# detector_debounce

**detector_debounce: clock routing**

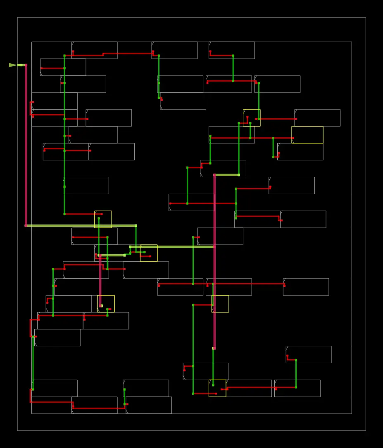

`config.mk`:
```
export PLATFORM = sky130hd
export DESIGN_NAME = detector_debounce
export DESIGN_NICKNAME = d
export VERILOG_FILES = /design/src/rtl/detector_debounce.sv
export SDC_FILE = /design/constraint.sdc
export NUM_CORES = 1
export LEC_CHECK = 0
export CAP_MARGIN = 0
export CORE_ASPECT_RATIO = 1.2
export CORE_MARGIN = 2
export CORE_UTILIZATION = 60
export CTS_BUF_LIST = sky130_fd_sc_hd__clkbuf_4 sky130_fd_sc_hd__clkbuf_8
export DETAILED_ROUTE_END_ITERATION = 10
export MAX_ROUTING_LAYER = met4
export PLACE_DENSITY = 0.88
export REMOVE_ABC_BUFFERS = 1
export SETUP_SLACK_MARGIN = 0.2
export SYNTH_ARGS = -nofsm -noshare
export SYNTH_HDL_FRONTEND = slang
export SYNTH_SLANG_ARGS = --single-unit
```
`constraint.sdc`:
```
create_clock -name clk -period 2.5 [get_ports clk]
set_input_delay 0.75 -clock clk [delete_from_list [all_inputs] [get_ports clk]]
set_output_delay 0.75 -clock clk [all_outputs]
set_load 0.02 [all_outputs]
```
`src/rtl/detector_debounce.sv`:
```
// detector_debounce: two-flop synchroniser plus per-bit consecutive-sample debounce with a change strobe and a settled flag; in: clk, rst, enable, raw_detector; out: detector, changed, settled
module detector_debounce #(
  parameter int               WIDTH      = 4,
  parameter int               STABLE_CNT = 10,
  parameter int               CNT_W      = 8,
  parameter logic [WIDTH-1:0] INIT_VALUE = '0
) (
  input  logic             clk,
  input  logic             rst,
  input  logic             enable,
  input  logic [WIDTH-1:0] raw_detector,
  output logic [WIDTH-1:0] detector,
  output logic             changed,
  output logic             settled
);
  localparam logic [CNT_W-1:0] LAST = CNT_W'(STABLE_CNT - 1);
  logic [WIDTH-1:0] sync1, sync2, flip, cnt_busy;
  logic [CNT_W-1:0] cnt      [WIDTH];
  logic [CNT_W-1:0] cnt_next [WIDTH];
  always_comb begin
    for (int i = 0; i < WIDTH; i++) begin
      flip[i]     = enable && (sync2[i] != detector[i]) && (cnt[i] == LAST);
      cnt_next[i] = (!enable || sync2[i] == detector[i] || flip[i]) ? '0 : cnt[i] + 1'b1;
      cnt_busy[i] = |cnt[i];
    end
  end
  assign settled = (sync2 == detector) && !(|cnt_busy);
  always_ff @(posedge clk) begin
    if (rst) begin
      sync1    <= '0;
      sync2    <= '0;
      detector <= INIT_VALUE;
      changed  <= 1'b0;
      cnt      <= '{default: '0};
    end else begin
      sync1    <= raw_detector;
      sync2    <= sync1;
      detector <= detector ^ flip;
      changed  <= |flip;
      cnt      <= cnt_next;
    end
  end
endmodule
```
# alu_writeback

## src/rtl/cpu_pkg.sv

```systemverilog
// Shared CPU definitions: status flag bit positions and branch condition encodings.
// Used by the writeback stage and by anything that decodes status or cond_sel.
package cpu_pkg;

  localparam int FLAG_CARRY = 2;
  localparam int FLAG_NEG   = 1;
  localparam int FLAG_ZERO  = 0;

  typedef enum logic [1:0] {
    COND_ALWAYS = 2'b00,
    COND_ZERO   = 2'b01,
    COND_NEG    = 2'b10,
    COND_CARRY  = 2'b11
  } cond_e;

  function automatic logic eval_cond(input logic [2:0] flags, input logic [1:0] sel);
    logic res;
    case (cond_e'(sel))
      COND_ALWAYS: res = 1'b1;
      COND_ZERO:   res = flags[FLAG_ZERO];
      COND_NEG:    res = flags[FLAG_NEG];
      COND_CARRY:  res = flags[FLAG_CARRY];
      default:     res = 1'b0;
    endcase
    return res;
  endfunction

endpackage

```

## src/rtl/sync_fifo.sv

```systemverilog
// Single-clock FIFO with power-of-two depth; the caller must only write when there is room
// (or a read happens in the same cycle) and only read when not empty.
module sync_fifo #(
  parameter int WIDTH = 8,
  parameter int DEPTH = 2,
  localparam int PTR_W = $clog2(DEPTH),
  localparam int CNT_W = $clog2(DEPTH + 1)
) (
  input  logic             clock,
  input  logic             reset,
  input  logic             wr_en,
  input  logic             rd_en,
  input  logic [WIDTH-1:0] wdata,
  output logic [WIDTH-1:0] rdata,
  output logic [CNT_W-1:0] count,
  output logic             full,
  output logic             empty
);

  logic [WIDTH-1:0] mem_r [DEPTH];
  logic [PTR_W-1:0] wr_ptr_r;
  logic [PTR_W-1:0] rd_ptr_r;
  logic [CNT_W-1:0] count_r;

  // Storage and pointers; memory is cleared on reset so the head reads zero afterwards.
  always_ff @(posedge clock) begin
    if (reset) begin
      for (int i = 0; i < DEPTH; i++) begin
        mem_r[i] <= '0;
      end
      wr_ptr_r <= '0;
      rd_ptr_r <= '0;
    end else begin
      if (wr_en) begin
        mem_r[wr_ptr_r] <= wdata;
        wr_ptr_r        <= wr_ptr_r + PTR_W'(1);
      end
      if (rd_en) begin
        rd_ptr_r <= rd_ptr_r + PTR_W'(1);
      end
    end
  end

  // Occupancy; simultaneous read and write leave it unchanged.
  always_ff @(posedge clock) begin
    if (reset) begin
      count_r <= '0;
    end else begin
      case ({wr_en, rd_en})
        2'b10:   count_r <= count_r + CNT_W'(1);
        2'b01:   count_r <= count_r - CNT_W'(1);
        default: count_r <= count_r;
      endcase
    end
  end

  assign rdata = mem_r[rd_ptr_r];
  assign count = count_r;
  assign full  = (count_r == CNT_W'(DEPTH));
  assign empty = (count_r == CNT_W'(0));

endmodule

```

## src/rtl/alu_writeback.sv

```systemverilog
// ALU writeback stage: queues captured results for the register file, keeps the status
// flags, flags dropped captures, and evaluates branch conditions on the status register.
module alu_writeback
  import cpu_pkg::*;
#(
  parameter int DATA_W     = 8,
  parameter int REG_ADDR_W = 3,
  parameter int DEPTH      = 2
) (
  input  logic                  clock,
  input  logic                  reset,
  input  logic                  capture,
  input  logic [DATA_W-1:0]     alu_result,
  input  logic [2:0]            alu_flags,
  input  logic [REG_ADDR_W-1:0] dest_addr,
  input  logic                  flag_we,
  output logic                  wb_valid,
  input  logic                  wb_ready,
  output logic [DATA_W-1:0]     wb_data,
  output logic [REG_ADDR_W-1:0] wb_addr,
  output logic [2:0]            status,
  output logic                  full,
  output logic                  overflow,
  input  logic [1:0]            cond_sel,
  output logic                  cond_true
);

  localparam int ENTRY_W = DATA_W + REG_ADDR_W;
  localparam int CNT_W   = $clog2(DEPTH + 1);

  logic               pop_s;
  logic               accept_s;
  logic               empty_s;
  logic               full_s;
  logic [CNT_W-1:0]   count_s;
  logic [ENTRY_W-1:0] head_s;
  logic [2:0]         status_r;
  logic               overflow_r;

  assign pop_s    = wb_valid & wb_ready;
  // A pop in the same cycle frees the slot the new capture needs.
  assign accept_s = capture & ((count_s != CNT_W'(DEPTH)) | pop_s);

  sync_fifo #(
    .WIDTH (ENTRY_W),
    .DEPTH (DEPTH)
  ) u_fifo (
    .clock (clock),
    .reset (reset),
    .wr_en (accept_s),
    .rd_en (pop_s),
    .wdata ({alu_result, dest_addr}),
    .rdata (head_s),
    .count (count_s),
    .full  (full_s),
    .empty (empty_s)
  );

  // Status flags load only with an accepted capture; overflow is sticky until reset.
  always_ff @(posedge clock) begin
    if (reset) begin
      status_r   <= 3'b000;
      overflow_r <= 1'b0;
    end else begin
      if (accept_s && flag_we) begin
        status_r <= alu_flags;
      end
      if (capture && !accept_s) begin
        overflow_r <= 1'b1;
      end
    end
  end

  // Branch condition decode.
  always_comb begin
    cond_true = 1'b0;
    cond_true = eval_cond(status_r, cond_sel);
  end

  assign wb_valid = ~empty_s;
  assign wb_data  = head_s[ENTRY_W-1:REG_ADDR_W];
  assign wb_addr  = head_s[REG_ADDR_W-1:0];
  assign full     = full_s;
  assign status   = status_r;
  assign overflow = overflow_r;

endmodule

```

## config.mk

```make
export PLATFORM = sky130hd
export DESIGN_NAME = alu_writeback
export DESIGN_NICKNAME = d
export VERILOG_FILES = /design/src/rtl/cpu_pkg.sv /design/src/rtl/sync_fifo.sv /design/src/rtl/alu_writeback.sv
export SDC_FILE = /design/constraint.sdc
export NUM_CORES = 1
export LEC_CHECK = 0
export ABC_CLOCK_PERIOD_IN_PS = 2300
export CAP_MARGIN = 20
export CORE_MARGIN = 1
export CORE_UTILIZATION = 45
export CTS_CLUSTER_SIZE = 10
export DETAILED_ROUTE_END_ITERATION = 6
export GPL_TIMING_DRIVEN = 0
export HOLD_SLACK_MARGIN = 0.1
export MAX_ROUTING_LAYER = met4
export PLACE_DENSITY = 0.77
export SLEW_MARGIN = 40
export SYNTH_ARGS = -nofsm -noshare
export SYNTH_HDL_FRONTEND = slang
export SYNTH_SLANG_ARGS = --single-unit
```

## constraint.sdc

```tcl
create_clock -name clock -period 2.3 [get_ports clock]
set_input_delay 0.46 -clock clock [delete_from_list [all_inputs] [get_ports clock]]
set_output_delay 0.46 -clock clock [all_outputs]
set_load 0.02 [all_outputs]
```

# tipi_rpi_link

<file path="config.mk">
export PLATFORM = sky130hd
export DESIGN_NAME = tipi_rpi_link
export DESIGN_NICKNAME = d
export VERILOG_FILES = /design/src/rtl/tipi_pkg.sv /design/src/rtl/tipi_sync_edge.sv /design/src/rtl/tipi_rpi_link.sv
export SDC_FILE = /design/constraint.sdc
export NUM_CORES = 1
export LEC_CHECK = 0
export CAP_MARGIN = 10
export CORE_AREA = 3 3 69 71
export CTS_CLUSTER_DIAMETER = 50
export CTS_CLUSTER_SIZE = 20
export DETAILED_ROUTE_END_ITERATION = 6
export DIE_AREA = 0 0 72 74
export PLACE_DENSITY = 0.68
export SLEW_MARGIN = 10
export SYNTH_ARGS = -nofsm -noshare
export SYNTH_HDL_FRONTEND = slang
export SYNTH_SLANG_ARGS = --single-unit
</file>
<file path="constraint.sdc">
create_clock -name clk -period 1.9 [get_ports clk]
set_input_delay 0.38 -clock clk [delete_from_list [all_inputs] [get_ports clk]]
set_output_delay 0.38 -clock clk [all_outputs]
set_load 0.005 [all_outputs]
</file>
<file path="src/rtl/tipi_pkg.sv">
// Shared types and constants for the TIPI Raspberry Pi serial link.
package tipi_pkg;

  localparam int TIPI_BYTE_W = 8;

  // Channel select values carried on r_cd and held in cd_sel.
  localparam logic CH_DATA = 1'b0;
  localparam logic CH_CTRL = 1'b1;

  // Transaction FSM: wait for r_le, shift eight bits, wait for r_le to drop.
  typedef enum logic [1:0] {
    ST_IDLE  = 2'd0,
    ST_SHIFT = 2'd1,
    ST_FULL  = 2'd2
  } link_state_e;

endpackage

</file>
<file path="src/rtl/tipi_sync_edge.sv">
// Multi-flop synchronizer for one asynchronous input, followed by a single
// edge-detect flop that yields one-clk rise/fall pulses.
module tipi_sync_edge #(
  parameter int SYNC_STAGES = 2
) (
  input  logic clk,
  input  logic rst,
  input  logic async_in,
  output logic level,
  output logic rise,
  output logic fall
);

  logic [SYNC_STAGES-1:0] sync_q;
  logic                   prev_q;

  // Synchronizer chain plus the previous-level flop used for edge detection.
  always_ff @(posedge clk or posedge rst) begin
    if (rst) begin
      sync_q <= '0;
      prev_q <= 1'b0;
    end else begin
      // NOTE: non-blocking assignments let every stage sample the old value of
      // its neighbour, which is what makes this a chain of flops, not a wire.
      sync_q <= {sync_q[SYNC_STAGES-2:0], async_in};
      prev_q <= sync_q[SYNC_STAGES-1];
    end
  end

  assign level = sync_q[SYNC_STAGES-1];
  assign rise  = level & ~prev_q;
  assign fall  = ~level & prev_q;

endmodule

</file>
<file path="src/rtl/tipi_rpi_link.sv">
// Byte-wide serial link between the TI-side latches and a Raspberry Pi master.
// The RPi frames a transfer with r_le, clocks eight bits with r_clk, and the
// byte it shifted in is committed to rd_q or rc_q when r_le drops.
module tipi_rpi_link
  import tipi_pkg::*;
#(
  parameter int SYNC_STAGES = 2
) (
  input  logic                   clk,
  input  logic                   rst,
  input  logic [TIPI_BYTE_W-1:0] tc_data,
  input  logic [TIPI_BYTE_W-1:0] tc_ctrl,
  input  logic                   r_clk,
  input  logic                   r_le,
  input  logic                   r_cd,
  input  logic                   r_dout,
  output logic                   r_din,
  output logic [TIPI_BYTE_W-1:0] rd_q,
  output logic [TIPI_BYTE_W-1:0] rc_q,
  output logic                   rd_stb,
  output logic                   rc_stb,
  output logic                   xfer_err
);

  // Synchronized views of the RPi pins.
  logic clk_rise, le_rise, le_fall, cd_s, dout_s;
  logic unused_clk_lvl, unused_clk_fall, unused_le_lvl;
  logic unused_cd_rise, unused_cd_fall, unused_dout_rise, unused_dout_fall;

  tipi_sync_edge #(.SYNC_STAGES(SYNC_STAGES)) u_sync_clk (
    .clk(clk), .rst(rst), .async_in(r_clk),
    .level(unused_clk_lvl), .rise(clk_rise), .fall(unused_clk_fall)
  );
  tipi_sync_edge #(.SYNC_STAGES(SYNC_STAGES)) u_sync_le (
    .clk(clk), .rst(rst), .async_in(r_le),
    .level(unused_le_lvl), .rise(le_rise), .fall(le_fall)
  );
  tipi_sync_edge #(.SYNC_STAGES(SYNC_STAGES)) u_sync_cd (
    .clk(clk), .rst(rst), .async_in(r_cd),
    .level(cd_s), .rise(unused_cd_rise), .fall(unused_cd_fall)
  );
  tipi_sync_edge #(.SYNC_STAGES(SYNC_STAGES)) u_sync_dout (
    .clk(clk), .rst(rst), .async_in(r_dout),
    .level(dout_s), .rise(unused_dout_rise), .fall(unused_dout_fall)
  );

  // After reset the synchronizers refill from zero, so an r_le already high
  // would look like a fresh rise; arm only once that artefact has passed.
  logic [SYNC_STAGES:0] warm_q;
  logic                 armed;

  // Warm-up shift register that fills with ones after reset release.
  always_ff @(posedge clk or posedge rst) begin
    if (rst) warm_q <= '0;
    else     warm_q <= {warm_q[SYNC_STAGES-1:0], 1'b1};
  end

  assign armed = warm_q[SYNC_STAGES];

  link_state_e            state_q, state_n;
  logic [TIPI_BYTE_W-1:0] shreg_q, shreg_n;
  logic [3:0]             cnt_q, cnt_n;
  logic                   cd_q, cd_n;
  logic [TIPI_BYTE_W-1:0] rd_n, rc_n;
  logic                   rd_stb_n, rc_stb_n, err_n;

  // State and datapath registers.
  always_ff @(posedge clk or posedge rst) begin
    if (rst) begin
      // NOTE: the committed bytes are ordinary registers, not a memory, so they
      // are reset along with the control state and read as 0 after reset.
      state_q  <= ST_IDLE;
      shreg_q  <= '0;
      cnt_q    <= '0;
      cd_q     <= CH_DATA;
      rd_q     <= '0;
      rc_q     <= '0;
      rd_stb   <= 1'b0;
      rc_stb   <= 1'b0;
      xfer_err <= 1'b0;
    end else begin
      state_q  <= state_n;
      shreg_q  <= shreg_n;
      cnt_q    <= cnt_n;
      cd_q     <= cd_n;
      rd_q     <= rd_n;
      rc_q     <= rc_n;
      rd_stb   <= rd_stb_n;
      rc_stb   <= rc_stb_n;
      xfer_err <= err_n;
    end
  end

  // Next-state logic; an r_le fall always wins over a coincident r_clk rise.
  always_comb begin
    // NOTE: every signal gets a hold/default value first so no path through
    // the case statement leaves one unassigned and infers a latch.
    state_n  = state_q;
    shreg_n  = shreg_q;
    cnt_n    = cnt_q;
    cd_n     = cd_q;
    rd_n     = rd_q;
    rc_n     = rc_q;
    rd_stb_n = 1'b0;
    rc_stb_n = 1'b0;
    err_n    = xfer_err;
    case (state_q)
      ST_IDLE: begin
        if (le_rise && armed) begin
          cd_n    = cd_s;
          shreg_n = (cd_s == CH_CTRL) ? tc_ctrl : tc_data;
          cnt_n   = '0;
          state_n = ST_SHIFT;
        end
      end
      ST_SHIFT: begin
        if (le_fall) begin
          err_n   = 1'b1;
          state_n = ST_IDLE;
        end else if (clk_rise) begin
          shreg_n = {shreg_q[TIPI_BYTE_W-2:0], dout_s};
          cnt_n   = cnt_q + 4'd1;
          if (cnt_q == 4'd7) state_n = ST_FULL;
        end
      end
      ST_FULL: begin
        if (le_fall) begin
          if (cd_q == CH_CTRL) begin
            rc_n     = shreg_q;
            rc_stb_n = 1'b1;
          end else begin
            rd_n     = shreg_q;
            rd_stb_n = 1'b1;
          end
          err_n   = 1'b0;
          state_n = ST_IDLE;
        end
      end
      default: state_n = ST_IDLE;
    endcase
  end

  // MSB of the shift register drives the RPi, held low while idle.
  assign r_din = (state_q != ST_IDLE) & shreg_q[TIPI_BYTE_W-1];

endmodule

</file>
# instr_enc_loader_flat

File: src/rtl/instr_enc_loader_if.sv
// Stream/memory bundle for the instruction encoder-loader.
// The loader takes the slave view; the program source / memory model takes the master view.
interface instr_enc_loader_if #(
    parameter int ADDR_W = 32,
    parameter int CNT_W  = 9
);
    logic              start;
    logic              in_valid;
    logic              in_ready;
    logic [2:0]        in_fmt;
    logic [6:0]        in_op;
    logic [4:0]        in_rd;
    logic [4:0]        in_rs1;
    logic [4:0]        in_rs2;
    logic [2:0]        in_f3;
    logic [6:0]        in_f7;
    logic [31:0]       in_imm;
    logic              in_last;
    logic              mem_we;
    logic [ADDR_W-1:0] mem_addr;
    logic [31:0]       mem_wdata;
    logic              mem_ack;
    logic              done;
    logic              full;
    logic              err_flag;
    logic [CNT_W-1:0]  err_cnt;
    logic [CNT_W-1:0]  word_cnt;

    modport slave (
        input  start, in_valid, in_fmt, in_op, in_rd, in_rs1, in_rs2, in_f3, in_f7,
               in_imm, in_last, mem_ack,
        output in_ready, mem_we, mem_addr, mem_wdata, done, full, err_flag, err_cnt, word_cnt
    );

    modport master (
        output start, in_valid, in_fmt, in_op, in_rd, in_rs1, in_rs2, in_f3, in_f7,
               in_imm, in_last, mem_ack,
        input  in_ready, mem_we, mem_addr, mem_wdata, done, full, err_flag, err_cnt, word_cnt
    );
endinterface

File: src/rtl/instr_enc_loader.sv
// Assembles RV32I instruction fields into 32-bit words and writes them to sequential
// instruction-memory addresses; illegal entries are dropped and counted.
module instr_enc_loader #(
    parameter int                ADDR_W    = 32,
    parameter logic [ADDR_W-1:0] BASE_ADDR = '0,
    parameter int                DEPTH     = 256
) (
    input logic                 clk,
    input logic                 rst_n,
    instr_enc_loader_if.slave   bus
);
    localparam int               CNT_W     = $clog2(DEPTH + 1);
    localparam logic [CNT_W-1:0] CNT_MAX   = '1;
    localparam logic [CNT_W-1:0] LAST_SLOT = CNT_W'(DEPTH - 1);

    localparam logic [1:0] S_IDLE  = 2'd0;
    localparam logic [1:0] S_RUN   = 2'd1;
    localparam logic [1:0] S_WRITE = 2'd2;
    localparam logic [1:0] S_DONE  = 2'd3;

    localparam logic [2:0] FMT_I = 3'b000;
    localparam logic [2:0] FMT_S = 3'b001;
    localparam logic [2:0] FMT_B = 3'b010;
    localparam logic [2:0] FMT_J = 3'b011;
    localparam logic [2:0] FMT_U = 3'b100;
    localparam logic [2:0] FMT_R = 3'b101;

    localparam logic [6:0] OP_REG    = 7'b0110011;
    localparam logic [6:0] OP_IMM    = 7'b0010011;
    localparam logic [6:0] OP_LOAD   = 7'b0000011;
    localparam logic [6:0] OP_JALR   = 7'b1100111;
    localparam logic [6:0] OP_STORE  = 7'b0100011;
    localparam logic [6:0] OP_BRANCH = 7'b1100011;
    localparam logic [6:0] OP_JAL    = 7'b1101111;
    localparam logic [6:0] OP_AUIPC  = 7'b0010111;
    localparam logic [6:0] OP_LUI    = 7'b0110111;

    logic [1:0]        state;
    logic [ADDR_W-1:0] addr_q;
    logic [31:0]       wdata_q;
    logic              last_q;
    logic [CNT_W-1:0]  word_cnt_q;
    logic [CNT_W-1:0]  err_cnt_q;
    logic              err_flag_q;
    logic              full_q;

    logic [31:0] imm;
    logic        op_known;
    logic [2:0]  op_fmt;
    logic        range_ok;
    logic        enc_legal;
    logic [31:0] enc_word;
    logic        fits12;
    logic        fits13;
    logic        fits21;
    logic        slot_last;

    assign imm = bus.in_imm;

    // An immediate fits N signed bits when every bit from N-1 upward equals the sign.
    assign fits12 = (&imm[31:11]) | (~|imm[31:11]);
    assign fits13 = (&imm[31:12]) | (~|imm[31:12]);
    assign fits21 = (&imm[31:20]) | (~|imm[31:20]);

    // NOTE: every signal written in an always_comb gets a default first, so no path leaves it unassigned and no latch is inferred.
    always_comb begin
        op_known = 1'b1;
        op_fmt   = FMT_I;
        case (bus.in_op)
            OP_REG:                     op_fmt = FMT_R;
            OP_IMM, OP_LOAD, OP_JALR:   op_fmt = FMT_I;
            OP_STORE:                   op_fmt = FMT_S;
            OP_BRANCH:                  op_fmt = FMT_B;
            OP_JAL:                     op_fmt = FMT_J;
            OP_AUIPC, OP_LUI:           op_fmt = FMT_U;
            default:                    op_known = 1'b0;
        endcase
    end

    always_comb begin
        range_ok = 1'b0;
        enc_word = '0;
        case (bus.in_fmt)
            FMT_R: begin
                range_ok = 1'b1;
                enc_word = {bus.in_f7, bus.in_rs2, bus.in_rs1, bus.in_f3, bus.in_rd, bus.in_op};
            end
            FMT_I: begin
                range_ok = fits12;
                enc_word = {imm[11:0], bus.in_rs1, bus.in_f3, bus.in_rd, bus.in_op};
            end
            FMT_S: begin
                range_ok = fits12;
                enc_word = {imm[11:5], bus.in_rs2, bus.in_rs1, bus.in_f3, imm[4:0], bus.in_op};
            end
            FMT_B: begin
                range_ok = fits13 && !imm[0];
                enc_word = {imm[12], imm[10:5], bus.in_rs2, bus.in_rs1, bus.in_f3,
                            imm[4:1], imm[11], bus.in_op};
            end
            FMT_U: begin
                range_ok = (imm[11:0] == 12'd0);
                enc_word = {imm[31:12], bus.in_rd, bus.in_op};
            end
            FMT_J: begin
                range_ok = fits21 && !imm[0];
                enc_word = {imm[20], imm[10:1], imm[11], imm[19:12], bus.in_rd, bus.in_op};
            end
            default: begin
                range_ok = 1'b0;
                enc_word = '0;
            end
        endcase
    end

    // Formats 110/111 never equal a decoded op_fmt, so they fall out as illegal here.
    assign enc_legal = op_known && (op_fmt == bus.in_fmt) && range_ok;
    assign slot_last = (word_cnt_q == LAST_SLOT);

    // NOTE: state registers use non-blocking assignments so every flop samples pre-edge values regardless of statement order.
    always_ff @(posedge clk or negedge rst_n) begin
        if (!rst_n) begin
            state      <= S_IDLE;
            addr_q     <= BASE_ADDR;
            wdata_q    <= '0;
            last_q     <= 1'b0;
            word_cnt_q <= '0;
            err_cnt_q  <= '0;
            err_flag_q <= 1'b0;
            full_q     <= 1'b0;
        end else begin
            case (state)
                S_IDLE: begin
                    if (bus.start) begin
                        state      <= S_RUN;
                        addr_q     <= BASE_ADDR;
                        word_cnt_q <= '0;
                        err_cnt_q  <= '0;
                        err_flag_q <= 1'b0;
                        full_q     <= 1'b0;
                    end
                end
                S_RUN: begin
                    if (bus.in_valid) begin
                        if (enc_legal) begin
                            wdata_q <= enc_word;
                            last_q  <= bus.in_last;
                            state   <= S_WRITE;
                        end else begin
                            if (err_cnt_q != CNT_MAX) begin
                                err_cnt_q <= err_cnt_q + 1'b1;
                            end
                            err_flag_q <= 1'b1;
                            state      <= bus.in_last ? S_DONE : S_RUN;
                        end
                    end
                end
                S_WRITE: begin
                    if (bus.mem_ack) begin
                        addr_q     <= addr_q + ADDR_W'(4);
                        word_cnt_q <= word_cnt_q + 1'b1;
                        if (slot_last) begin
                            full_q <= 1'b1;
                        end
                        state <= (last_q || slot_last) ? S_DONE : S_RUN;
                    end
                end
                S_DONE:  state <= S_IDLE;
                default: state <= S_IDLE;
            endcase
        end
    end

    assign bus.in_ready  = (state == S_RUN);
    assign bus.mem_we    = (state == S_WRITE);
    assign bus.done      = (state == S_DONE);
    assign bus.mem_addr  = addr_q;
    assign bus.mem_wdata = wdata_q;
    assign bus.full      = full_q;
    assign bus.err_flag  = err_flag_q;
    assign bus.err_cnt   = err_cnt_q;
    assign bus.word_cnt  = word_cnt_q;

endmodule

File: src/flat_wrapper.sv
// flat-port wrapper written by rule: the top's interface ports become plain ports
module instr_enc_loader_flat 
#(
    parameter int                ADDR_W    = 32,
    parameter logic [ADDR_W-1:0] BASE_ADDR = '0,
    parameter int                DEPTH     = 256
)
  (clk, rst_n, bus_start, bus_in_valid, bus_in_fmt, bus_in_op, bus_in_rd, bus_in_rs1, bus_in_rs2, bus_in_f3, bus_in_f7, bus_in_imm, bus_in_last, bus_mem_ack, bus_in_ready, bus_mem_we, bus_mem_addr, bus_mem_wdata, bus_done, bus_full, bus_err_flag, bus_err_cnt, bus_word_cnt);
  instr_enc_loader_if #(.ADDR_W(ADDR_W), .CNT_W(($clog2(DEPTH + 1)))) bus_i ();
  input logic clk;
  input logic rst_n;
  input wire logic [$bits(bus_i.start)-1:0] bus_start;
  input wire logic [$bits(bus_i.in_valid)-1:0] bus_in_valid;
  input wire logic [$bits(bus_i.in_fmt)-1:0] bus_in_fmt;
  input wire logic [$bits(bus_i.in_op)-1:0] bus_in_op;
  input wire logic [$bits(bus_i.in_rd)-1:0] bus_in_rd;
  input wire logic [$bits(bus_i.in_rs1)-1:0] bus_in_rs1;
  input wire logic [$bits(bus_i.in_rs2)-1:0] bus_in_rs2;
  input wire logic [$bits(bus_i.in_f3)-1:0] bus_in_f3;
  input wire logic [$bits(bus_i.in_f7)-1:0] bus_in_f7;
  input wire logic [$bits(bus_i.in_imm)-1:0] bus_in_imm;
  input wire logic [$bits(bus_i.in_last)-1:0] bus_in_last;
  input wire logic [$bits(bus_i.mem_ack)-1:0] bus_mem_ack;
  output wire logic [$bits(bus_i.in_ready)-1:0] bus_in_ready;
  output wire logic [$bits(bus_i.mem_we)-1:0] bus_mem_we;
  output wire logic [$bits(bus_i.mem_addr)-1:0] bus_mem_addr;
  output wire logic [$bits(bus_i.mem_wdata)-1:0] bus_mem_wdata;
  output wire logic [$bits(bus_i.done)-1:0] bus_done;
  output wire logic [$bits(bus_i.full)-1:0] bus_full;
  output wire logic [$bits(bus_i.err_flag)-1:0] bus_err_flag;
  output wire logic [$bits(bus_i.err_cnt)-1:0] bus_err_cnt;
  output wire logic [$bits(bus_i.word_cnt)-1:0] bus_word_cnt;
  assign bus_i.start = bus_start;
  assign bus_i.in_valid = bus_in_valid;
  assign bus_i.in_fmt = bus_in_fmt;
  assign bus_i.in_op = bus_in_op;
  assign bus_i.in_rd = bus_in_rd;
  assign bus_i.in_rs1 = bus_in_rs1;
  assign bus_i.in_rs2 = bus_in_rs2;
  assign bus_i.in_f3 = bus_in_f3;
  assign bus_i.in_f7 = bus_in_f7;
  assign bus_i.in_imm = bus_in_imm;
  assign bus_i.in_last = bus_in_last;
  assign bus_i.mem_ack = bus_mem_ack;
  assign bus_in_ready = bus_i.in_ready;
  assign bus_mem_we = bus_i.mem_we;
  assign bus_mem_addr = bus_i.mem_addr;
  assign bus_mem_wdata = bus_i.mem_wdata;
  assign bus_done = bus_i.done;
  assign bus_full = bus_i.full;
  assign bus_err_flag = bus_i.err_flag;
  assign bus_err_cnt = bus_i.err_cnt;
  assign bus_word_cnt = bus_i.word_cnt;
  instr_enc_loader #(.ADDR_W(ADDR_W), .BASE_ADDR(BASE_ADDR), .DEPTH(DEPTH)) u_core (.clk(clk), .rst_n(rst_n), .bus(bus_i));
endmodule
File: config.mk
export PLATFORM = sky130hd
export DESIGN_NAME = instr_enc_loader_flat
export DESIGN_NICKNAME = d
export VERILOG_FILES = /design/src/rtl/instr_enc_loader_if.sv /design/src/rtl/instr_enc_loader.sv /design/src/flat_wrapper.sv
export SDC_FILE = /design/constraint.sdc
export NUM_CORES = 1
export LEC_CHECK = 0
export ABC_AREA = 0
export CAP_MARGIN = 15
export CORE_ASPECT_RATIO = 1.1
export CORE_MARGIN = 2
export CORE_UTILIZATION = 31
export CTS_CLUSTER_SIZE = 14
export DETAILED_ROUTE_END_ITERATION = 8
export PLACE_DENSITY = 0.56
export SYNTH_ARGS = -nofsm -noshare
export SYNTH_HDL_FRONTEND = slang
export SYNTH_SLANG_ARGS = --single-unit
File: constraint.sdc
create_clock -name clk -period 6.25 [get_ports clk]
set_input_delay 1.25 -clock clk [delete_from_list [all_inputs] [get_ports clk]]
set_output_delay 1.25 -clock clk [all_outputs]
set_load 0.1 [all_outputs]

==> layout pictures side by side <==
Sizing map.
(a)
Scale: 8 px per um.
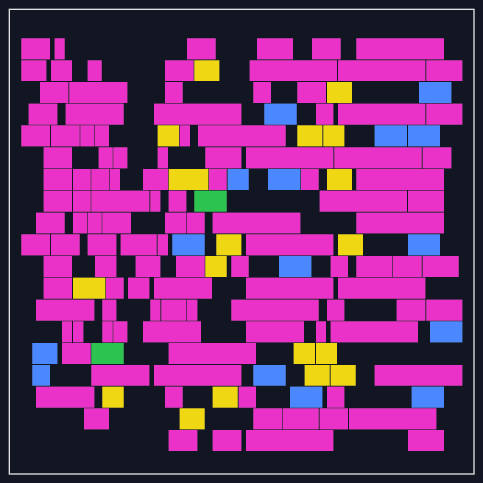
(b)
Scale: 8 px per um.
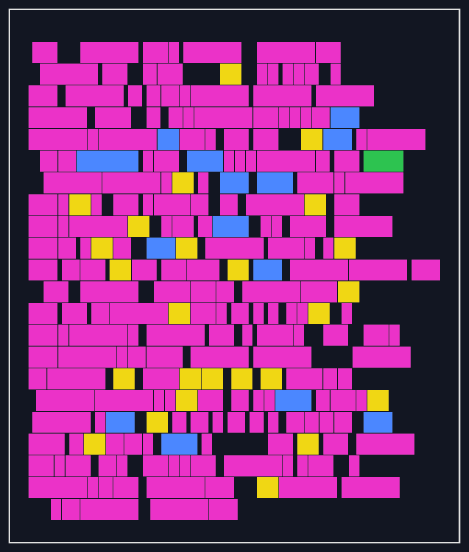
(c)
Scale: 3 px per um.
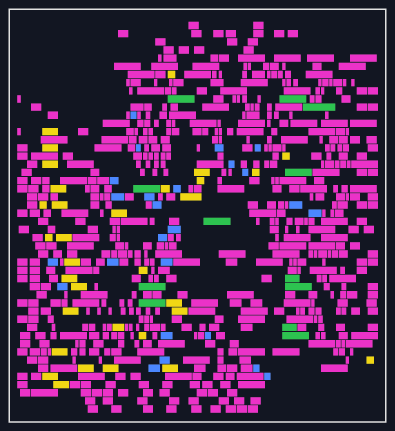
(d)
Scale: 6 px per um.
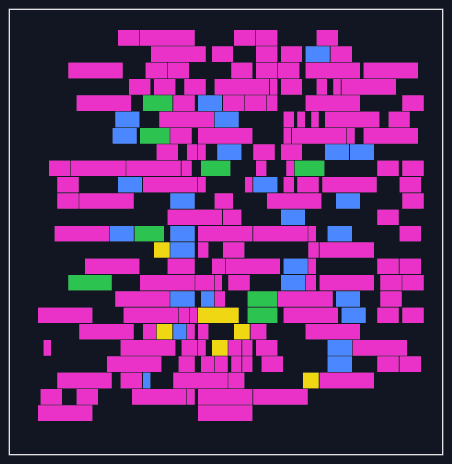
(b) is detector_debounce.
(d) is tipi_rpi_link.
(a) is alu_writeback.
(c) is instr_enc_loader_flat.
- fewest cells: (a)
- most cells: (c)

Key to (b):
| colour | size | cells | share |
|---|---|---|---|
| yellow | drive 3 to 4 | 25 | 10% |
| blue | drive 2 | 14 | 5.7% |
| green | drive 6 and up | 1 | 0.41% |
| magenta | drive 1 or less | 204 | 84% |

**detector_debounce: signal wires on met3**

Scale: 8 px per um.
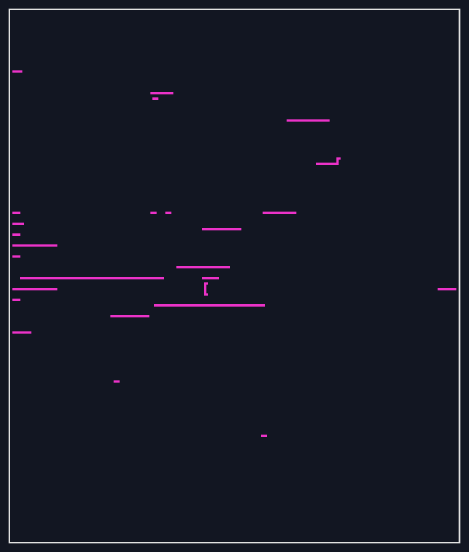
wire length on this layer: 85.5 um
main direction: horizontal
nets with wire on the layer: 19

**detector_debounce: register map, names as in the netlist**

Scale: 6 px per um.
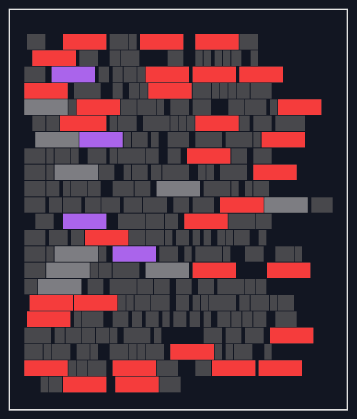
| colour | netlist name | flops |
|---|---|---|
| red | `cnt` | 32 |
| purple | `sync2` | 4 |
not coloured: 9
flop share of the area: 38.9%
Flop area: 902 um2
Final Core Density: 75.2%
Seq power: 726 uW

## Picture notes: 'clock routing' of detector_debounce
Latency at later pin: 0.36 ns
P_clk: 353 uW
flop count: 45
clock sink count: 45
CTS buffer count: 5

==> results.sh, detector_debounce <==
# flow metrics
export IMPL_fillCellCount=209
export IMPL_cts_tree="done"
export IMPL_simple_gate_share_pct=28.9
export IMPL_ys_seq_share_pct=46.1
export IMPL_crit_buf_inv=1
export IMPL_vias=1490
export IMPL_combPwrFrac_pct=4.1
export IMPL_detail_route_antenna_nets=0
export IMPL_status="completed"
export IMPL_post_cts_buffers=0
export IMPL_wl_met1_um=1550
export IMPL_num_nonclk_inverters=12
export IMPL_path_cells="xor2_1, nor4_1, nand4_1, nor3_2, buf_4"
export IMPL_root_buffer="clkbuf_4"
export IMPL_worst_path_stages=5
export IMPL_final_nets=263
export IMPL_final_setup_skew_ns=0.0111
export IMPL_instances_no_fill=280
export IMPL_p_clk_share_pct=31.4
export IMPL_tightest_slew_ns=0.310
export IMPL_cts_hold_buf=0
export IMPL_min_period_ns=2.41
export IMPL_cts_resized=7
export IMPL_track_usage_pct=21.9
export IMPL_r2r_start="cnt[8]$_SDFF_PP0_"
export IMPL_dp_cells=273
export IMPL_yosys_area_top_type="dfxtp_1"
export IMPL_port_buffers=12
export IMPL_drc_errors=0
export IMPL_logic_gate_count=150
export IMPL_die_area_mm2=0.00373
export IMPL_whs_path_depth=1
export IMPL_sh_comb_area_pct=43.8
export IMPL_timing_setup_tns_ns=0
export IMPL_dp_final_hpwl_um=2760
export IMPL_ys_flop_type="dfxtp_1"
export IMPL_dr_wl_met3_um=85
export IMPL_hp_start="sync1[1]$_SDFF_PP0_"
export IMPL_top_cells_by_area="dfxtp_1 (46%), xor2_1 (11%), nor2_1 (7.9%)"
## detector_debounce: per-stage QoR
stage | util (%) | setup slack, ns | power (uW) | hold WS [ns] | instance area, um2
after floorplan | - | 0.291 | 762 | 0.414 | 1950
after global placement | 73.0 | 0.0405 | 787 | 0.420 | 2250
after detailed placement | 73.0 | 0.0216 | 789 | 0.431 | 2250
after CTS | 75.0 | 0.0929 | 1140 | 0.459 | 2310
after global routing | 75.2 | -0.0261 | 1170 | 0.465 | 2320
final | 75.2 | 0.0914 | 1130 | 0.460 | 2320
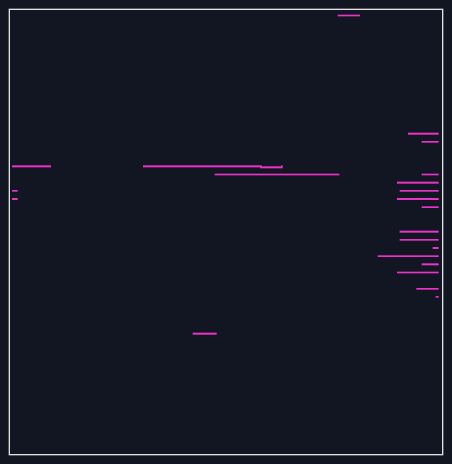
**Above:** tipi_rpi_link (signal wires on met3).
Scale: 6 px per um.
main direction: horizontal
nets with wire on the layer: 21
wire length on this layer: 126 um
share of all routed wire: 3.5%
longest straight run: 20.5 um
via count: 1198
Total Routed Length: 3600 um
global-route met3 utilization: 2.97%

**tipi_rpi_link: register map, names as in the netlist**

Scale: 4 px per um.
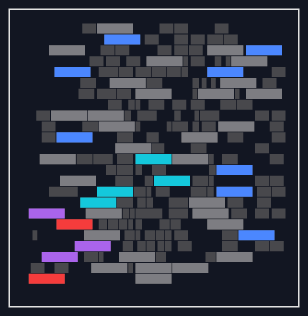
| colour | netlist name | flops |
|---|---|---|
| blue | `rd_q` | 8 |
| cyan | `cnt_q` | 4 |
| red | `u_sync_clk.sync_q` | 2 |
| purple | `warm_q` | 3 |
not coloured: 30
Seq power: 1240 uW
flop share of the area: 47.6%
Flop area: 0.00118 mm2
Final Core Density: 57.5%

==> results.sh, tipi_rpi_link <==
# flow metrics
export IMPL_status="completed"
export IMPL_wl_per_cell_um=15.1
export IMPL_cts_hold_buf=0
export IMPL_largestClassByArea="sequential cells"
export IMPL_maxPowerGroup="sequential cells"
export IMPL_track_usage_pct=14.7
export IMPL_ys_flops=47
export IMPL_post_cts_buffers=0
export IMPL_comb_area_um2=648
export IMPL_flops=47
export IMPL_p_leak_uw=0.00114
export IMPL_power_uw=2200
export IMPL_yosys_area_share_aoi_pct=5.79
export IMPL_sh_comb_area_pct=26.3
export IMPL_first_pass_iters=6
export IMPL_syn2layout_area_growth_pct=32.9
export IMPL_fin_crit_sh_pct=93.5
export IMPL_logic_gate_count=82
export IMPL_async_reset_ff_share_pct=100
export IMPL_root_buffer="clkbuf_8"
export IMPL_grt_busiest_layer="met2"
export IMPL_warnings=26
export IMPL_overflow=0
export IMPL_worst_setup_path_start_kind="flip-flop"
export IMPL_pg_comb_uw=313
export IMPL_grt_start_max_net_pins=24
export IMPL_yosys_area_top_type="dfrtp_1"
export IMPL_min_path_type="in2async"
export IMPL_most_common_cell="dfrtp_1"
export IMPL_drc_errors=0
export IMPL_initCoreUtil_pct=43.3
export IMPL_detail_route_antenna_nets=0
export IMPL_clock_sinks=47
export IMPL_die_w_um=72
export IMPL_syn_nets=159
export IMPL_p_sw_share_pct=24.9
export IMPL_nWellTaps=52
export IMPL_powerDensity_mw_per_mm2=890
export IMPL_criticalPathCategory="reg2reg"
export IMPL_top_level_ports=42
export IMPL_max_vdd_ir_drop_uv=411
export IMPL_met2_wirelength_um=1930
export IMPL_num_rows=24
export IMPL_clk_power_uw=642
export IMPL_num_nonclk_inverters=3
export IMPL_worstSkewPairLatency_ns=0.29
export IMPL_yosys_warnings=0
export IMPL_drive_above_1_share_pct=21.9
tipi_rpi_link: state kept, by name (all words and copies together) (netlist names), 2 cells and up:
name                count
rc_q                    8
rd_q                    8
shreg_q                 8
cnt_q                   4
warm_q                  3
state_q                 2
u_sync_cd.sync_q        2
u_sync_clk.sync_q       2
u_sync_dout.sync_q      2
u_sync_le.sync_q        2
tipi_rpi_link: critical path: stages, from the launching register on:
cell and delay, ns:
dfrtp_1 0.40, and2b_1 0.31, nor3b_4 0.09, nor2_2 0.47
mux2_2 0.40
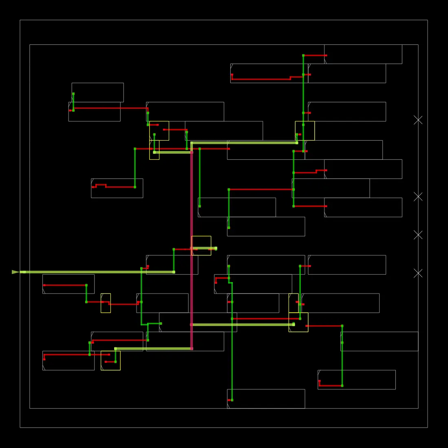
**Above:** alu_writeback (clock routing).
clk_skew: 0.00295 ns
Latency at later pin: 0.32 ns
flop count: 31
clock sink count: 31
P_clk: 283 uW

==> results.sh, alu_writeback <==
# flow metrics
export IMPL_final_cell_mix="clkdlybuf4s50_1 (27), edfxtp_1 (22), mux2_2 (11), and2_1 (11)"
export IMPL_dr_wl_met3_um=215
export IMPL_layout_setup_ws_ns=0.250
export IMPL_yosys_area_mm2=0.00141
export IMPL_setup_viol=0
export IMPL_whs_path_depth=2
export IMPL_post_cts_buffers=0
export IMPL_coreArea_mm2=0.00285
export IMPL_top_level_ports=39
export IMPL_cp_endpoint="wb_valid"
export IMPL_die_h_um=57.9
export IMPL_yosysTopAreaCellShare_pct=47.0
export IMPL_top_register="u_fifo.mem_r"
export IMPL_violations="DRC"
export IMPL_top_cells_by_area="edfxtp_1 (47%), dfxtp_1 (13%), mux2_2 (8.8%)"
export IMPL_die_w_um=57.9
export IMPL_max_vdd_ir_drop_uv=562
export IMPL_status="complete, but fails checks"
export IMPL_drive_above_1_share_pct=23.0
export IMPL_vias=953
export IMPL_first_pass_iters=6
export IMPL_most_common_cell="edfxtp_1"
export IMPL_power_uw=1620
export IMPL_cp_top_family="buffers and inverters"
export IMPL_placed_area_mm2=0.00183
export IMPL_synth_area_per_cell_um2=13.3
export IMPL_yosys_area_top_type="edfxtp_1"
export IMPL_fillCellCount=224
export IMPL_simple_gate_share_pct=20.2
export IMPL_root_buffer="clkbuf_4"
export IMPL_synth_area_mm2=0.00141
export IMPL_die_area_mm2=0.00335
export IMPL_drc_errors=4
export IMPL_yosys_warnings=0
export IMPL_rsz0062_at_grt="false"
export IMPL_ys_cells=106
export IMPL_min_period_ns=2.05
export IMPL_r2r_slack_ns=0.43
export IMPL_pre_cts_slack_ns=-0.0311
export IMPL_dp_cells=175
export IMPL_num_rows=19
export IMPL_r2r_start="u_fifo.count[1]$_SDFFE_PP0P_"
export IMPL_xor_share_pct=1.87
-- alu_writeback: area by class of cell --
cell class	instances	area [um2]	share of cell area (%)
Tap cell	31	38.8	2.04
Buffer	5	37.5	1.97
Multi-Input combinational cell	70	536	28.1
Sequential cell	31	841	44.1
Clock buffer	6	41.3	2.17
Timing Repair Buffer	38	404	21.2
Clock inverter	2	7.51	0.394
-- alu_writeback: report_power, final --
group,switching [uW],total (uW),internal [uW]
combinational,294,623,329
clock,170,283,113
sequential,36.0,718,682
total,500,1620,1120
**instr_enc_loader_flat: signal wires on met3**

Scale: 3 px per um.
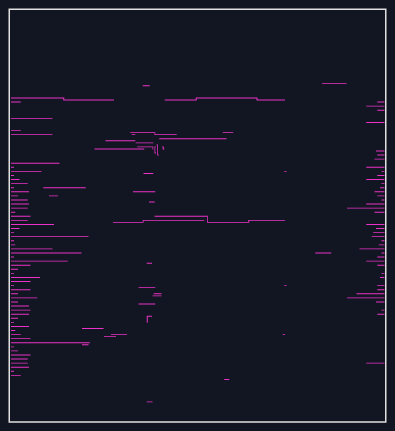
nets with wire on the layer: 122
wire length on this layer: 807 um
share of all routed wire: 5.6%

**instr_enc_loader_flat: clock routing**

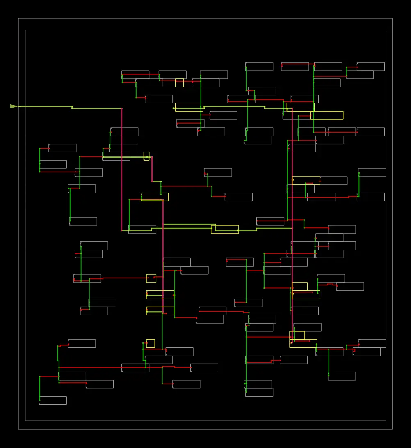
clk_skew: 0.0104 ns
Latency at later pin: 0.35 ns
clk_buf instances: 11

==> results.sh, instr_enc_loader_flat <==
# flow metrics
export IMPL_r2r_cells=9
export IMPL_holdWs_ns=0.486
export IMPL_track_usage_pct=17.1
export IMPL_max_stage_delay_ns=1.15
export IMPL_synthTopCellsByCount="dfrtp_1 (85), nor2_1 (40), nand2_1 (39)"
export IMPL_nNonClkBuffers=162
export IMPL_p_int_uw=1070
export IMPL_powerDensity_mw_per_mm2=248
export IMPL_port_buffers=157
export IMPL_clock_sinks=85
export IMPL_wl_per_cell_um=16.8
export IMPL_first_pass_iters=5
export IMPL_setup_viol=0
export IMPL_ys_flops=85
export IMPL_place_gp_congestion=0.870
export IMPL_path_cells="clkdlybuf4s50_1, inv_1, xnor2_1, or2_4, a211oi_4, buf_4, mux2_2"
export IMPL_grt_pass1_vias=4538
export IMPL_bufAreaShareNonClock_pct=23.0
export IMPL_drc_errors=0
export IMPL_yosys_area_mm2=0.00499
export IMPL_p_sw_share_pct=38.1
export IMPL_seq_area_mm2=0.00213
export IMPL_cts_tree="done"
export IMPL_nWellTaps=200
export IMPL_initCoreUtil_pct=31.7
export IMPL_status="completed"
export IMPL_layout_setup_ws_ns=2.04
export IMPL_p_leak_uw=0.00291
export IMPL_pre_cts_slack_ns=1.67
export IMPL_top_level_ports=160
export IMPL_async_reset_ff_share_pct=100
==> instr_enc_loader_flat: cells by family after synthesis <==
family,after synthesis
AOI/OAI and AO/OA,115
xor gates and xnor gates,31
buffers and inverters,42
DFF,85
other,1
muxes,44
adders and majority gates,5
and+or+nand+nor,181
==> instr_enc_loader_flat: layer usage <==
layer  vias to the layer above  global-route usage, %  wire length, um
li1                       2135                      -                -
met1                      2164                   22.2             6530
met2                       162                   28.4             6810
met3                        17                   3.91              807
met4                         0                   5.49              250
met5                         -                      0                0

# ingress_redirect_ctrl

==> config.mk <==
export PLATFORM = sky130hd
export DESIGN_NAME = ingress_redirect_ctrl
export DESIGN_NICKNAME = d
export VERILOG_FILES = /design/src/rtl/config_pkg.sv /design/src/rtl/ingress_ctrl_pkg.sv /design/src/rtl/epoch_slot_filter.sv /design/src/rtl/ingress_redirect_ctrl.sv
export SDC_FILE = /design/constraint.sdc
export NUM_CORES = 1
export LEC_CHECK = 0
export ABC_AREA = 1
export CAP_MARGIN = 30
export CORE_MARGIN = 2
export CORE_UTILIZATION = 45
export DETAILED_ROUTE_END_ITERATION = 6
export PLACE_DENSITY_LB_ADDON = 0.2
export SLEW_MARGIN = 20
export SYNTH_ARGS = -nofsm -noshare
export SYNTH_HDL_FRONTEND = slang
export SYNTH_SLANG_ARGS = --single-unit
==> constraint.sdc <==
create_clock -name clk_i -period 6.85 [get_ports clk_i]
set_clock_uncertainty 0.1 [all_clocks]
set_input_delay 1.0275 -clock clk_i [delete_from_list [all_inputs] [get_ports clk_i]]
set_output_delay 1.0275 -clock clk_i [all_outputs]
set_load 0.1 [all_outputs]
==> src/rtl/config_pkg.sv <==
// Core configuration record shared by front-end blocks.
package config_pkg;
  typedef struct packed {
    int unsigned INSTR_PER_FETCH;
    int unsigned PLEN;
  } cfg_t;

  localparam cfg_t EmptyCfg = '{INSTR_PER_FETCH: 32'd4, PLEN: 32'd32};
endpackage

==> src/rtl/ingress_ctrl_pkg.sv <==
// Shared epoch width and redirect FSM state type for fetch, backend and ingress.
package ingress_ctrl_pkg;
  localparam int unsigned EPOCH_W = 3;

  typedef enum logic [1:0] {
    ST_RUN   = 2'd0,
    ST_FLUSH = 2'd1,
    ST_DRAIN = 2'd2
  } ingress_ctrl_state_e;

  function automatic logic [15:0] sat_add16(input logic [15:0] a, input logic [15:0] b);
    logic [16:0] s;
    s = {1'b0, a} + {1'b0, b};
    return s[16] ? 16'hFFFF : s[15:0];
  endfunction
endpackage

==> src/rtl/epoch_slot_filter.sv <==
// Per-slot epoch match plus stale/valid slot counts for one fetch packet.
module epoch_slot_filter
  import ingress_ctrl_pkg::*;
#(
  parameter int unsigned N  = 4,
  parameter int unsigned CW = $clog2(N + 1)
) (
  input  logic [N-1:0]              slot_valid_i,
  input  logic [N-1:0][EPOCH_W-1:0] slot_epoch_i,
  input  logic [EPOCH_W-1:0]        epoch_i,
  output logic [N-1:0]              match_o,
  output logic                      any_match_o,
  output logic [CW-1:0]             stale_cnt_o,
  output logic [CW-1:0]             valid_cnt_o
);
  for (genvar i = 0; i < N; i++) begin : g_slot
    assign match_o[i] = slot_valid_i[i] & (slot_epoch_i[i] == epoch_i);
  end

  assign any_match_o = |match_o;

  always_comb begin
    stale_cnt_o = '0;
    valid_cnt_o = '0;
    for (int i = 0; i < N; i++) begin
      stale_cnt_o = stale_cnt_o + CW'(slot_valid_i[i] & ~match_o[i]);
      valid_cnt_o = valid_cnt_o + CW'(slot_valid_i[i]);
    end
  end
endmodule

==> src/rtl/ingress_redirect_ctrl.sv <==
// Redirect/flush sequencer: bumps the fetch epoch on redirect and filters
// stale-epoch slots between fetch and the ingress cluster without buffering.
module ingress_redirect_ctrl
  import ingress_ctrl_pkg::*;
#(
  parameter config_pkg::cfg_t Cfg           = config_pkg::EmptyCfg,
  parameter int unsigned      DRAIN_TIMEOUT = 32,
  localparam int unsigned     N             = Cfg.INSTR_PER_FETCH,
  localparam int unsigned     PLEN          = Cfg.PLEN
) (
  input  logic                      clk_i,
  input  logic                      rst_ni,
  input  logic                      redirect_i,
  input  logic [PLEN-1:0]           redirect_pc_i,
  input  logic                      fe_valid_i,
  output logic                      fe_ready_o,
  input  logic [N-1:0]              fe_slot_valid_i,
  input  logic [N-1:0][EPOCH_W-1:0] fe_fetch_epoch_i,
  output logic                      ing_valid_o,
  input  logic                      ing_ready_i,
  output logic [N-1:0]              ing_slot_valid_o,
  output logic                      ing_flush_o,
  output logic [EPOCH_W-1:0]        epoch_o,
  output logic                      fetch_redirect_valid_o,
  output logic [PLEN-1:0]           fetch_redirect_pc_o,
  output logic                      drain_busy_o,
  output logic [15:0]               stale_drop_cnt_o
);
  localparam int unsigned CW = $clog2(N + 1);

  ingress_ctrl_state_e state_q, state_d;
  logic [EPOCH_W-1:0]  epoch_q, epoch_d;
  logic [PLEN-1:0]     pc_q, pc_d;
  logic [7:0]          drain_q, drain_d;
  logic [15:0]         stale_q, stale_d;

  logic          any_match, accept, in_flush;
  logic [CW-1:0] stale_cnt, valid_cnt, drop_cnt;

  epoch_slot_filter #(.N(N)) u_filter (
    .slot_valid_i (fe_slot_valid_i),
    .slot_epoch_i (fe_fetch_epoch_i),
    .epoch_i      (epoch_q),
    .match_o      (ing_slot_valid_o),
    .any_match_o  (any_match),
    .stale_cnt_o  (stale_cnt),
    .valid_cnt_o  (valid_cnt)
  );

  assign in_flush    = (state_q == ST_FLUSH);
  // All-stale packets are consumed immediately so fetch never stalls on them.
  assign fe_ready_o  = in_flush | ~any_match | ing_ready_i;
  assign ing_valid_o = ~in_flush & fe_valid_i & any_match;
  assign accept      = fe_valid_i & fe_ready_o;
  assign drop_cnt    = in_flush ? valid_cnt : stale_cnt;

  always_comb begin
    state_d = state_q;
    epoch_d = epoch_q;
    pc_d    = pc_q;
    drain_d = drain_q;
    stale_d = accept ? sat_add16(stale_q, 16'(drop_cnt)) : stale_q;
    if (redirect_i) begin
      state_d = ST_FLUSH;
      epoch_d = epoch_q + EPOCH_W'(1);
      pc_d    = redirect_pc_i;
    end else begin
      case (state_q)
        ST_FLUSH: begin
          state_d = ST_DRAIN;
          drain_d = '0;
        end
        ST_DRAIN: begin
          if ((accept & any_match) || (drain_q == 8'(DRAIN_TIMEOUT - 1))) state_d = ST_RUN;
          else drain_d = drain_q + 8'd1;
        end
        default: ;
      endcase
    end
  end

  always_ff @(posedge clk_i or negedge rst_ni) begin
    if (!rst_ni) begin
      state_q <= ST_RUN;
      epoch_q <= '0;
      pc_q    <= '0;
      drain_q <= '0;
      stale_q <= '0;
    end else begin
      state_q <= state_d;
      epoch_q <= epoch_d;
      pc_q    <= pc_d;
      drain_q <= drain_d;
      stale_q <= stale_d;
    end
  end

  assign ing_flush_o            = in_flush;
  assign fetch_redirect_valid_o = in_flush;
  assign fetch_redirect_pc_o    = pc_q;
  assign epoch_o                = epoch_q;
  assign drain_busy_o           = (state_q != ST_RUN);
  assign stale_drop_cnt_o       = stale_q;
endmodule

# mul_acc_pipe_flat

===== src/rtl/mul_acc_pipe_if.sv =====
// Beat-in / partial-sum-out bundle for mul_acc_pipe. The master side drives the beats and out_ready.
// The slave side is the MAC unit.
interface mul_acc_pipe_if #(
    parameter int PSUM_W = 32,
    parameter int A_W    = 8,
    parameter int B_W    = 8
);
    logic              in_valid;
    logic              in_ready;
    logic              in_mode;
    logic [A_W-1:0]    in_a;
    logic [B_W-1:0]    in_b;
    logic              in_last;
    logic              out_valid;
    logic              out_ready;
    logic [PSUM_W-1:0] out_psum;
    logic              out_mode;
    logic              out_ovf;

    modport master (
        output in_valid, in_mode, in_a, in_b, in_last, out_ready,
        input  in_ready, out_valid, out_psum, out_mode, out_ovf
    );

    modport slave (
        input  in_valid, in_mode, in_a, in_b, in_last, out_ready,
        output in_ready, out_valid, out_psum, out_mode, out_ovf
    );
endinterface


===== src/rtl/mul_acc_pipe.sv =====
// Two-stage MAC that works as one 8x8 unit or as two 4x8 lanes, and emits one psum per in_last-delimited group.
// A result appears two cycles after its last beat. The whole pipe stalls while a result is held (in_ready = !out_valid | out_ready).
module mul_acc_pipe #(
    parameter int PSUM_W = 32,
    parameter int A_W    = 8,
    parameter int B_W    = 8
) (
    input  logic          clk,
    input  logic          rst_n,
    mul_acc_pipe_if.slave bus
);
    localparam int LW   = PSUM_W / 2;
    localparam int PP_W = 4 + B_W;
    localparam int PR_W = A_W + B_W;

    typedef enum logic {
        ST_IDLE  = 1'b0,
        ST_ACCUM = 1'b1
    } state_t;

    state_t            r_state;
    state_t            w_state_nxt;
    logic              r_grp_mode;

    logic              r_v1;
    logic [PP_W-1:0]   r_pp_hi;
    logic [PP_W-1:0]   r_pp_lo;
    logic              r_last1;
    logic              r_first1;
    logic              r_mode1;

    logic [PSUM_W-1:0] r_acc;
    logic              r_ovf_acc;
    logic              r_out_valid;
    logic [PSUM_W-1:0] r_out_psum;
    logic              r_out_mode;
    logic              r_out_ovf;

    logic              w_adv;
    logic              w_accept;
    logic              w_first;
    logic [PR_W-1:0]   w_prod;
    logic [PSUM_W-1:0] w_base;
    logic [PSUM_W:0]   w_sum_full;
    logic [LW:0]       w_sum_hi;
    logic [LW:0]       w_sum_lo;
    logic [PSUM_W-1:0] w_sum;
    logic              w_ovf;
    logic              w_ovf_grp;

    assign w_adv    = !r_out_valid || bus.out_ready;
    assign w_accept = bus.in_valid && w_adv;
    assign w_first  = (r_state == ST_IDLE);

    assign bus.in_ready  = w_adv;
    assign bus.out_valid = r_out_valid;
    assign bus.out_psum  = r_out_psum;
    assign bus.out_mode  = r_out_mode;
    assign bus.out_ovf   = r_out_ovf;

    always_ff @(posedge clk or negedge rst_n) begin
        if (!rst_n) begin
            r_state    <= ST_IDLE;
            r_grp_mode <= 1'b0;
        end else begin
            r_state <= w_state_nxt;
            if (w_accept && w_first) begin
                r_grp_mode <= bus.in_mode;
            end
        end
    end

    always_comb begin
        w_state_nxt = r_state;
        case (r_state)
            ST_IDLE:  if (w_accept && !bus.in_last) w_state_nxt = ST_ACCUM;
            ST_ACCUM: if (w_accept && bus.in_last)  w_state_nxt = ST_IDLE;
            default:  w_state_nxt = ST_IDLE;
        endcase
    end

    // S1: split a into nibbles so both modes share the same two partial products
    always_ff @(posedge clk or negedge rst_n) begin
        if (!rst_n) begin
            r_v1     <= 1'b0;
            r_pp_hi  <= '0;
            r_pp_lo  <= '0;
            r_last1  <= 1'b0;
            r_first1 <= 1'b0;
            r_mode1  <= 1'b0;
        end else if (w_adv) begin
            r_v1 <= bus.in_valid;
            if (bus.in_valid) begin
                r_pp_hi  <= {{B_W{1'b0}}, bus.in_a[7:4]} * {4'b0000, bus.in_b};
                r_pp_lo  <= {{B_W{1'b0}}, bus.in_a[3:0]} * {4'b0000, bus.in_b};
                r_last1  <= bus.in_last;
                r_first1 <= w_first;
                r_mode1  <= w_first ? bus.in_mode : r_grp_mode;
            end
        end
    end

    always_comb begin
        w_prod     = {r_pp_hi, 4'b0000} + {4'b0000, r_pp_lo};
        w_base     = r_first1 ? '0 : r_acc;
        w_sum_full = {1'b0, w_base} + {1'b0, PSUM_W'(w_prod)};
        // Lanes are added separately so a lo-lane carry never leaks into the hi lane
        w_sum_lo   = {1'b0, w_base[LW-1:0]}      + {1'b0, LW'(r_pp_lo)};
        w_sum_hi   = {1'b0, w_base[PSUM_W-1:LW]} + {1'b0, LW'(r_pp_hi)};
        if (r_mode1) begin
            w_sum = {w_sum_hi[LW-1:0], w_sum_lo[LW-1:0]};
            w_ovf = w_sum_hi[LW] || w_sum_lo[LW];
        end else begin
            w_sum = w_sum_full[PSUM_W-1:0];
            w_ovf = w_sum_full[PSUM_W];
        end
        w_ovf_grp = (!r_first1 && r_ovf_acc) || w_ovf;
    end

    always_ff @(posedge clk or negedge rst_n) begin
        if (!rst_n) begin
            r_acc       <= '0;
            r_ovf_acc   <= 1'b0;
            r_out_valid <= 1'b0;
            r_out_psum  <= '0;
            r_out_mode  <= 1'b0;
            r_out_ovf   <= 1'b0;
        end else if (w_adv) begin
            if (r_v1 && r_last1) begin
                r_out_valid <= 1'b1;
                r_out_psum  <= w_sum;
                r_out_ovf   <= w_ovf_grp;
                r_out_mode  <= r_mode1;
                r_acc       <= '0;
                r_ovf_acc   <= 1'b0;
            end else begin
                r_out_valid <= 1'b0;
                if (r_v1) begin
                    r_acc     <= w_sum;
                    r_ovf_acc <= w_ovf_grp;
                end
            end
        end
    end
endmodule


===== src/flat_wrapper.sv =====
// flat-port wrapper written by rule: the top's interface ports become plain ports
module mul_acc_pipe_flat 
#(
    parameter int PSUM_W = 32,
    parameter int A_W    = 8,
    parameter int B_W    = 8
)
  (clk, rst_n, bus_in_valid, bus_in_mode, bus_in_a, bus_in_b, bus_in_last, bus_out_ready, bus_in_ready, bus_out_valid, bus_out_psum, bus_out_mode, bus_out_ovf);
  mul_acc_pipe_if #(.PSUM_W(PSUM_W), .A_W(A_W), .B_W(B_W)) bus_i ();
  input  logic clk;
  input  logic rst_n;
  input wire logic [$bits(bus_i.in_valid)-1:0] bus_in_valid;
  input wire logic [$bits(bus_i.in_mode)-1:0] bus_in_mode;
  input wire logic [$bits(bus_i.in_a)-1:0] bus_in_a;
  input wire logic [$bits(bus_i.in_b)-1:0] bus_in_b;
  input wire logic [$bits(bus_i.in_last)-1:0] bus_in_last;
  input wire logic [$bits(bus_i.out_ready)-1:0] bus_out_ready;
  output wire logic [$bits(bus_i.in_ready)-1:0] bus_in_ready;
  output wire logic [$bits(bus_i.out_valid)-1:0] bus_out_valid;
  output wire logic [$bits(bus_i.out_psum)-1:0] bus_out_psum;
  output wire logic [$bits(bus_i.out_mode)-1:0] bus_out_mode;
  output wire logic [$bits(bus_i.out_ovf)-1:0] bus_out_ovf;
  assign bus_i.in_valid = bus_in_valid;
  assign bus_i.in_mode = bus_in_mode;
  assign bus_i.in_a = bus_in_a;
  assign bus_i.in_b = bus_in_b;
  assign bus_i.in_last = bus_in_last;
  assign bus_i.out_ready = bus_out_ready;
  assign bus_in_ready = bus_i.in_ready;
  assign bus_out_valid = bus_i.out_valid;
  assign bus_out_psum = bus_i.out_psum;
  assign bus_out_mode = bus_i.out_mode;
  assign bus_out_ovf = bus_i.out_ovf;
  mul_acc_pipe #(.PSUM_W(PSUM_W), .A_W(A_W), .B_W(B_W)) u_core (.clk(clk), .rst_n(rst_n), .bus(bus_i));
endmodule

===== config.mk =====
export PLATFORM = sky130hd
export DESIGN_NAME = mul_acc_pipe_flat
export DESIGN_NICKNAME = d
export VERILOG_FILES = /design/src/rtl/mul_acc_pipe_if.sv /design/src/rtl/mul_acc_pipe.sv /design/src/flat_wrapper.sv
export SDC_FILE = /design/constraint.sdc
export NUM_CORES = 1
export LEC_CHECK = 0
export CAP_MARGIN = 5
export CORE_MARGIN = 3
export CORE_UTILIZATION = 54
export CTS_CLUSTER_DIAMETER = 50
export DETAILED_ROUTE_END_ITERATION = 16
export PLACE_DENSITY = 0.79
export RECOVER_POWER = 25
export SLEW_MARGIN = 20
export SYNTH_ARGS = -nofsm -noshare
export SYNTH_HDL_FRONTEND = slang
export SYNTH_SLANG_ARGS = --single-unit

===== constraint.sdc =====
create_clock -name clk -period 5.3 [get_ports clk]
set_input_delay 0.53 -clock clk [delete_from_list [all_inputs] [get_ports clk]]
set_output_delay 0.53 -clock clk [all_outputs]
set_load 0.05 [all_outputs]

# draw_manager

**config.mk**
```make
export PLATFORM = sky130hd
export DESIGN_NAME = draw_manager
export DESIGN_NICKNAME = d
export VERILOG_FILES = /design/src/rtl/draw_manager.sv
export SDC_FILE = /design/constraint.sdc
export NUM_CORES = 1
export LEC_CHECK = 0
export ABC_CLOCK_PERIOD_IN_PS = 2600
export CORE_ASPECT_RATIO = 1.25
export CORE_MARGIN = 2
export CORE_UTILIZATION = 41
export CTS_CLUSTER_DIAMETER = 60
export CTS_CLUSTER_SIZE = 14
export DETAILED_ROUTE_END_ITERATION = 6
export GPL_TIMING_DRIVEN = 0
export PLACE_DENSITY = 0.82
export SYNTH_ARGS = -nofsm -noshare
export SYNTH_HDL_FRONTEND = slang
export SYNTH_SLANG_ARGS = --single-unit
```
**constraint.sdc**
```tcl
create_clock -name clk -period 2.6 [get_ports clk]
set_input_delay 0.39 -clock clk [delete_from_list [all_inputs] [get_ports clk]]
set_output_delay 0.39 -clock clk [all_outputs]
set_load 0.02 [all_outputs]
```
**src/rtl/draw_manager.sv**
```systemverilog
// Frame draw sequencer: optionally clears the framebuffer, then grants the shared pixel bus
// to each source in ascending ID order and forwards in-range, opaque pixels as registered writes.
// Optional feature macro: DRAW_MGR_CLEAR_EN (framebuffer clear to BG_COLOR at start of frame).
module draw_manager #(
  parameter int                     NUM_SOURCES   = 4,
  parameter int                     COLOR_DEPTH   = 9,
  parameter logic [COLOR_DEPTH-1:0] BG_COLOR      = '0,
  parameter int                     GRANT_TIMEOUT = 1024,
  localparam int                    SEL_W         = (NUM_SOURCES > 1) ? $clog2(NUM_SOURCES) : 1
) (
  input  logic                   clk,
  input  logic                   resetN,
  input  logic                   frame,
  output logic [SEL_W-1:0]       write_source_sel,
  output logic                   write_awaited,
  input  logic                   write_active,
  input  logic [COLOR_DEPTH-1:0] write_color_data,
  input  logic                   write_transparent,
  input  logic [31:0]            write_x_addr,
  input  logic [31:0]            write_y_addr,
  output logic                   fb_we,
  output logic [18:0]            fb_addr,
  output logic [COLOR_DEPTH-1:0] fb_data,
  output logic                   frame_done,
  output logic                   busy,
  output logic                   frame_overrun
);

  localparam int          TMO_W     = $clog2(GRANT_TIMEOUT + 1);
  localparam logic [18:0] LAST_ADDR = 19'd307199;

  typedef enum logic [2:0] {IDLE, CLEAR, GRANT, DRAIN, NEXT, DONE} state_t;

  state_t                 state_reg, state_next;
  logic [SEL_W-1:0]       index_reg, index_next;
  logic [TMO_W-1:0]       timer_reg, timer_next;
  logic [18:0]            clear_addr_reg, clear_addr_next;
  logic                   fb_we_reg, fb_we_next;
  logic [18:0]            fb_addr_reg, fb_addr_next;
  logic [COLOR_DEPTH-1:0] fb_data_reg, fb_data_next;
  logic                   overrun_reg, overrun_next;

  logic        pixel_ok;
  logic [18:0] pixel_addr;

  // y*640 + x computed as (y<<9) + (y<<7) + x; only valid once the range check passes
  assign pixel_ok   = write_active && !write_transparent &&
                      (write_x_addr < 32'd640) && (write_y_addr < 32'd480);
  assign pixel_addr = 19'({write_y_addr[8:0], 9'd0}) + 19'({write_y_addr[8:0], 7'd0}) +
                      19'(write_x_addr[9:0]);

  always_ff @(posedge clk) begin
    if (!resetN) begin
      state_reg      <= IDLE;
      index_reg      <= '0;
      timer_reg      <= '0;
      clear_addr_reg <= '0;
      fb_we_reg      <= 1'b0;
      fb_addr_reg    <= '0;
      fb_data_reg    <= '0;
      overrun_reg    <= 1'b0;
    end else begin
      state_reg      <= state_next;
      index_reg      <= index_next;
      timer_reg      <= timer_next;
      clear_addr_reg <= clear_addr_next;
      fb_we_reg      <= fb_we_next;
      fb_addr_reg    <= fb_addr_next;
      fb_data_reg    <= fb_data_next;
      overrun_reg    <= overrun_next;
    end
  end

  always_comb begin
    state_next      = state_reg;
    index_next      = index_reg;
    timer_next      = timer_reg;
    clear_addr_next = clear_addr_reg;
    fb_we_next      = 1'b0;
    fb_addr_next    = fb_addr_reg;
    fb_data_next    = fb_data_reg;
    overrun_next    = overrun_reg | (frame && (state_reg != IDLE));

    case (state_reg)
      IDLE: begin
        if (frame) begin
          index_next = '0;
          timer_next = '0;
`ifdef DRAW_MGR_CLEAR_EN
          state_next      = CLEAR;
          clear_addr_next = '0;
`else
          state_next      = GRANT;
`endif
        end
      end
      CLEAR: begin
        fb_we_next   = 1'b1;
        fb_addr_next = clear_addr_reg;
        fb_data_next = BG_COLOR;
        if (clear_addr_reg == LAST_ADDR) begin
          state_next = GRANT;
          index_next = '0;
          timer_next = '0;
        end else begin
          clear_addr_next = clear_addr_reg + 19'd1;
        end
      end
      GRANT: begin
        // The pixel presented on the cycle write_active rises is accepted as well
        if (write_active) begin
          state_next   = DRAIN;
          fb_we_next   = pixel_ok;
          fb_addr_next = pixel_ok ? pixel_addr : fb_addr_reg;
          fb_data_next = pixel_ok ? write_color_data : fb_data_reg;
        end else if (timer_reg == TMO_W'(GRANT_TIMEOUT - 1)) begin
          state_next = NEXT;
        end else begin
          timer_next = timer_reg + 1'b1;
        end
      end
      DRAIN: begin
        if (!write_active) begin
          state_next = NEXT;
        end else begin
          fb_we_next   = pixel_ok;
          fb_addr_next = pixel_ok ? pixel_addr : fb_addr_reg;
          fb_data_next = pixel_ok ? write_color_data : fb_data_reg;
        end
      end
      NEXT: begin
        timer_next = '0;
        if (index_reg == SEL_W'(NUM_SOURCES - 1)) begin
          state_next = DONE;
        end else begin
          state_next = GRANT;
          index_next = index_reg + 1'b1;
        end
      end
      DONE: begin
        state_next = IDLE;
        index_next = '0;
      end
      default: state_next = IDLE;
    endcase
  end

  assign write_source_sel = index_reg;
  assign write_awaited    = (state_reg == GRANT);
  assign fb_we            = fb_we_reg;
  assign fb_addr          = fb_addr_reg;
  assign fb_data          = fb_data_reg;
  assign frame_done       = (state_reg == DONE);
  assign busy             = (state_reg != IDLE);
  assign frame_overrun    = overrun_reg;

endmodule
```
# pipe_skid_reg_flat

$ cat config.mk
export PLATFORM = sky130hd
export DESIGN_NAME = pipe_skid_reg_flat
export DESIGN_NICKNAME = d
export VERILOG_FILES = /design/src/rtl/pipe_skid_reg_pkg.sv /design/src/rtl/pipe_skid_reg_if.sv /design/src/rtl/pipe_skid_reg_sat_counter.sv /design/src/rtl/pipe_skid_reg.sv /design/src/flat_wrapper.sv
export SDC_FILE = /design/constraint.sdc
export NUM_CORES = 2
export LEC_CHECK = 0
export CORE_AREA = 3 3 316 318
export DETAILED_ROUTE_END_ITERATION = 10
export DIE_AREA = 0 0 319 321
export PLACE_DENSITY = 0.66
export SYNTH_ARGS = -nofsm -noshare
export SYNTH_HDL_FRONTEND = slang
export SYNTH_HIERARCHICAL = 1
export SYNTH_SLANG_ARGS = --single-unit
$ cat constraint.sdc
create_clock -name clk -period 72 [get_ports clk]
set_clock_uncertainty 0.1 [all_clocks]
set_input_delay 7.2 -clock clk [delete_from_list [all_inputs] [get_ports clk]]
set_output_delay 7.2 -clock clk [all_outputs]
set_load 0.02 [all_outputs]
$ cat src/rtl/pipe_skid_reg_pkg.sv
// Shared pipeline-register definitions: the skid-buffer state encoding and the default widths.
// The IF/ID, ID/EX, EX/MEM and MEM/WB stage registers all use these.
package pipe_skid_reg_pkg;

  // The encoding equals the number of held entries, so occupancy is the state itself
  typedef enum logic [1:0] {
    EMPTY = 2'd0,
    ONE   = 2'd1,
    TWO   = 2'd2
  } skid_state_t;

  localparam int DEFAULT_DATA_W = 384;
  localparam int DEFAULT_CNT_W  = 32;

  function automatic logic [1:0] occupancy_of(input skid_state_t s);
    return s;
  endfunction

endpackage

$ cat src/rtl/pipe_skid_reg_if.sv
// Valid/ready handshake bundle for one side of a pipeline register.
// The master drives valid/data and the slave drives ready.
interface pipe_skid_reg_if #(
  parameter int DATA_W = pipe_skid_reg_pkg::DEFAULT_DATA_W
);

  logic              valid;
  logic              ready;
  logic [DATA_W-1:0] data;

  modport master (output valid, output data, input ready);
  modport slave  (input valid, input data, output ready);

endinterface

$ cat src/rtl/pipe_skid_reg_sat_counter.sv
// Up-counter that sticks at all-ones instead of wrapping.
module sat_counter #(
  parameter int CNT_W = pipe_skid_reg_pkg::DEFAULT_CNT_W
) (
  input  logic             clk,
  input  logic             rst,
  input  logic             inc,
  output logic [CNT_W-1:0] count
);

  always_ff @(posedge clk or posedge rst) begin
    if (rst) begin
      count <= '0;
    end else if (inc && (count != {CNT_W{1'b1}})) begin
      count <= count + 1'b1;
    end
  end

endmodule

$ cat src/rtl/pipe_skid_reg.sv
// Two-entry skid pipeline register with a registered in_ready, flush, and a stall-cycle counter.
// out_data is driven straight from the main register; the skid register absorbs one extra beat.
module pipe_skid_reg
  import pipe_skid_reg_pkg::*;
#(
  parameter int DATA_W = DEFAULT_DATA_W,
  parameter int CNT_W  = DEFAULT_CNT_W
) (
  input  logic             clk,
  input  logic             rst,
  input  logic             flush,
  pipe_skid_reg_if.slave   up,
  pipe_skid_reg_if.master  dn,
  output logic [1:0]       occupancy,
  output logic [CNT_W-1:0] stall_cnt
);

  skid_state_t       state_q;
  skid_state_t       state_d;
  logic [DATA_W-1:0] main_q;
  logic [DATA_W-1:0] skid_q;
  logic              ready_q;
  logic              accept;
  logic              consume;
  logic              load_main_in;
  logic              load_main_skid;
  logic              load_skid;

  assign up.ready  = ready_q;
  assign dn.valid  = (state_q != EMPTY);
  assign dn.data   = main_q;
  assign occupancy = occupancy_of(state_q);

  assign accept  = up.valid & ready_q;
  assign consume = dn.valid & dn.ready;

  always_comb begin
    state_d        = state_q;
    load_main_in   = 1'b0;
    load_main_skid = 1'b0;
    load_skid      = 1'b0;
    unique case (state_q)
      EMPTY: begin
        if (accept) begin
          state_d      = ONE;
          load_main_in = 1'b1;
        end
      end
      ONE: begin
        if (accept && consume) begin
          load_main_in = 1'b1;
        end else if (accept) begin
          state_d   = TWO;
          load_skid = 1'b1;
        end else if (consume) begin
          state_d = EMPTY;
        end
      end
      TWO: begin
        if (consume) begin
          state_d        = ONE;
          load_main_skid = 1'b1;
        end
      end
      default: state_d = EMPTY;
    endcase
    // A redirect wins over any transfer in the same cycle
    if (flush) begin
      state_d = EMPTY;
    end
  end

  always_ff @(posedge clk or posedge rst) begin
    if (rst) begin
      state_q <= EMPTY;
      ready_q <= 1'b1;
      main_q  <= '0;
      skid_q  <= '0;
    end else begin
      state_q <= state_d;
      ready_q <= (state_d != TWO);
      if (flush) begin
        main_q <= '0;
        skid_q <= '0;
      end else begin
        if (load_main_in) begin
          main_q <= up.data;
        end else if (load_main_skid) begin
          main_q <= skid_q;
        end
        if (load_skid) begin
          skid_q <= up.data;
        end
      end
    end
  end

  sat_counter #(.CNT_W(CNT_W)) u_stall_counter (
    .clk   (clk),
    .rst   (rst),
    .inc   (dn.valid & ~dn.ready),
    .count (stall_cnt)
  );

endmodule
$ cat src/flat_wrapper.sv
// flat-port wrapper written by rule: the top's interface ports become plain ports
module pipe_skid_reg_flat import pipe_skid_reg_pkg::*;
#(
  parameter int DATA_W = DEFAULT_DATA_W,
  parameter int CNT_W  = DEFAULT_CNT_W
)
  (clk, rst, flush, occupancy, stall_cnt, up_valid, up_data, up_ready, dn_valid, dn_data, dn_ready);
  pipe_skid_reg_if #(.DATA_W(DATA_W)) up_i ();
  pipe_skid_reg_if #(.DATA_W(DATA_W)) dn_i ();
  input  logic clk;
  input  logic rst;
  input  logic flush;
  output logic [1:0] occupancy;
  output logic [CNT_W-1:0] stall_cnt;
  input wire logic [$bits(up_i.valid)-1:0] up_valid;
  input wire logic [$bits(up_i.data)-1:0] up_data;
  output wire logic [$bits(up_i.ready)-1:0] up_ready;
  output wire logic [$bits(dn_i.valid)-1:0] dn_valid;
  output wire logic [$bits(dn_i.data)-1:0] dn_data;
  input wire logic [$bits(dn_i.ready)-1:0] dn_ready;
  assign up_i.valid = up_valid;
  assign up_i.data = up_data;
  assign up_ready = up_i.ready;
  assign dn_valid = dn_i.valid;
  assign dn_data = dn_i.data;
  assign dn_i.ready = dn_ready;
  pipe_skid_reg #(.DATA_W(DATA_W), .CNT_W(CNT_W)) u_core (.clk(clk), .rst(rst), .flush(flush), .up(up_i), .dn(dn_i), .occupancy(occupancy), .stall_cnt(stall_cnt));
endmodule
**mul_acc_pipe_flat: register map, names as in the netlist**

Scale: 3 px per um.
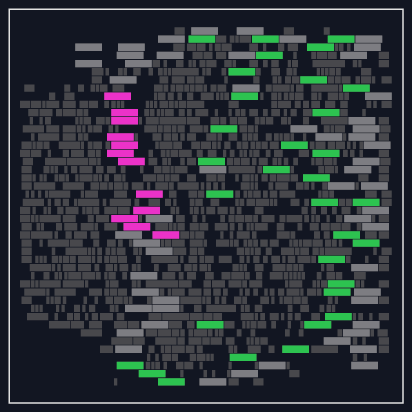
| colour | netlist name | flops |
|---|---|---|
| magenta | `u_core.r_pp_hi` | 12 |
| green | `u_core.r_acc` | 32 |
not coloured: 54
Flop area: 0.00245 mm2
Final Core Density: 63.6%
flop share of the area: 26.0%

==> results.sh, mul_acc_pipe_flat <==
# flow metrics
export IMPL_r2r_start="u_core.r_pp_lo[4]$_DFFE_PN0P_"
export IMPL_most_common_cell="nand2_1"
export IMPL_topCombFamilyByArea="AND-OR/OR-AND gates"
export IMPL_dr_wl_met3_um=1390
export IMPL_drc_errors=0
export IMPL_p_seq_uw=1270
export IMPL_nWellTaps=184
export IMPL_fmax_mhz=219
export IMPL_p_clk_share_pct=13.3
export IMPL_max_stage_delay_ns=0.46
export IMPL_p_int_uw=2690
export IMPL_cp_required_ns=5.53
export IMPL_async_reset_ff_share_pct=100
export IMPL_pre_cts_slack_ns=0.928
export IMPL_path_cells="ha_1, fa_1, a21o_1, a21oi_1, o21bai_1, a21oi_1, o21bai_1, a21oi_1, nor2_1, xor2_1, ha_1, a21oi_1, o21ai_0, a21oi_1, a21oi_1, a31oi_1, xor2_1, a311o_1"
export IMPL_simple_gate_share_pct=18.8
export IMPL_layout_setup_ws_ns=0.739
export IMPL_vias_per_cell=5.93
export IMPL_startpoint="u_core.r_pp_lo[4]$_DFFE_PN0P_"
export IMPL_yosys_area_mm2=0.00840
export IMPL_grt_util_met2_pct=40.1
export IMPL_fin_area_mm2=0.00945
export IMPL_first_pass_iters=5
export IMPL_yosysTopAreaCellShare_pct=29.2
export IMPL_place_gp_congestion=0.957
export IMPL_grt_busiest_layer="met2"
export IMPL_timing_setup_tns_ns=0
export IMPL_antenna_found_initial=0
export IMPL_die_w_um=131
export IMPL_comb_area_mm2=0.00564
export IMPL_grt_start_max_net_pins=57
export IMPL_root_buffer="clkbuf_16"
export IMPL_top_cells_by_area="dfrtp_1 (29%), ha_1 (12%), nand2_1 (7.1%)"
export IMPL_die_h_um=131
export IMPL_drv_cap=1
export IMPL_cp_end_kind="flip-flop"
export IMPL_bufAreaShareNonClock_pct=6.50
export IMPL_synth_area_per_cell_um2=8.59
export IMPL_cts_hold_buf=0
export IMPL_violations="capacitance limit, slew limit"
export IMPL_drv_slew=44
export IMPL_fin_crit_sh_pct=86.1
export IMPL_yosys_area_share_aoi_pct=19.7
export IMPL_warnings=28
export IMPL_ys_flop_type="dfrtp_1"
export IMPL_clkbuf_count=9
export IMPL_cp_endpoint="u_core.r_acc[28]$_DFFE_PN0P_"
export IMPL_status="complete, but fails checks"
export IMPL_logic_gate_count=795
export IMPL_htreeDepth=3
export IMPL_detail_route_antenna_nets=0
export IMPL_drive_above_1_share_pct=4.98
export IMPL_cts_tree="done"
==> mul_acc_pipe_flat: registers in the layout, indices dropped and copies added, names as in the netlist, named ones only <==
name	count
u_core.r_ovf_acc	1
u_core.r_pp_lo	12
u_core.bus.out_mode	1
u_core.r_mode1	1
u_core.r_last1	1
u_core.r_grp_mode	1
u_core.bus.out_valid	1
u_core.r_v1	1
u_core.bus.out_psum	32
u_core.r_pp_hi	12
u_core.r_acc	32
u_core.bus.out_ovf	1
u_core.r_first1	1
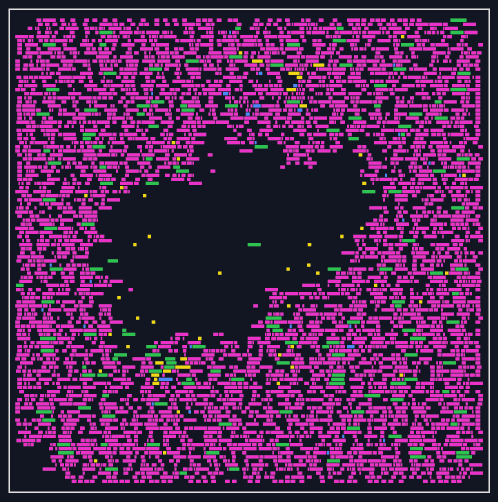
**Above:** pipe_skid_reg_flat (sizing map).
Scale: 1.5 px per um.
| colour | size | cells | share |
|---|---|---|---|
| blue | drive 2 | 29 | 0.68% |
| green | drive 6 and up | 144 | 3.4% |
| magenta | drive 1 or less | 4043 | 95% |
| yellow | drive 3 to 4 | 51 | 1.2% |
Area growth, synth to finish: 29.1%
Finished Cell Area: 0.0511 mm2
Signal buffers: 853
fin worst setup slack: 60.95 ns

==> results.sh, pipe_skid_reg_flat <==
# flow metrics
export IMPL_status="completed"
export IMPL_fillCellCount=8528
export IMPL_path_cells="clkdlybuf4s50_1, and3b_1, a21oi_4, buf_4, buf_4, buf_4, a22o_1"
export IMPL_ys_cells=3674
export IMPL_place_gp_congestion=0.829
export IMPL_yosys_area_mm2=0.0396
export IMPL_criticalPathCategory="in2reg"
export IMPL_clock_sinks=803
export IMPL_path_clk_slew_ns=0.06
export IMPL_p_switching_uw=357
export IMPL_topCombFamilyByArea="AND-OR/OR-AND gates"
export IMPL_placed_area_mm2=0.0478
export IMPL_clk_path_buf_depth=3
export IMPL_min_path_type="reg2reg"
export IMPL_first_pass_iters=7
export IMPL_pre_cts_slack_ns=60.37
export IMPL_synth_area_per_cell_um2=10.8
export IMPL_routed_wirelength_um=146000
export IMPL_nWellTaps=1276
export IMPL_dp_final_hpwl_um=83900
export IMPL_yosys_area_top_type="dfrtp_1"
export IMPL_powerDensity_mw_per_mm2=24.0
export IMPL_holdPathEnd="u_core/u_stall_counter/count[18]$_DFFE_PP0P_"
export IMPL_worstSkewPairLatency_ns=0.67
export IMPL_vias_per_cell=6.16
export IMPL_seq_area_mm2=0.0201
export IMPL_post_cts_buffers=0
export IMPL_initCoreUtil_pct=40.9
export IMPL_drt_initial_drc_count=3128
export IMPL_p_leak_uw=0.0226
export IMPL_holdWs_ns=0.392
export IMPL_startpoint="up_valid"
export IMPL_finalHoldViolCount=0
export IMPL_cpMostUsedCell="buf_4"
export IMPL_maxPowerGroup="sequential cells"
export IMPL_lay_top_count="clkdlybuf4s50_1"
export IMPL_p_seq_uw=503
export IMPL_num_rows=114
export IMPL_fmax_mhz=90.5
export IMPL_comb_area_mm2=0.0160
export IMPL_cp_required_ns=72.50
export IMPL_p_int_uw=868
export IMPL_tightest_slew_ns=1.36
export IMPL_setup_viol=0
export IMPL_drc_errors=0
export IMPL_rsz0062_at_grt="false"
export IMPL_max_vdd_ir_drop_uv=16.4
export IMPL_ys_sh_adder_pct=0.0316
export IMPL_simple_gate_share_pct=14.7
export IMPL_antenna_found_initial=49
export IMPL_die_area_mm2=0.102
export IMPL_fin_util_pct=52.8
export IMPL_edf_count=0
export IMPL_sh_comb_area_pct=31.4
export IMPL_logic_gate_count=2050
export IMPL_drive_above_1_share_pct=5.25
export IMPL_largestClassByArea="sequential cells"
export IMPL_postSynthCellCount=3674
## pipe_skid_reg_flat: sequential cells by signal (all words and copies together) (netlist names)
name                          count
u_core/occupancy                  2
u_core/dn.data                  384
u_core/u_stall_counter/count     32
u_core/skid_q                   384
u_core/up.ready                   1
## pipe_skid_reg_flat: layer usage
| metal | track usage, % | routed length (um) | up-vias |
|---|---|---|---|
| met4 | 12.3 | 6370 | 14 |
| met5 | 0 | 99 | - |
| met2 | 41.8 | 67700 | 1433 |
| met3 | 6.62 | 10900 | 285 |
| met1 | 36.6 | 60500 | 17600 |
| li1 | - | - | 15100 |
**draw_manager: clock routing**

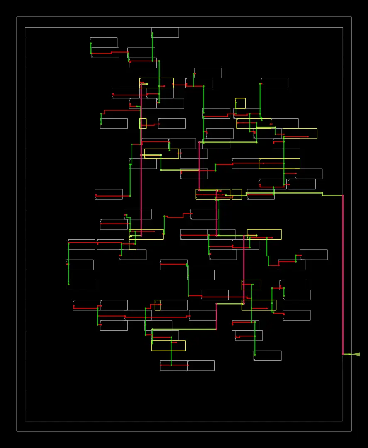
CTS buffer count: 9
Latency at later pin: 0.34 ns

**draw_manager: wire density map**

Scale: 3 px per um. The die is cut into 18 by 22 equal tiles; black is low, pale yellow is high, scaled to the fullest tile. Values are wire area over tile area, all layers added.
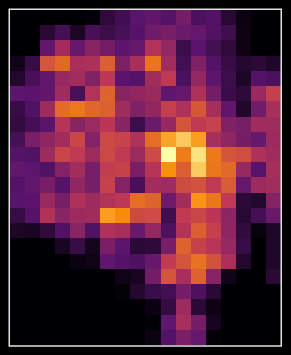
mean over tiles: 0.19
nearly empty tiles: 22%
fullest tile: 0.70
emptiest ninth of the die: south-west
tiles over half the peak: 17%
densest ninth of the die: centre
Wirelength per Cell: 16.2 um
via count: 4159
Total Routed Length: 11800 um
GRT Total Usage: 23.3%

==> results.sh, draw_manager <==
# flow metrics
export IMPL_status="completed"
export IMPL_layout_setup_ws_ns=0.0260
export IMPL_critPathSlowestCell="or4_4"
export IMPL_combPwrFrac_pct=26.5
export IMPL_postSynthCellCount=473
export IMPL_die_area_mm2=0.0101
export IMPL_xor_share_pct=4.14
export IMPL_yosys_warnings=0
export IMPL_dp_cells=708
export IMPL_startpoint="write_y_addr[2]"
export IMPL_powerDensity_mw_per_mm2=568
export IMPL_cp_required_ns=2.86
export IMPL_min_period_ns=2.57
export IMPL_lay_top_count="clkdlybuf4s50_1"
export IMPL_r2r_cells=7
## draw_manager: timing repair
item,CTS,global route
resized,24,9
pin swaps,10,2
buffers inserted,3,4
endpoints found under the setup margin,32,28
## draw_manager: final cells by class
class	instances	share of cell area [%]
clock buffers	11	4.41
repair buffers	119	21.3
inverters	26	1.77
flip-flops and latches	65	23.6
plain buffers	26	1.98
clock inverters	5	1.00
well taps	123	2.80
multi-input cells	356	43.1
## draw_manager: per-layer routing
metal  vias to the layer above  GRT usage (%)
met1                      1937           26.1
li1                       1992              -
met5                         -              0
met4                         0           9.13
met3                        37           4.87
met2                       193           43.0
**ingress_redirect_ctrl: sizing map**

Scale: 4 px per um.
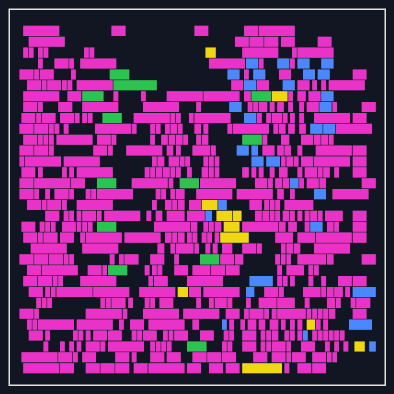
| colour | size | cells | share |
|---|---|---|---|
| green | drive 6 and up | 12 | 2.1% |
| blue | drive 2 | 32 | 5.6% |
| magenta | drive 1 or less | 518 | 90% |
| yellow | drive 3 to 4 | 11 | 1.9% |

==> results.sh, ingress_redirect_ctrl <==
# flow metrics
export IMPL_sh_comb_area_pct=35.3
export IMPL_holdPathEnd="drain_q[3]$_DFFE_PN0P_"
export IMPL_status="completed"
export IMPL_cp_end_kind="flip-flop"
export IMPL_p_leak_uw=0.00248
export IMPL_drt_initial_drc_count=130
export IMPL_drc_errors=0
export IMPL_drive_above_1_share_pct=9.60
export IMPL_post_cts_buffers=0
export IMPL_ys_flop_type="dfrtp_1"
export IMPL_num_rows=32
export IMPL_initCoreUtil_pct=46.5
export IMPL_combPwrFrac_pct=57.4
export IMPL_ys_sh_adder_pct=5.82
export IMPL_whs_path_depth=2
export IMPL_worstSkewPairLatency_ns=0.34
export IMPL_cts_tree="done"
export IMPL_routed_top_layer="met4"
export IMPL_topCombFamilyByArea="simple AND/OR/NAND/NOR gates"
export IMPL_routed_wirelength_um=8300
export IMPL_grt_start_max_net_pins=62
export IMPL_fmax_mhz=219
export IMPL_cp_top_family="adder cells"
export IMPL_met2_wirelength_um=4120
export IMPL_cpMostUsedCell="inv_1"
export IMPL_final_nets=636
export IMPL_place_gp_congestion=0.895
export IMPL_cts_buffers=9
export IMPL_r2r_slack_ns=2.72
export IMPL_htreeDepth=3
export IMPL_r2r_start="epoch_o[1]$_DFFE_PN0P_"
export IMPL_ys_flops=61
export IMPL_tightest_slew_ns=1.01
export IMPL_p_clk_share_pct=16.3
export IMPL_startpoint="fe_fetch_epoch_i[1]"
export IMPL_syn_nets=524
export IMPL_overflow=0
export IMPL_nNonClkBuffers=115
export IMPL_grt_pass1_vias=3205
export IMPL_r2r_cells=20
export IMPL_coreArea_mm2=0.00777
export IMPL_p_switching_uw=1060
export IMPL_root_buffer="clkbuf_8"
export IMPL_ys_cells=456
ingress_redirect_ctrl: flip-flops by register name, summed over array words and instances (netlist names):
name and cells:
epoch_o 3, drain_q 8, fetch_redirect_pc_o 32, state_q 2
stale_drop_cnt_o 16
ingress_redirect_ctrl: metrics by stage:
stage | total power (uW) | hold WS [ns]
after floorplan | 1410 | 0.342
after global placement | 1640 | 0.353
after detailed placement | 1660 | 0.357
after CTS | 1980 | 0.376
after global routing | 2090 | 0.401
final | 1970 | 0.372

# line_refill_ctrl

===== config.mk =====
export PLATFORM = sky130hd
export DESIGN_NAME = line_refill_ctrl
export DESIGN_NICKNAME = d
export VERILOG_FILES = /design/src/rtl/line_refill_ctrl.sv
export SDC_FILE = /design/constraint.sdc
export NUM_CORES = 1
export LEC_CHECK = 0
export ABC_CLOCK_PERIOD_IN_PS = 3900
export CAP_MARGIN = 20
export CORE_AREA = 2 2 434 436
export DETAILED_ROUTE_END_ITERATION = 8
export DIE_AREA = 0 0 436 438
export GPL_ROUTABILITY_DRIVEN = 0
export HOLD_SLACK_MARGIN = 0.12
export PLACE_DENSITY = 0.38
export SYNTH_ARGS = -nofsm -noshare
export SYNTH_HDL_FRONTEND = slang
export SYNTH_SLANG_ARGS = --single-unit

===== constraint.sdc =====
create_clock -name clk -period 3.9 [get_ports clk]
set_input_delay 0.585 -clock clk [delete_from_list [all_inputs] [get_ports clk]]
set_output_delay 0.585 -clock clk [all_outputs]
set_load 0.03 [all_outputs]

===== src/rtl/line_refill_ctrl.sv =====
// Cache line refill controller: optional dirty-victim writeback followed by a
// line read from off-chip memory. Each memory phase waits for a ready
// handshake and is bounded by a timeout.
module line_refill_ctrl #(
  parameter int LINE_BYTES = 32,
  parameter int ADDR_W     = 32,
  parameter int TIMEOUT    = 1023
) (
  input  logic                    clk,
  input  logic                    rst,
  input  logic                    miss_req,
  input  logic [ADDR_W-1:0]       miss_addr,
  input  logic                    evict_dirty,
  input  logic [ADDR_W-1:0]       evict_addr,
  input  logic [LINE_BYTES*8-1:0] evict_data,
  output logic                    busy,
  output logic [LINE_BYTES*8-1:0] refill_data,
  output logic                    refill_valid,
  output logic                    refill_err,
  output logic [ADDR_W-1:0]       offchip_mem_addr,
  output logic [LINE_BYTES*8-1:0] offchip_mem_wdata,
  output logic                    offchip_mem_write_en,
  output logic                    offchip_mem_read_en,
  input  logic [LINE_BYTES*8-1:0] offchip_mem_data,
  input  logic                    offchip_mem_ready
);

  localparam int LINE_W = LINE_BYTES * 8;
  localparam int CNT_W  = (TIMEOUT < 2) ? 1 : $clog2(TIMEOUT + 1);

  localparam logic [2:0] ST_IDLE = 3'd0;
  localparam logic [2:0] ST_WB   = 3'd1;
  localparam logic [2:0] ST_GAP  = 3'd2;
  localparam logic [2:0] ST_RD   = 3'd3;
  localparam logic [2:0] ST_DONE = 3'd4;

  // Clears the byte-offset bits so every memory address is line aligned.
  localparam logic [ADDR_W-1:0] ALIGN_MASK = ~ADDR_W'(LINE_BYTES - 1);

  logic [2:0]        state_reg, state_next;
  logic [CNT_W-1:0]  cnt_reg;
  logic [ADDR_W-1:0] miss_addr_reg;
  logic [ADDR_W-1:0] addr_reg;
  logic [LINE_W-1:0] wdata_reg;
  logic [LINE_W-1:0] refill_data_reg;
  logic              err_reg;
  logic              in_phase;
  logic              timeout_hit;

  // A phase is a WB or RD wait; the last allowed wait cycle is TIMEOUT-1.
  assign in_phase    = (state_reg == ST_WB) || (state_reg == ST_RD);
  assign timeout_hit = (cnt_reg == CNT_W'(TIMEOUT - 1));

  // Enables and status decode straight from the registered state, so the two
  // enables are mutually exclusive by construction.
  assign busy                 = (state_reg != ST_IDLE);
  assign offchip_mem_write_en = (state_reg == ST_WB);
  assign offchip_mem_read_en  = (state_reg == ST_RD);
  assign refill_valid         = (state_reg == ST_DONE);
  assign refill_err           = err_reg;
  assign refill_data          = refill_data_reg;
  assign offchip_mem_addr     = addr_reg;
  assign offchip_mem_wdata    = wdata_reg;

  // Next-state selection; ready only matters while a phase is waiting.
  always_comb begin
    state_next = state_reg;
    case (state_reg)
      ST_IDLE: begin
        if (miss_req) begin
          state_next = evict_dirty ? ST_WB : ST_RD;
        end
      end
      ST_WB: begin
        if (offchip_mem_ready) begin
          state_next = ST_GAP;
        end else if (timeout_hit) begin
          state_next = ST_IDLE;
        end
      end
      ST_GAP:  state_next = ST_RD;
      ST_RD: begin
        if (offchip_mem_ready) begin
          state_next = ST_DONE;
        end else if (timeout_hit) begin
          state_next = ST_IDLE;
        end
      end
      ST_DONE: state_next = ST_IDLE;
      default: state_next = ST_IDLE;
    endcase
  end

  // State register and per-phase wait counter (cleared on every state change).
  always_ff @(posedge clk or negedge rst) begin
    if (!rst) begin
      state_reg <= ST_IDLE;
      cnt_reg   <= '0;
    end else begin
      state_reg <= state_next;
      if (state_next != state_reg) begin
        cnt_reg <= '0;
      end else if (in_phase) begin
        cnt_reg <= cnt_reg + CNT_W'(1);
      end
    end
  end

  // Request capture, address sequencing, returned line and error pulse.
  always_ff @(posedge clk or negedge rst) begin
    if (!rst) begin
      miss_addr_reg   <= '0;
      addr_reg        <= '0;
      wdata_reg       <= '0;
      refill_data_reg <= '0;
      err_reg         <= 1'b0;
    end else begin
      err_reg <= in_phase && !offchip_mem_ready && timeout_hit;
      if (state_reg == ST_IDLE && miss_req) begin
        miss_addr_reg <= miss_addr & ALIGN_MASK;
        wdata_reg     <= evict_data;
        addr_reg      <= evict_dirty ? (evict_addr & ALIGN_MASK)
                                     : (miss_addr & ALIGN_MASK);
      end
      if (state_reg == ST_WB && offchip_mem_ready) begin
        addr_reg <= miss_addr_reg;
      end
      if (state_reg == ST_RD && offchip_mem_ready) begin
        refill_data_reg <= offchip_mem_data;
      end
    end
  end

endmodule


# alu_rr_sequencer

==> src/rtl/alu_rr_sequencer.sv <==
// rtl/alu_rr_sequencer.sv - two-requester round-robin front end for a shared registered 8-bit ALU
// Optional response counters stat0_cnt/stat1_cnt are enabled by defining ALU_RR_STATS_EN.
module alu_rr_sequencer #(
  parameter int PRI_INIT = 0
) (
  input  logic        clk,
  input  logic        rst,
  input  logic        req0_valid,
  output logic        req0_ready,
  input  logic [7:0]  req0_a,
  input  logic [7:0]  req0_b,
  input  logic [2:0]  req0_op,
  input  logic        req1_valid,
  output logic        req1_ready,
  input  logic [7:0]  req1_a,
  input  logic [7:0]  req1_b,
  input  logic [2:0]  req1_op,
  output logic        rsp_valid,
  input  logic        rsp_ready,
  output logic        rsp_id,
  output logic [15:0] rsp_out,
  output logic        rsp_cb,
  output logic        busy
`ifdef ALU_RR_STATS_EN
  ,
  output logic [15:0] stat0_cnt,
  output logic [15:0] stat1_cnt
`endif
);

  localparam logic [1:0] IDLE = 2'd0;
  localparam logic [1:0] EXEC = 2'd1;
  localparam logic [1:0] RESP = 2'd2;

  localparam logic [2:0] OP_ADD = 3'b000;
  localparam logic [2:0] OP_SUB = 3'b001;
  localparam logic [2:0] OP_MUL = 3'b010;
  localparam logic [2:0] OP_SHL = 3'b011;
  localparam logic [2:0] OP_SHR = 3'b100;
  localparam logic [2:0] OP_AND = 3'b101;
  localparam logic [2:0] OP_OR  = 3'b110;
  localparam logic [2:0] OP_XOR = 3'b111;

  // Seeding last_grant with the opposite requester makes PRI_INIT win the first tie.
  localparam logic LAST_GRANT_INIT = (PRI_INIT == 0) ? 1'b1 : 1'b0;

  logic [1:0]  state_q, state_d;
  logic        last_grant_q, last_grant_d;
  logic [7:0]  a_q, a_d;
  logic [7:0]  b_q, b_d;
  logic [2:0]  op_q, op_d;
  logic        id_q, id_d;
  logic        rsp_valid_q, rsp_valid_d;
  logic        rsp_id_q, rsp_id_d;
  logic [15:0] rsp_out_q, rsp_out_d;
  logic        rsp_cb_q, rsp_cb_d;

  logic        grant;
  logic [15:0] alu_out;
  logic        alu_cb;
  logic [8:0]  sum9;
  logic [8:0]  diff9;

  always_comb begin
    sum9    = {1'b0, a_q} + {1'b0, b_q};
    diff9   = {1'b0, a_q} - {1'b0, b_q};
    alu_out = '0;
    alu_cb  = 1'b0;
    case (op_q)
      OP_ADD: begin
        alu_out = {8'h00, sum9[7:0]};
        alu_cb  = sum9[8];
      end
      OP_SUB: begin
        alu_out = {8'h00, diff9[7:0]};
        alu_cb  = (a_q < b_q);
      end
      OP_MUL: alu_out = {8'h00, a_q} * {8'h00, b_q};
      OP_SHL: alu_out = (|b_q[7:3]) ? 16'h0000 : {8'h00, a_q << b_q[2:0]};
      OP_SHR: alu_out = (|b_q[7:3]) ? 16'h0000 : {8'h00, a_q >> b_q[2:0]};
      OP_AND: alu_out = {8'h00, a_q & b_q};
      OP_OR:  alu_out = {8'h00, a_q | b_q};
      OP_XOR: alu_out = {8'h00, a_q ^ b_q};
      default: alu_out = '0;
    endcase
  end

  always_comb begin
    grant        = (req0_valid && req1_valid) ? ~last_grant_q : req1_valid;
    req0_ready   = (state_q == IDLE) && !grant && req0_valid;
    req1_ready   = (state_q == IDLE) && grant && req1_valid;
    state_d      = state_q;
    last_grant_d = last_grant_q;
    a_d          = a_q;
    b_d          = b_q;
    op_d         = op_q;
    id_d         = id_q;
    rsp_valid_d  = rsp_valid_q;
    rsp_id_d     = rsp_id_q;
    rsp_out_d    = rsp_out_q;
    rsp_cb_d     = rsp_cb_q;
    case (state_q)
      IDLE: begin
        if (req0_ready || req1_ready) begin
          a_d          = grant ? req1_a : req0_a;
          b_d          = grant ? req1_b : req0_b;
          op_d         = grant ? req1_op : req0_op;
          id_d         = grant;
          last_grant_d = grant;
          state_d      = EXEC;
        end
      end
      EXEC: begin
        rsp_out_d   = alu_out;
        rsp_cb_d    = alu_cb;
        rsp_id_d    = id_q;
        rsp_valid_d = 1'b1;
        state_d     = RESP;
      end
      RESP: begin
        if (rsp_ready) begin
          rsp_valid_d = 1'b0;
          state_d     = IDLE;
        end
      end
      default: state_d = IDLE;
    endcase
  end

  always_ff @(posedge clk) begin
    if (rst) begin
      state_q      <= IDLE;
      last_grant_q <= LAST_GRANT_INIT;
      a_q          <= '0;
      b_q          <= '0;
      op_q         <= '0;
      id_q         <= 1'b0;
      rsp_valid_q  <= 1'b0;
      rsp_id_q     <= 1'b0;
      rsp_out_q    <= '0;
      rsp_cb_q     <= 1'b0;
    end else begin
      state_q      <= state_d;
      last_grant_q <= last_grant_d;
      a_q          <= a_d;
      b_q          <= b_d;
      op_q         <= op_d;
      id_q         <= id_d;
      rsp_valid_q  <= rsp_valid_d;
      rsp_id_q     <= rsp_id_d;
      rsp_out_q    <= rsp_out_d;
      rsp_cb_q     <= rsp_cb_d;
    end
  end

  assign rsp_valid = rsp_valid_q;
  assign rsp_id    = rsp_id_q;
  assign rsp_out   = rsp_out_q;
  assign rsp_cb    = rsp_cb_q;
  assign busy      = (state_q != IDLE);

`ifdef ALU_RR_STATS_EN
  logic [15:0] stat0_q, stat0_d;
  logic [15:0] stat1_q, stat1_d;
  logic        rsp_done;

  always_comb begin
    rsp_done = rsp_valid_q && rsp_ready;
    stat0_d  = stat0_q;
    stat1_d  = stat1_q;
    if (rsp_done && !rsp_id_q && (stat0_q != 16'hFFFF)) stat0_d = stat0_q + 16'd1;
    if (rsp_done && rsp_id_q && (stat1_q != 16'hFFFF))  stat1_d = stat1_q + 16'd1;
  end

  always_ff @(posedge clk) begin
    if (rst) begin
      stat0_q <= '0;
      stat1_q <= '0;
    end else begin
      stat0_q <= stat0_d;
      stat1_q <= stat1_d;
    end
  end

  assign stat0_cnt = stat0_q;
  assign stat1_cnt = stat1_q;
`endif

endmodule
==> config.mk <==
export PLATFORM = sky130hd
export DESIGN_NAME = alu_rr_sequencer
export DESIGN_NICKNAME = d
export VERILOG_FILES = /design/src/rtl/alu_rr_sequencer.sv
export SDC_FILE = /design/constraint.sdc
export NUM_CORES = 1
export LEC_CHECK = 0
export ABC_AREA = 1
export CAP_MARGIN = 30
export CELL_PAD_IN_SITES_DETAIL_PLACEMENT = 1
export CELL_PAD_IN_SITES_GLOBAL_PLACEMENT = 2
export CORE_UTILIZATION = 29
export CTS_CLUSTER_DIAMETER = 60
export DETAILED_ROUTE_END_ITERATION = 6
export PLACE_DENSITY_LB_ADDON = 0.12
export SKIP_LAST_GASP = 1
export SYNTH_ARGS = -nofsm -noshare
export SYNTH_HDL_FRONTEND = slang
export SYNTH_SLANG_ARGS = --single-unit
==> constraint.sdc <==
create_clock -name clk -period 4.1 [get_ports clk]
set_clock_uncertainty 0.15 [all_clocks]
set_input_delay 0.82 -clock clk [delete_from_list [all_inputs] [get_ports clk]]
set_output_delay 0.82 -clock clk [all_outputs]
set_load 0.01 [all_outputs]
**alu_rr_sequencer: register map, names as in the netlist**

Scale: 3 px per um.
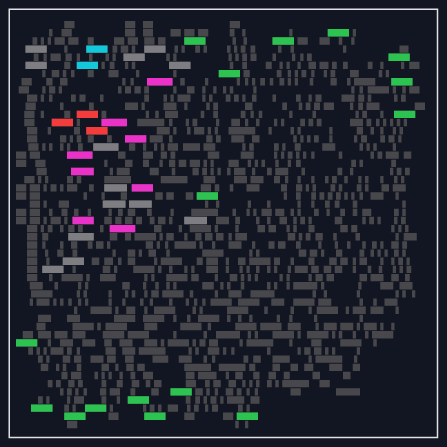
| colour | netlist name | flops |
|---|---|---|
| magenta | `a_q` | 8 |
| red | `op_q` | 3 |
| green | `rsp_out` | 16 |
| cyan | `state_q` | 2 |
not coloured: 13
Flop area: 870 um2
flop share of the area: 11.8%
Final Core Density: 38.7%
Seq power: 524 uW

==> results.sh, alu_rr_sequencer <==
# flow metrics
export IMPL_r2r_cells=20
export IMPL_muxShareOfSynthArea_pct=0
export IMPL_topCombFamilyByArea="simple AND/OR/NAND/NOR gates"
export IMPL_met1_usage_pct=27.7
export IMPL_max_vdd_ir_drop_uv=181
export IMPL_initCoreUtil_pct=30.0
export IMPL_powerDensity_mw_per_mm2=299
export IMPL_seq_power_share_pct=23.8
export IMPL_path_clk_slew_ns=0.07
export IMPL_max_stage_delay_ns=0.54
export IMPL_pg_comb_uw=1230
export IMPL_worst_setup_path_start_kind="flip-flop"
export IMPL_postSynthCellCount=870
export IMPL_grt_util_met2_pct=34.7
export IMPL_die_area_mm2=0.0202
export IMPL_whs_path_depth=2
export IMPL_p_switching_uw=1010
export IMPL_status="completed"
export IMPL_nNonClkBuffers=134
export IMPL_die_h_um=142
export IMPL_p_leak_uw=0.00385
export IMPL_r2r_slack_ns=0.16
export IMPL_cts_hold_buf=0
export IMPL_clock_area_share_pct=2.06
export IMPL_clk_path_buf_depth=2
export IMPL_clock_sinks=42
export IMPL_power_uw=2200
export IMPL_p_clk_share_pct=20.5
export IMPL_timing_setup_tns_ns=0
export IMPL_syn_nets=1012
export IMPL_yosysTopAreaCellShare_pct=15.7
export IMPL_p_sw_share_pct=45.7
export IMPL_yosys_area_share_aoi_pct=12.4
export IMPL_simple_gate_share_pct=29.9
export IMPL_holdWs_ns=0.316
export IMPL_nWellTaps=260
export IMPL_placed_area_mm2=0.00689
export IMPL_cts_tree="done"
export IMPL_min_period_ns=3.94
export IMPL_async_reset_ff_share_pct=0
export IMPL_ys_sh_adder_pct=26.7
export IMPL_lay_top_count="nand2_1"
export IMPL_vias=5726
export IMPL_r2r_end="rsp_out[12]$_SDFFE_PP0P_"
export IMPL_clk_power_uw=450
export IMPL_antenna_found_initial=0
export IMPL_grt_busiest_layer="met2"
export IMPL_final_cell_mix="nand2_1 (226), inv_1 (149), clkdlybuf4s50_1 (64)"
alu_rr_sequencer: cell usage after synthesis (3+ instances only):
cell type	number
nand2_1	238
inv_1	157
ha_1	61
nor2_1	56
nand3_1	50
a21oi_1	43
dfxtp_1	42
fa_1	38
o21ai_0	38
buf_2	19
a31oi_1	18
nand4_1	11
inv_2	10
buf_6	7
clkbuf_1	7
nand3_2	7
nor2_2	7
o21ai_1	7
buf_4	6
nand2_2	6
nand3b_1	4
nor3_1	4
o21bai_1	4
nor2_4	3
or2_2	3
**line_refill_ctrl: signal wires on met3**

Scale: 1 px per um.
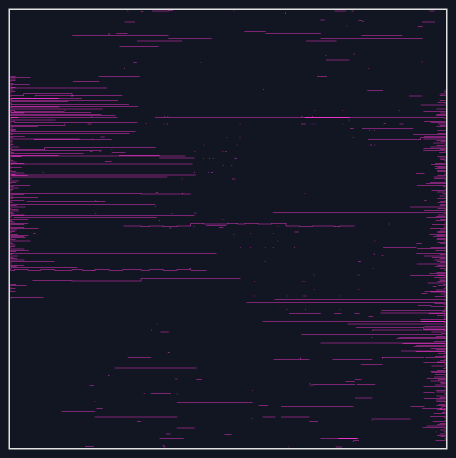
longest straight run: 290 um
share of all routed wire: 9.2%
wire length on this layer: 11600 um
main direction: horizontal
Total Routed Length: 126000 um
via count: 18700

==> results.sh, line_refill_ctrl <==
# flow metrics
export IMPL_pg_comb_uw=18900
export IMPL_yosys_area_mm2=0.0237
export IMPL_path_cells="nor2b_2, and2_1, clkdlybuf4s50_1"
export IMPL_post_cts_buffers=0
export IMPL_hp_start="evict_data[35]"
export IMPL_coreArea_mm2=0.187
export IMPL_status="completed"
export IMPL_ys_flop_type="dfrtp_1"
export IMPL_dp_cells=5485
export IMPL_grt_pass1_vias=19500
export IMPL_rsz0062_at_grt="false"
export IMPL_drive_above_1_share_pct=14.8
export IMPL_p_switching_uw=15700
export IMPL_clk_power_uw=7810
export IMPL_critPathMaxFanout=12
export IMPL_seq_power_share_pct=28.4
export IMPL_top_level_ports=1130
export IMPL_synth_area_per_cell_um2=12.2
export IMPL_edf_count=0
export IMPL_min_path_type="in2reg"
export IMPL_grt_util_met3_pct=5.31
export IMPL_overflow=0
export IMPL_cts_buffers=82
export IMPL_crit_buf_inv=1
export IMPL_r2r_cells=4
export IMPL_grt_start_max_net_pins=97
export IMPL_p_seq_uw=10600
export IMPL_drc_errors=0
export IMPL_dp_final_hpwl_um=98800
export IMPL_startpoint="state_reg[0]$_DFF_PN0_"
export IMPL_cp_required_ns=3.31
export IMPL_vias_per_cell=3.31
export IMPL_grt_pass1_wl_um=171000
export IMPL_timing_setup_tns_ns=0
export IMPL_cp_end_kind="output port"
export IMPL_root_buffer="clkbuf_16"
export IMPL_clock_sinks=580
export IMPL_pre_cts_slack_ns=1.03
export IMPL_max_stage_delay_ns=0.80
export IMPL_synth_area_mm2=0.0237
export IMPL_wl_per_cell_um=22.3
export IMPL_ys_sh_adder_pct=0.105
export IMPL_routed_top_layer="met5"
export IMPL_warnings=37
export IMPL_die_h_um=438
==> line_refill_ctrl: what timing repair did <==
action	in CTS	in global routing
hold endpoints to repair	44	0
hold buffers	1	0
setup endpoints to repair	0	0
gates resized	0	0
==> line_refill_ctrl: cell type report <==
class	count	area (um2)	share of cell area [%]
Sequential cell	580	14500	36.1
Timing Repair Buffer	1157	11700	29.1
Multi-Input combinational cell	1250	8080	20.1
Tap cell	2495	3120	7.77
Clock buffer	116	2350	5.85
Clock inverter	32	397	0.987
Antenna cell	14	35.0	0.0872
Inverter	4	15.0	0.0374

## Gallery

Wire density map.
panel A
Scale: 3 px per um. The die is cut into 28 by 28 equal tiles; black is low, pale yellow is high, scaled to the fullest tile. Values are wire area over tile area, all layers added.
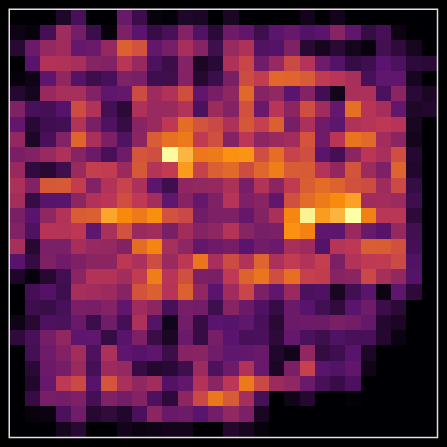
panel B
The die is cut into 22 by 22 equal tiles; black is low, pale yellow is high, scaled to the fullest tile. Values are wire area over tile area, all layers added.
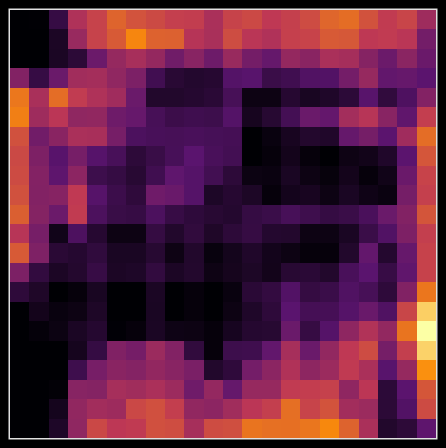
The one with the largest die is panel B.
- line_refill_ctrl = panel B
- alu_rr_sequencer = panel A

Key to panel A:
densest ninth of the die: centre
nearly empty tiles: 13%
tiles over half the peak: 17%


# deserializer

$ cat src/rtl/deserializer.sv
// Serial-to-parallel word assembler (MSB first) feeding a show-ahead output FIFO.
// Optional error counter output err_cnt_o is enabled by defining DESER_ERR_CNT_EN.
module deserializer #(
    parameter int unsigned WIDTH      = 6,
    parameter int unsigned FIFO_DEPTH = 4
) (
    input  logic             clk_i,
    input  logic             rst_i,
    input  logic             ser_data_i,
    input  logic             ser_val_i,
    output logic [WIDTH-1:0] data_o,
    output logic             data_val_o,
    input  logic             data_rdy_i,
    output logic             busy_o,
    output logic             frame_err_o,
    output logic             ovf_o
`ifdef DESER_ERR_CNT_EN
    ,
    output logic [7:0]       err_cnt_o
`endif
);

    localparam int unsigned CntW = (WIDTH > 1) ? $clog2(WIDTH) : 1;
    localparam int unsigned PtrW = (FIFO_DEPTH > 1) ? $clog2(FIFO_DEPTH) : 1;
    localparam int unsigned OccW = $clog2(FIFO_DEPTH + 1);
    localparam logic [CntW-1:0] LastBit = CntW'(WIDTH - 1);
    localparam logic [OccW-1:0] FullOcc = OccW'(FIFO_DEPTH);

    logic [CntW-1:0]  r_bit_cnt;
    logic [WIDTH-1:0] r_shift;
    logic             r_frame_err;
    logic             r_ovf;
    logic [WIDTH-1:0] r_mem [FIFO_DEPTH];
    logic [PtrW-1:0]  r_wr_ptr;
    logic [PtrW-1:0]  r_rd_ptr;
    logic [OccW-1:0]  r_occ;

    logic [WIDTH-1:0] w_word;
    logic             w_last;
    logic             w_frame_err;
    logic             w_full;
    logic             w_pop;
    logic             w_push_ok;
    logic             w_ovf;

    always_comb begin
        w_word      = (r_shift << 1) | WIDTH'(ser_data_i);
        w_last      = ser_val_i && (r_bit_cnt == LastBit);
        w_frame_err = !ser_val_i && (r_bit_cnt != '0);
        w_full      = (r_occ == FullOcc);
        w_pop       = data_val_o && data_rdy_i;
        // A pop in the same cycle frees the slot, so a full buffer still accepts the word.
        w_push_ok   = w_last && (!w_full || w_pop);
        w_ovf       = w_last && w_full && !w_pop;
    end

    always_ff @(posedge clk_i) begin
        if (rst_i) begin
            r_bit_cnt   <= '0;
            r_shift     <= '0;
            r_frame_err <= 1'b0;
            r_ovf       <= 1'b0;
        end else begin
            r_frame_err <= w_frame_err;
            r_ovf       <= w_ovf;
            if (!ser_val_i) begin
                r_bit_cnt <= '0;
                r_shift   <= '0;
            end else if (w_last) begin
                r_bit_cnt <= '0;
                r_shift   <= '0;
            end else begin
                r_bit_cnt <= r_bit_cnt + CntW'(1);
                r_shift   <= w_word;
            end
        end
    end

    always_ff @(posedge clk_i) begin
        if (w_push_ok && !rst_i) begin
            r_mem[r_wr_ptr] <= w_word;
        end
    end

    always_ff @(posedge clk_i) begin
        if (rst_i) begin
            r_wr_ptr <= '0;
            r_rd_ptr <= '0;
            r_occ    <= '0;
        end else begin
            if (w_push_ok) begin
                r_wr_ptr <= r_wr_ptr + PtrW'(1);
            end
            if (w_pop) begin
                r_rd_ptr <= r_rd_ptr + PtrW'(1);
            end
            unique case ({w_push_ok, w_pop})
                2'b10:   r_occ <= r_occ + OccW'(1);
                2'b01:   r_occ <= r_occ - OccW'(1);
                default: r_occ <= r_occ;
            endcase
        end
    end

    always_comb begin
        data_val_o  = (r_occ != '0);
        data_o      = data_val_o ? r_mem[r_rd_ptr] : '0;
        busy_o      = (r_bit_cnt != '0);
        frame_err_o = r_frame_err;
        ovf_o       = r_ovf;
    end

`ifdef DESER_ERR_CNT_EN
    logic [7:0] r_err_cnt;
    logic [8:0] w_err_sum;

    always_comb begin
        w_err_sum = {1'b0, r_err_cnt} + {8'd0, w_frame_err} + {8'd0, w_ovf};
    end

    always_ff @(posedge clk_i) begin
        if (rst_i) begin
            r_err_cnt <= '0;
        end else begin
            r_err_cnt <= w_err_sum[8] ? 8'hFF : w_err_sum[7:0];
        end
    end

    assign err_cnt_o = r_err_cnt;
`else
    // Error counter not built.
`endif

endmodule

$ cat config.mk
export PLATFORM = sky130hd
export DESIGN_NAME = deserializer
export DESIGN_NICKNAME = d
export VERILOG_FILES = /design/src/rtl/deserializer.sv
export SDC_FILE = /design/constraint.sdc
export NUM_CORES = 1
export LEC_CHECK = 0
export CORE_MARGIN = 10
export CORE_UTILIZATION = 45
export CTS_CLUSTER_SIZE = 20
export DETAILED_ROUTE_END_ITERATION = 8
export GPL_TIMING_DRIVEN = 0
export PLACE_DENSITY = 0.69
export SLEW_MARGIN = 20
export SYNTH_ARGS = -nofsm -noshare
export SYNTH_HDL_FRONTEND = slang
export SYNTH_SLANG_ARGS = --single-unit
$ cat constraint.sdc
create_clock -name clk_i -period 2.35 [get_ports clk_i]
set_input_delay 0.705 -clock clk_i [delete_from_list [all_inputs] [get_ports clk_i]]
set_output_delay 0.705 -clock clk_i [all_outputs]
set_load 0.01 [all_outputs]
**deserializer: clock routing**

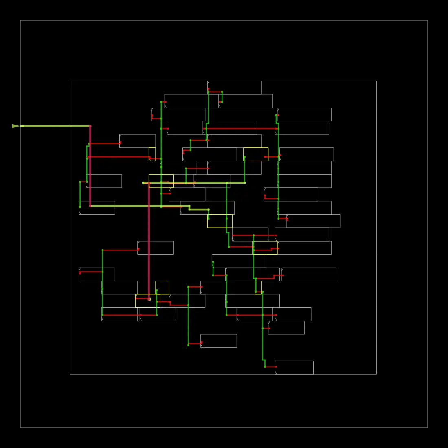
CTS buffer count: 5
flop count: 43
P_clk: 427 uW
clk_buf instances: 5

**deserializer: signal wires on met3**

Scale: 6 px per um.
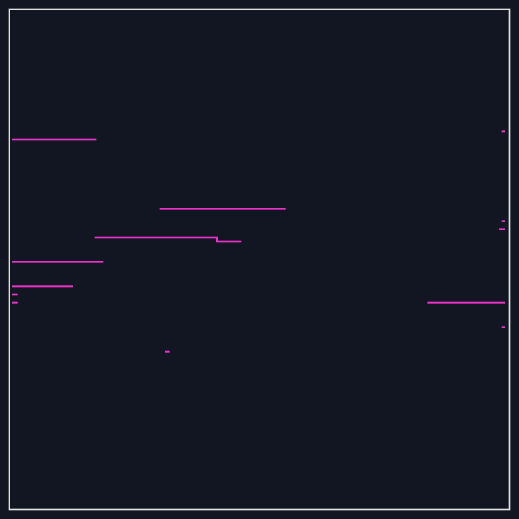
wire length on this layer: 99.8 um
longest straight run: 20.7 um
nets with wire on the layer: 11

**deserializer: sizing map**

Scale: 6 px per um.
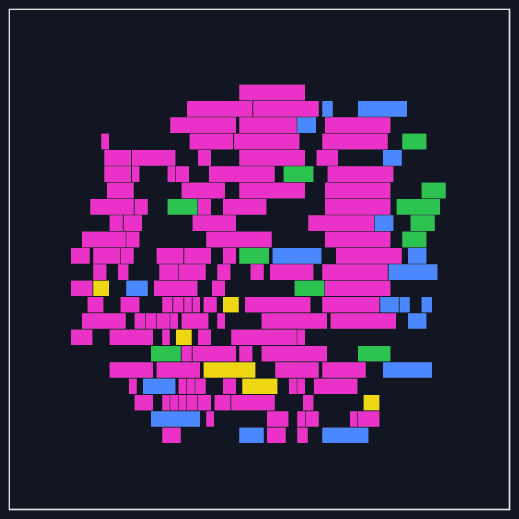
| colour | size | cells | share |
|---|---|---|---|
| green | drive 6 and up | 11 | 7.3% |
| magenta | drive 1 or less | 115 | 77% |
| yellow | drive 3 to 4 | 6 | 4.0% |
| blue | drive 2 | 18 | 12% |

## per-layer routing
metal | track usage [%] | routed length [um] | vias to the layer above
met5 | 0 | 0 | -
met4 | 4.15 | 40 | 0
met3 | 2.83 | 99 | 4
met2 | 13.2 | 1450 | 14
met1 | 9.12 | 1230 | 486
li1 | - | - | 485
## worst max-delay path, stage by stage, from the launching register on
cell and delay [ns]:
dfxtp_2 0.34, buf_8 0.13, buf_12 0.10, mux4_2 0.47
and2b_2 0.21, buf_6 0.11
==> results.sh <==
# flow metrics
export IMPL_layout_setup_ws_ns=-0.000600
export IMPL_maxPowerGroup="sequential cells"
export IMPL_top_register="r_mem"
export IMPL_largest_reg_flops=24
export IMPL_drive_above_1_share_pct=23.3
export IMPL_lay_top_count="edfxtp_1"
export IMPL_routed_wirelength_um=2820
export IMPL_syn2layout_area_growth_pct=18.3
export IMPL_bufAreaShareNonClock_pct=9.44
export IMPL_edf_count=24
export IMPL_critPathMaxFanout=6
export IMPL_synth_area_mm2=0.00179
export IMPL_first_pass_iters=4
export IMPL_largestClassByArea="sequential cells"
export IMPL_warnings=33
export IMPL_r2r_slack_ns=0.26
export IMPL_instances_no_fill=198
export IMPL_clk_path_buf_depth=2
export IMPL_coreArea_mm2=0.00374
export IMPL_yosys_area_share_aoi_pct=3.21
export IMPL_clock_area_share_pct=3.95
export IMPL_cp_endpoint="data_o[0]"
export IMPL_syn_nets=138
export IMPL_sh_comb_area_pct=30.0
export IMPL_top_level_ports=15
export IMPL_setup_viol=2
export IMPL_violations="setup timing"
export IMPL_status="complete, but fails checks"
export IMPL_simple_gate_share_pct=14.8
export IMPL_min_period_ns=2.35
export IMPL_max_vdd_ir_drop_uv=377
export IMPL_p_seq_uw=794
export IMPL_yosys_warnings=0
export IMPL_yosys_area_top_type="edfxtp_1"
export IMPL_ys_flops=43
export IMPL_fmax_mhz=425
export IMPL_combPwrFrac_pct=2.3
export IMPL_drv_cap=0
export IMPL_p_int_uw=1010


## Gallery

Clock routing.
picture 1
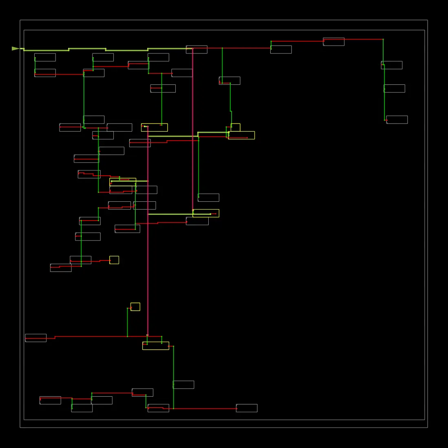
picture 2
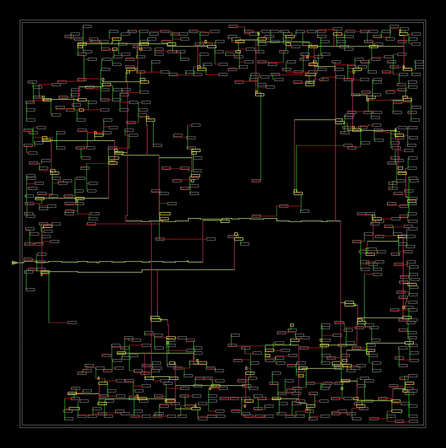
picture 3
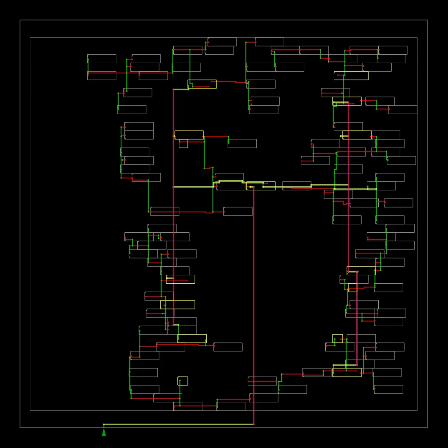
picture 4
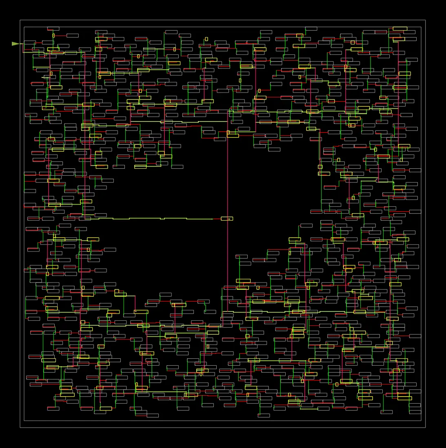
picture 5
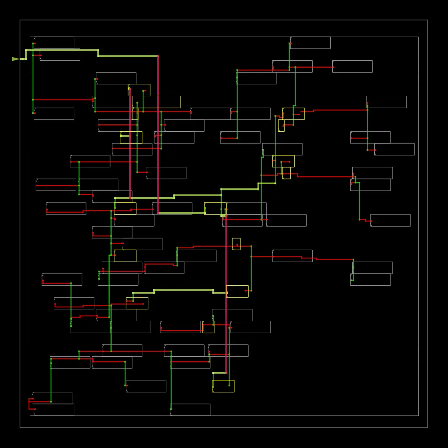
picture 6
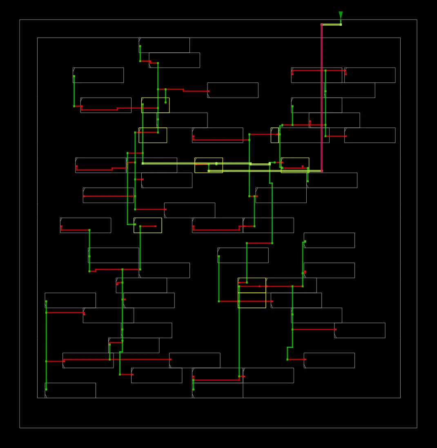
- picture 1 = alu_rr_sequencer
- picture 6 = tipi_rpi_link
- picture 3 = mul_acc_pipe_flat
- picture 4 = pipe_skid_reg_flat
- picture 5 = ingress_redirect_ctrl
- picture 2 = line_refill_ctrl
The one with the fewest clock buffers is picture 1.
The one with the most sequential cells is picture 4.


==> gallery <==
Signal wires on met3.
image #1
Scale: 8 px per um.
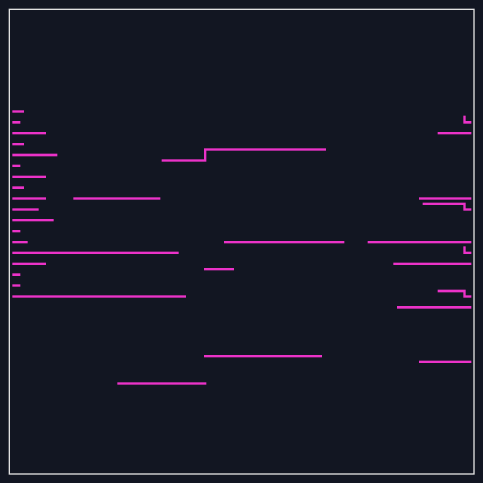
image #2
Scale: 4 px per um.
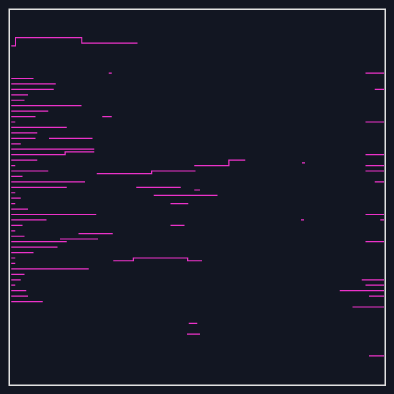
image #3
Scale: 4 px per um.
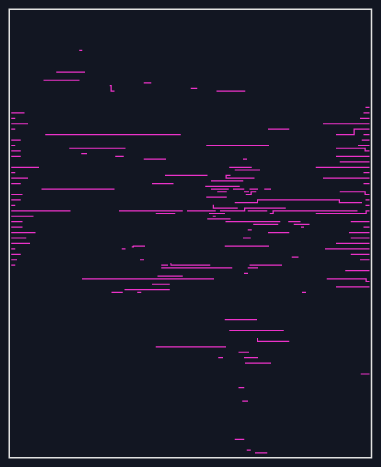
image #4
Scale: 3 px per um.
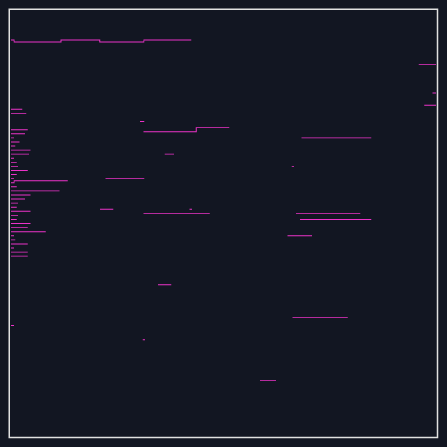
image #5
Scale: 1.5 px per um.
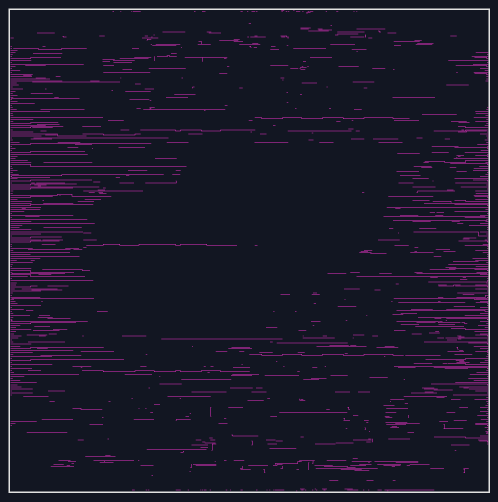
image #6
Scale: 4 px per um.
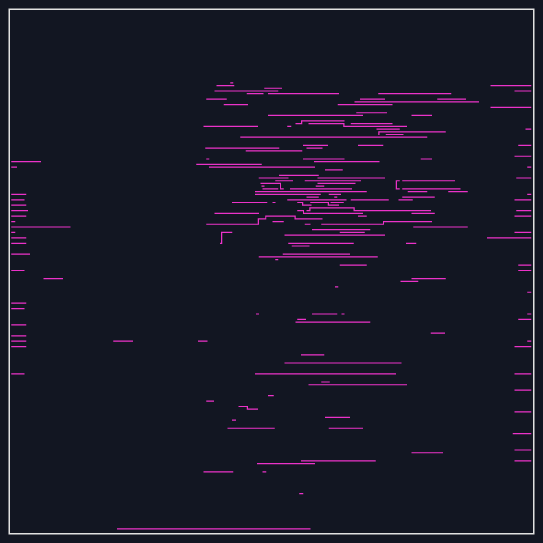
- smallest die: image #1
- largest die: image #5
draw_manager is image #3.
ingress_redirect_ctrl is image #2.
pipe_skid_reg_flat is image #5.
alu_writeback is image #1.
mul_acc_pipe_flat is image #6.
alu_rr_sequencer is image #4.

Key to image #6:
wire length on this layer: 1390 um
nets with wire on the layer: 119
share of all routed wire: 6.7%
main direction: horizontal
longest straight run: 48.1 um

Power and IR drop assume default switching activity.
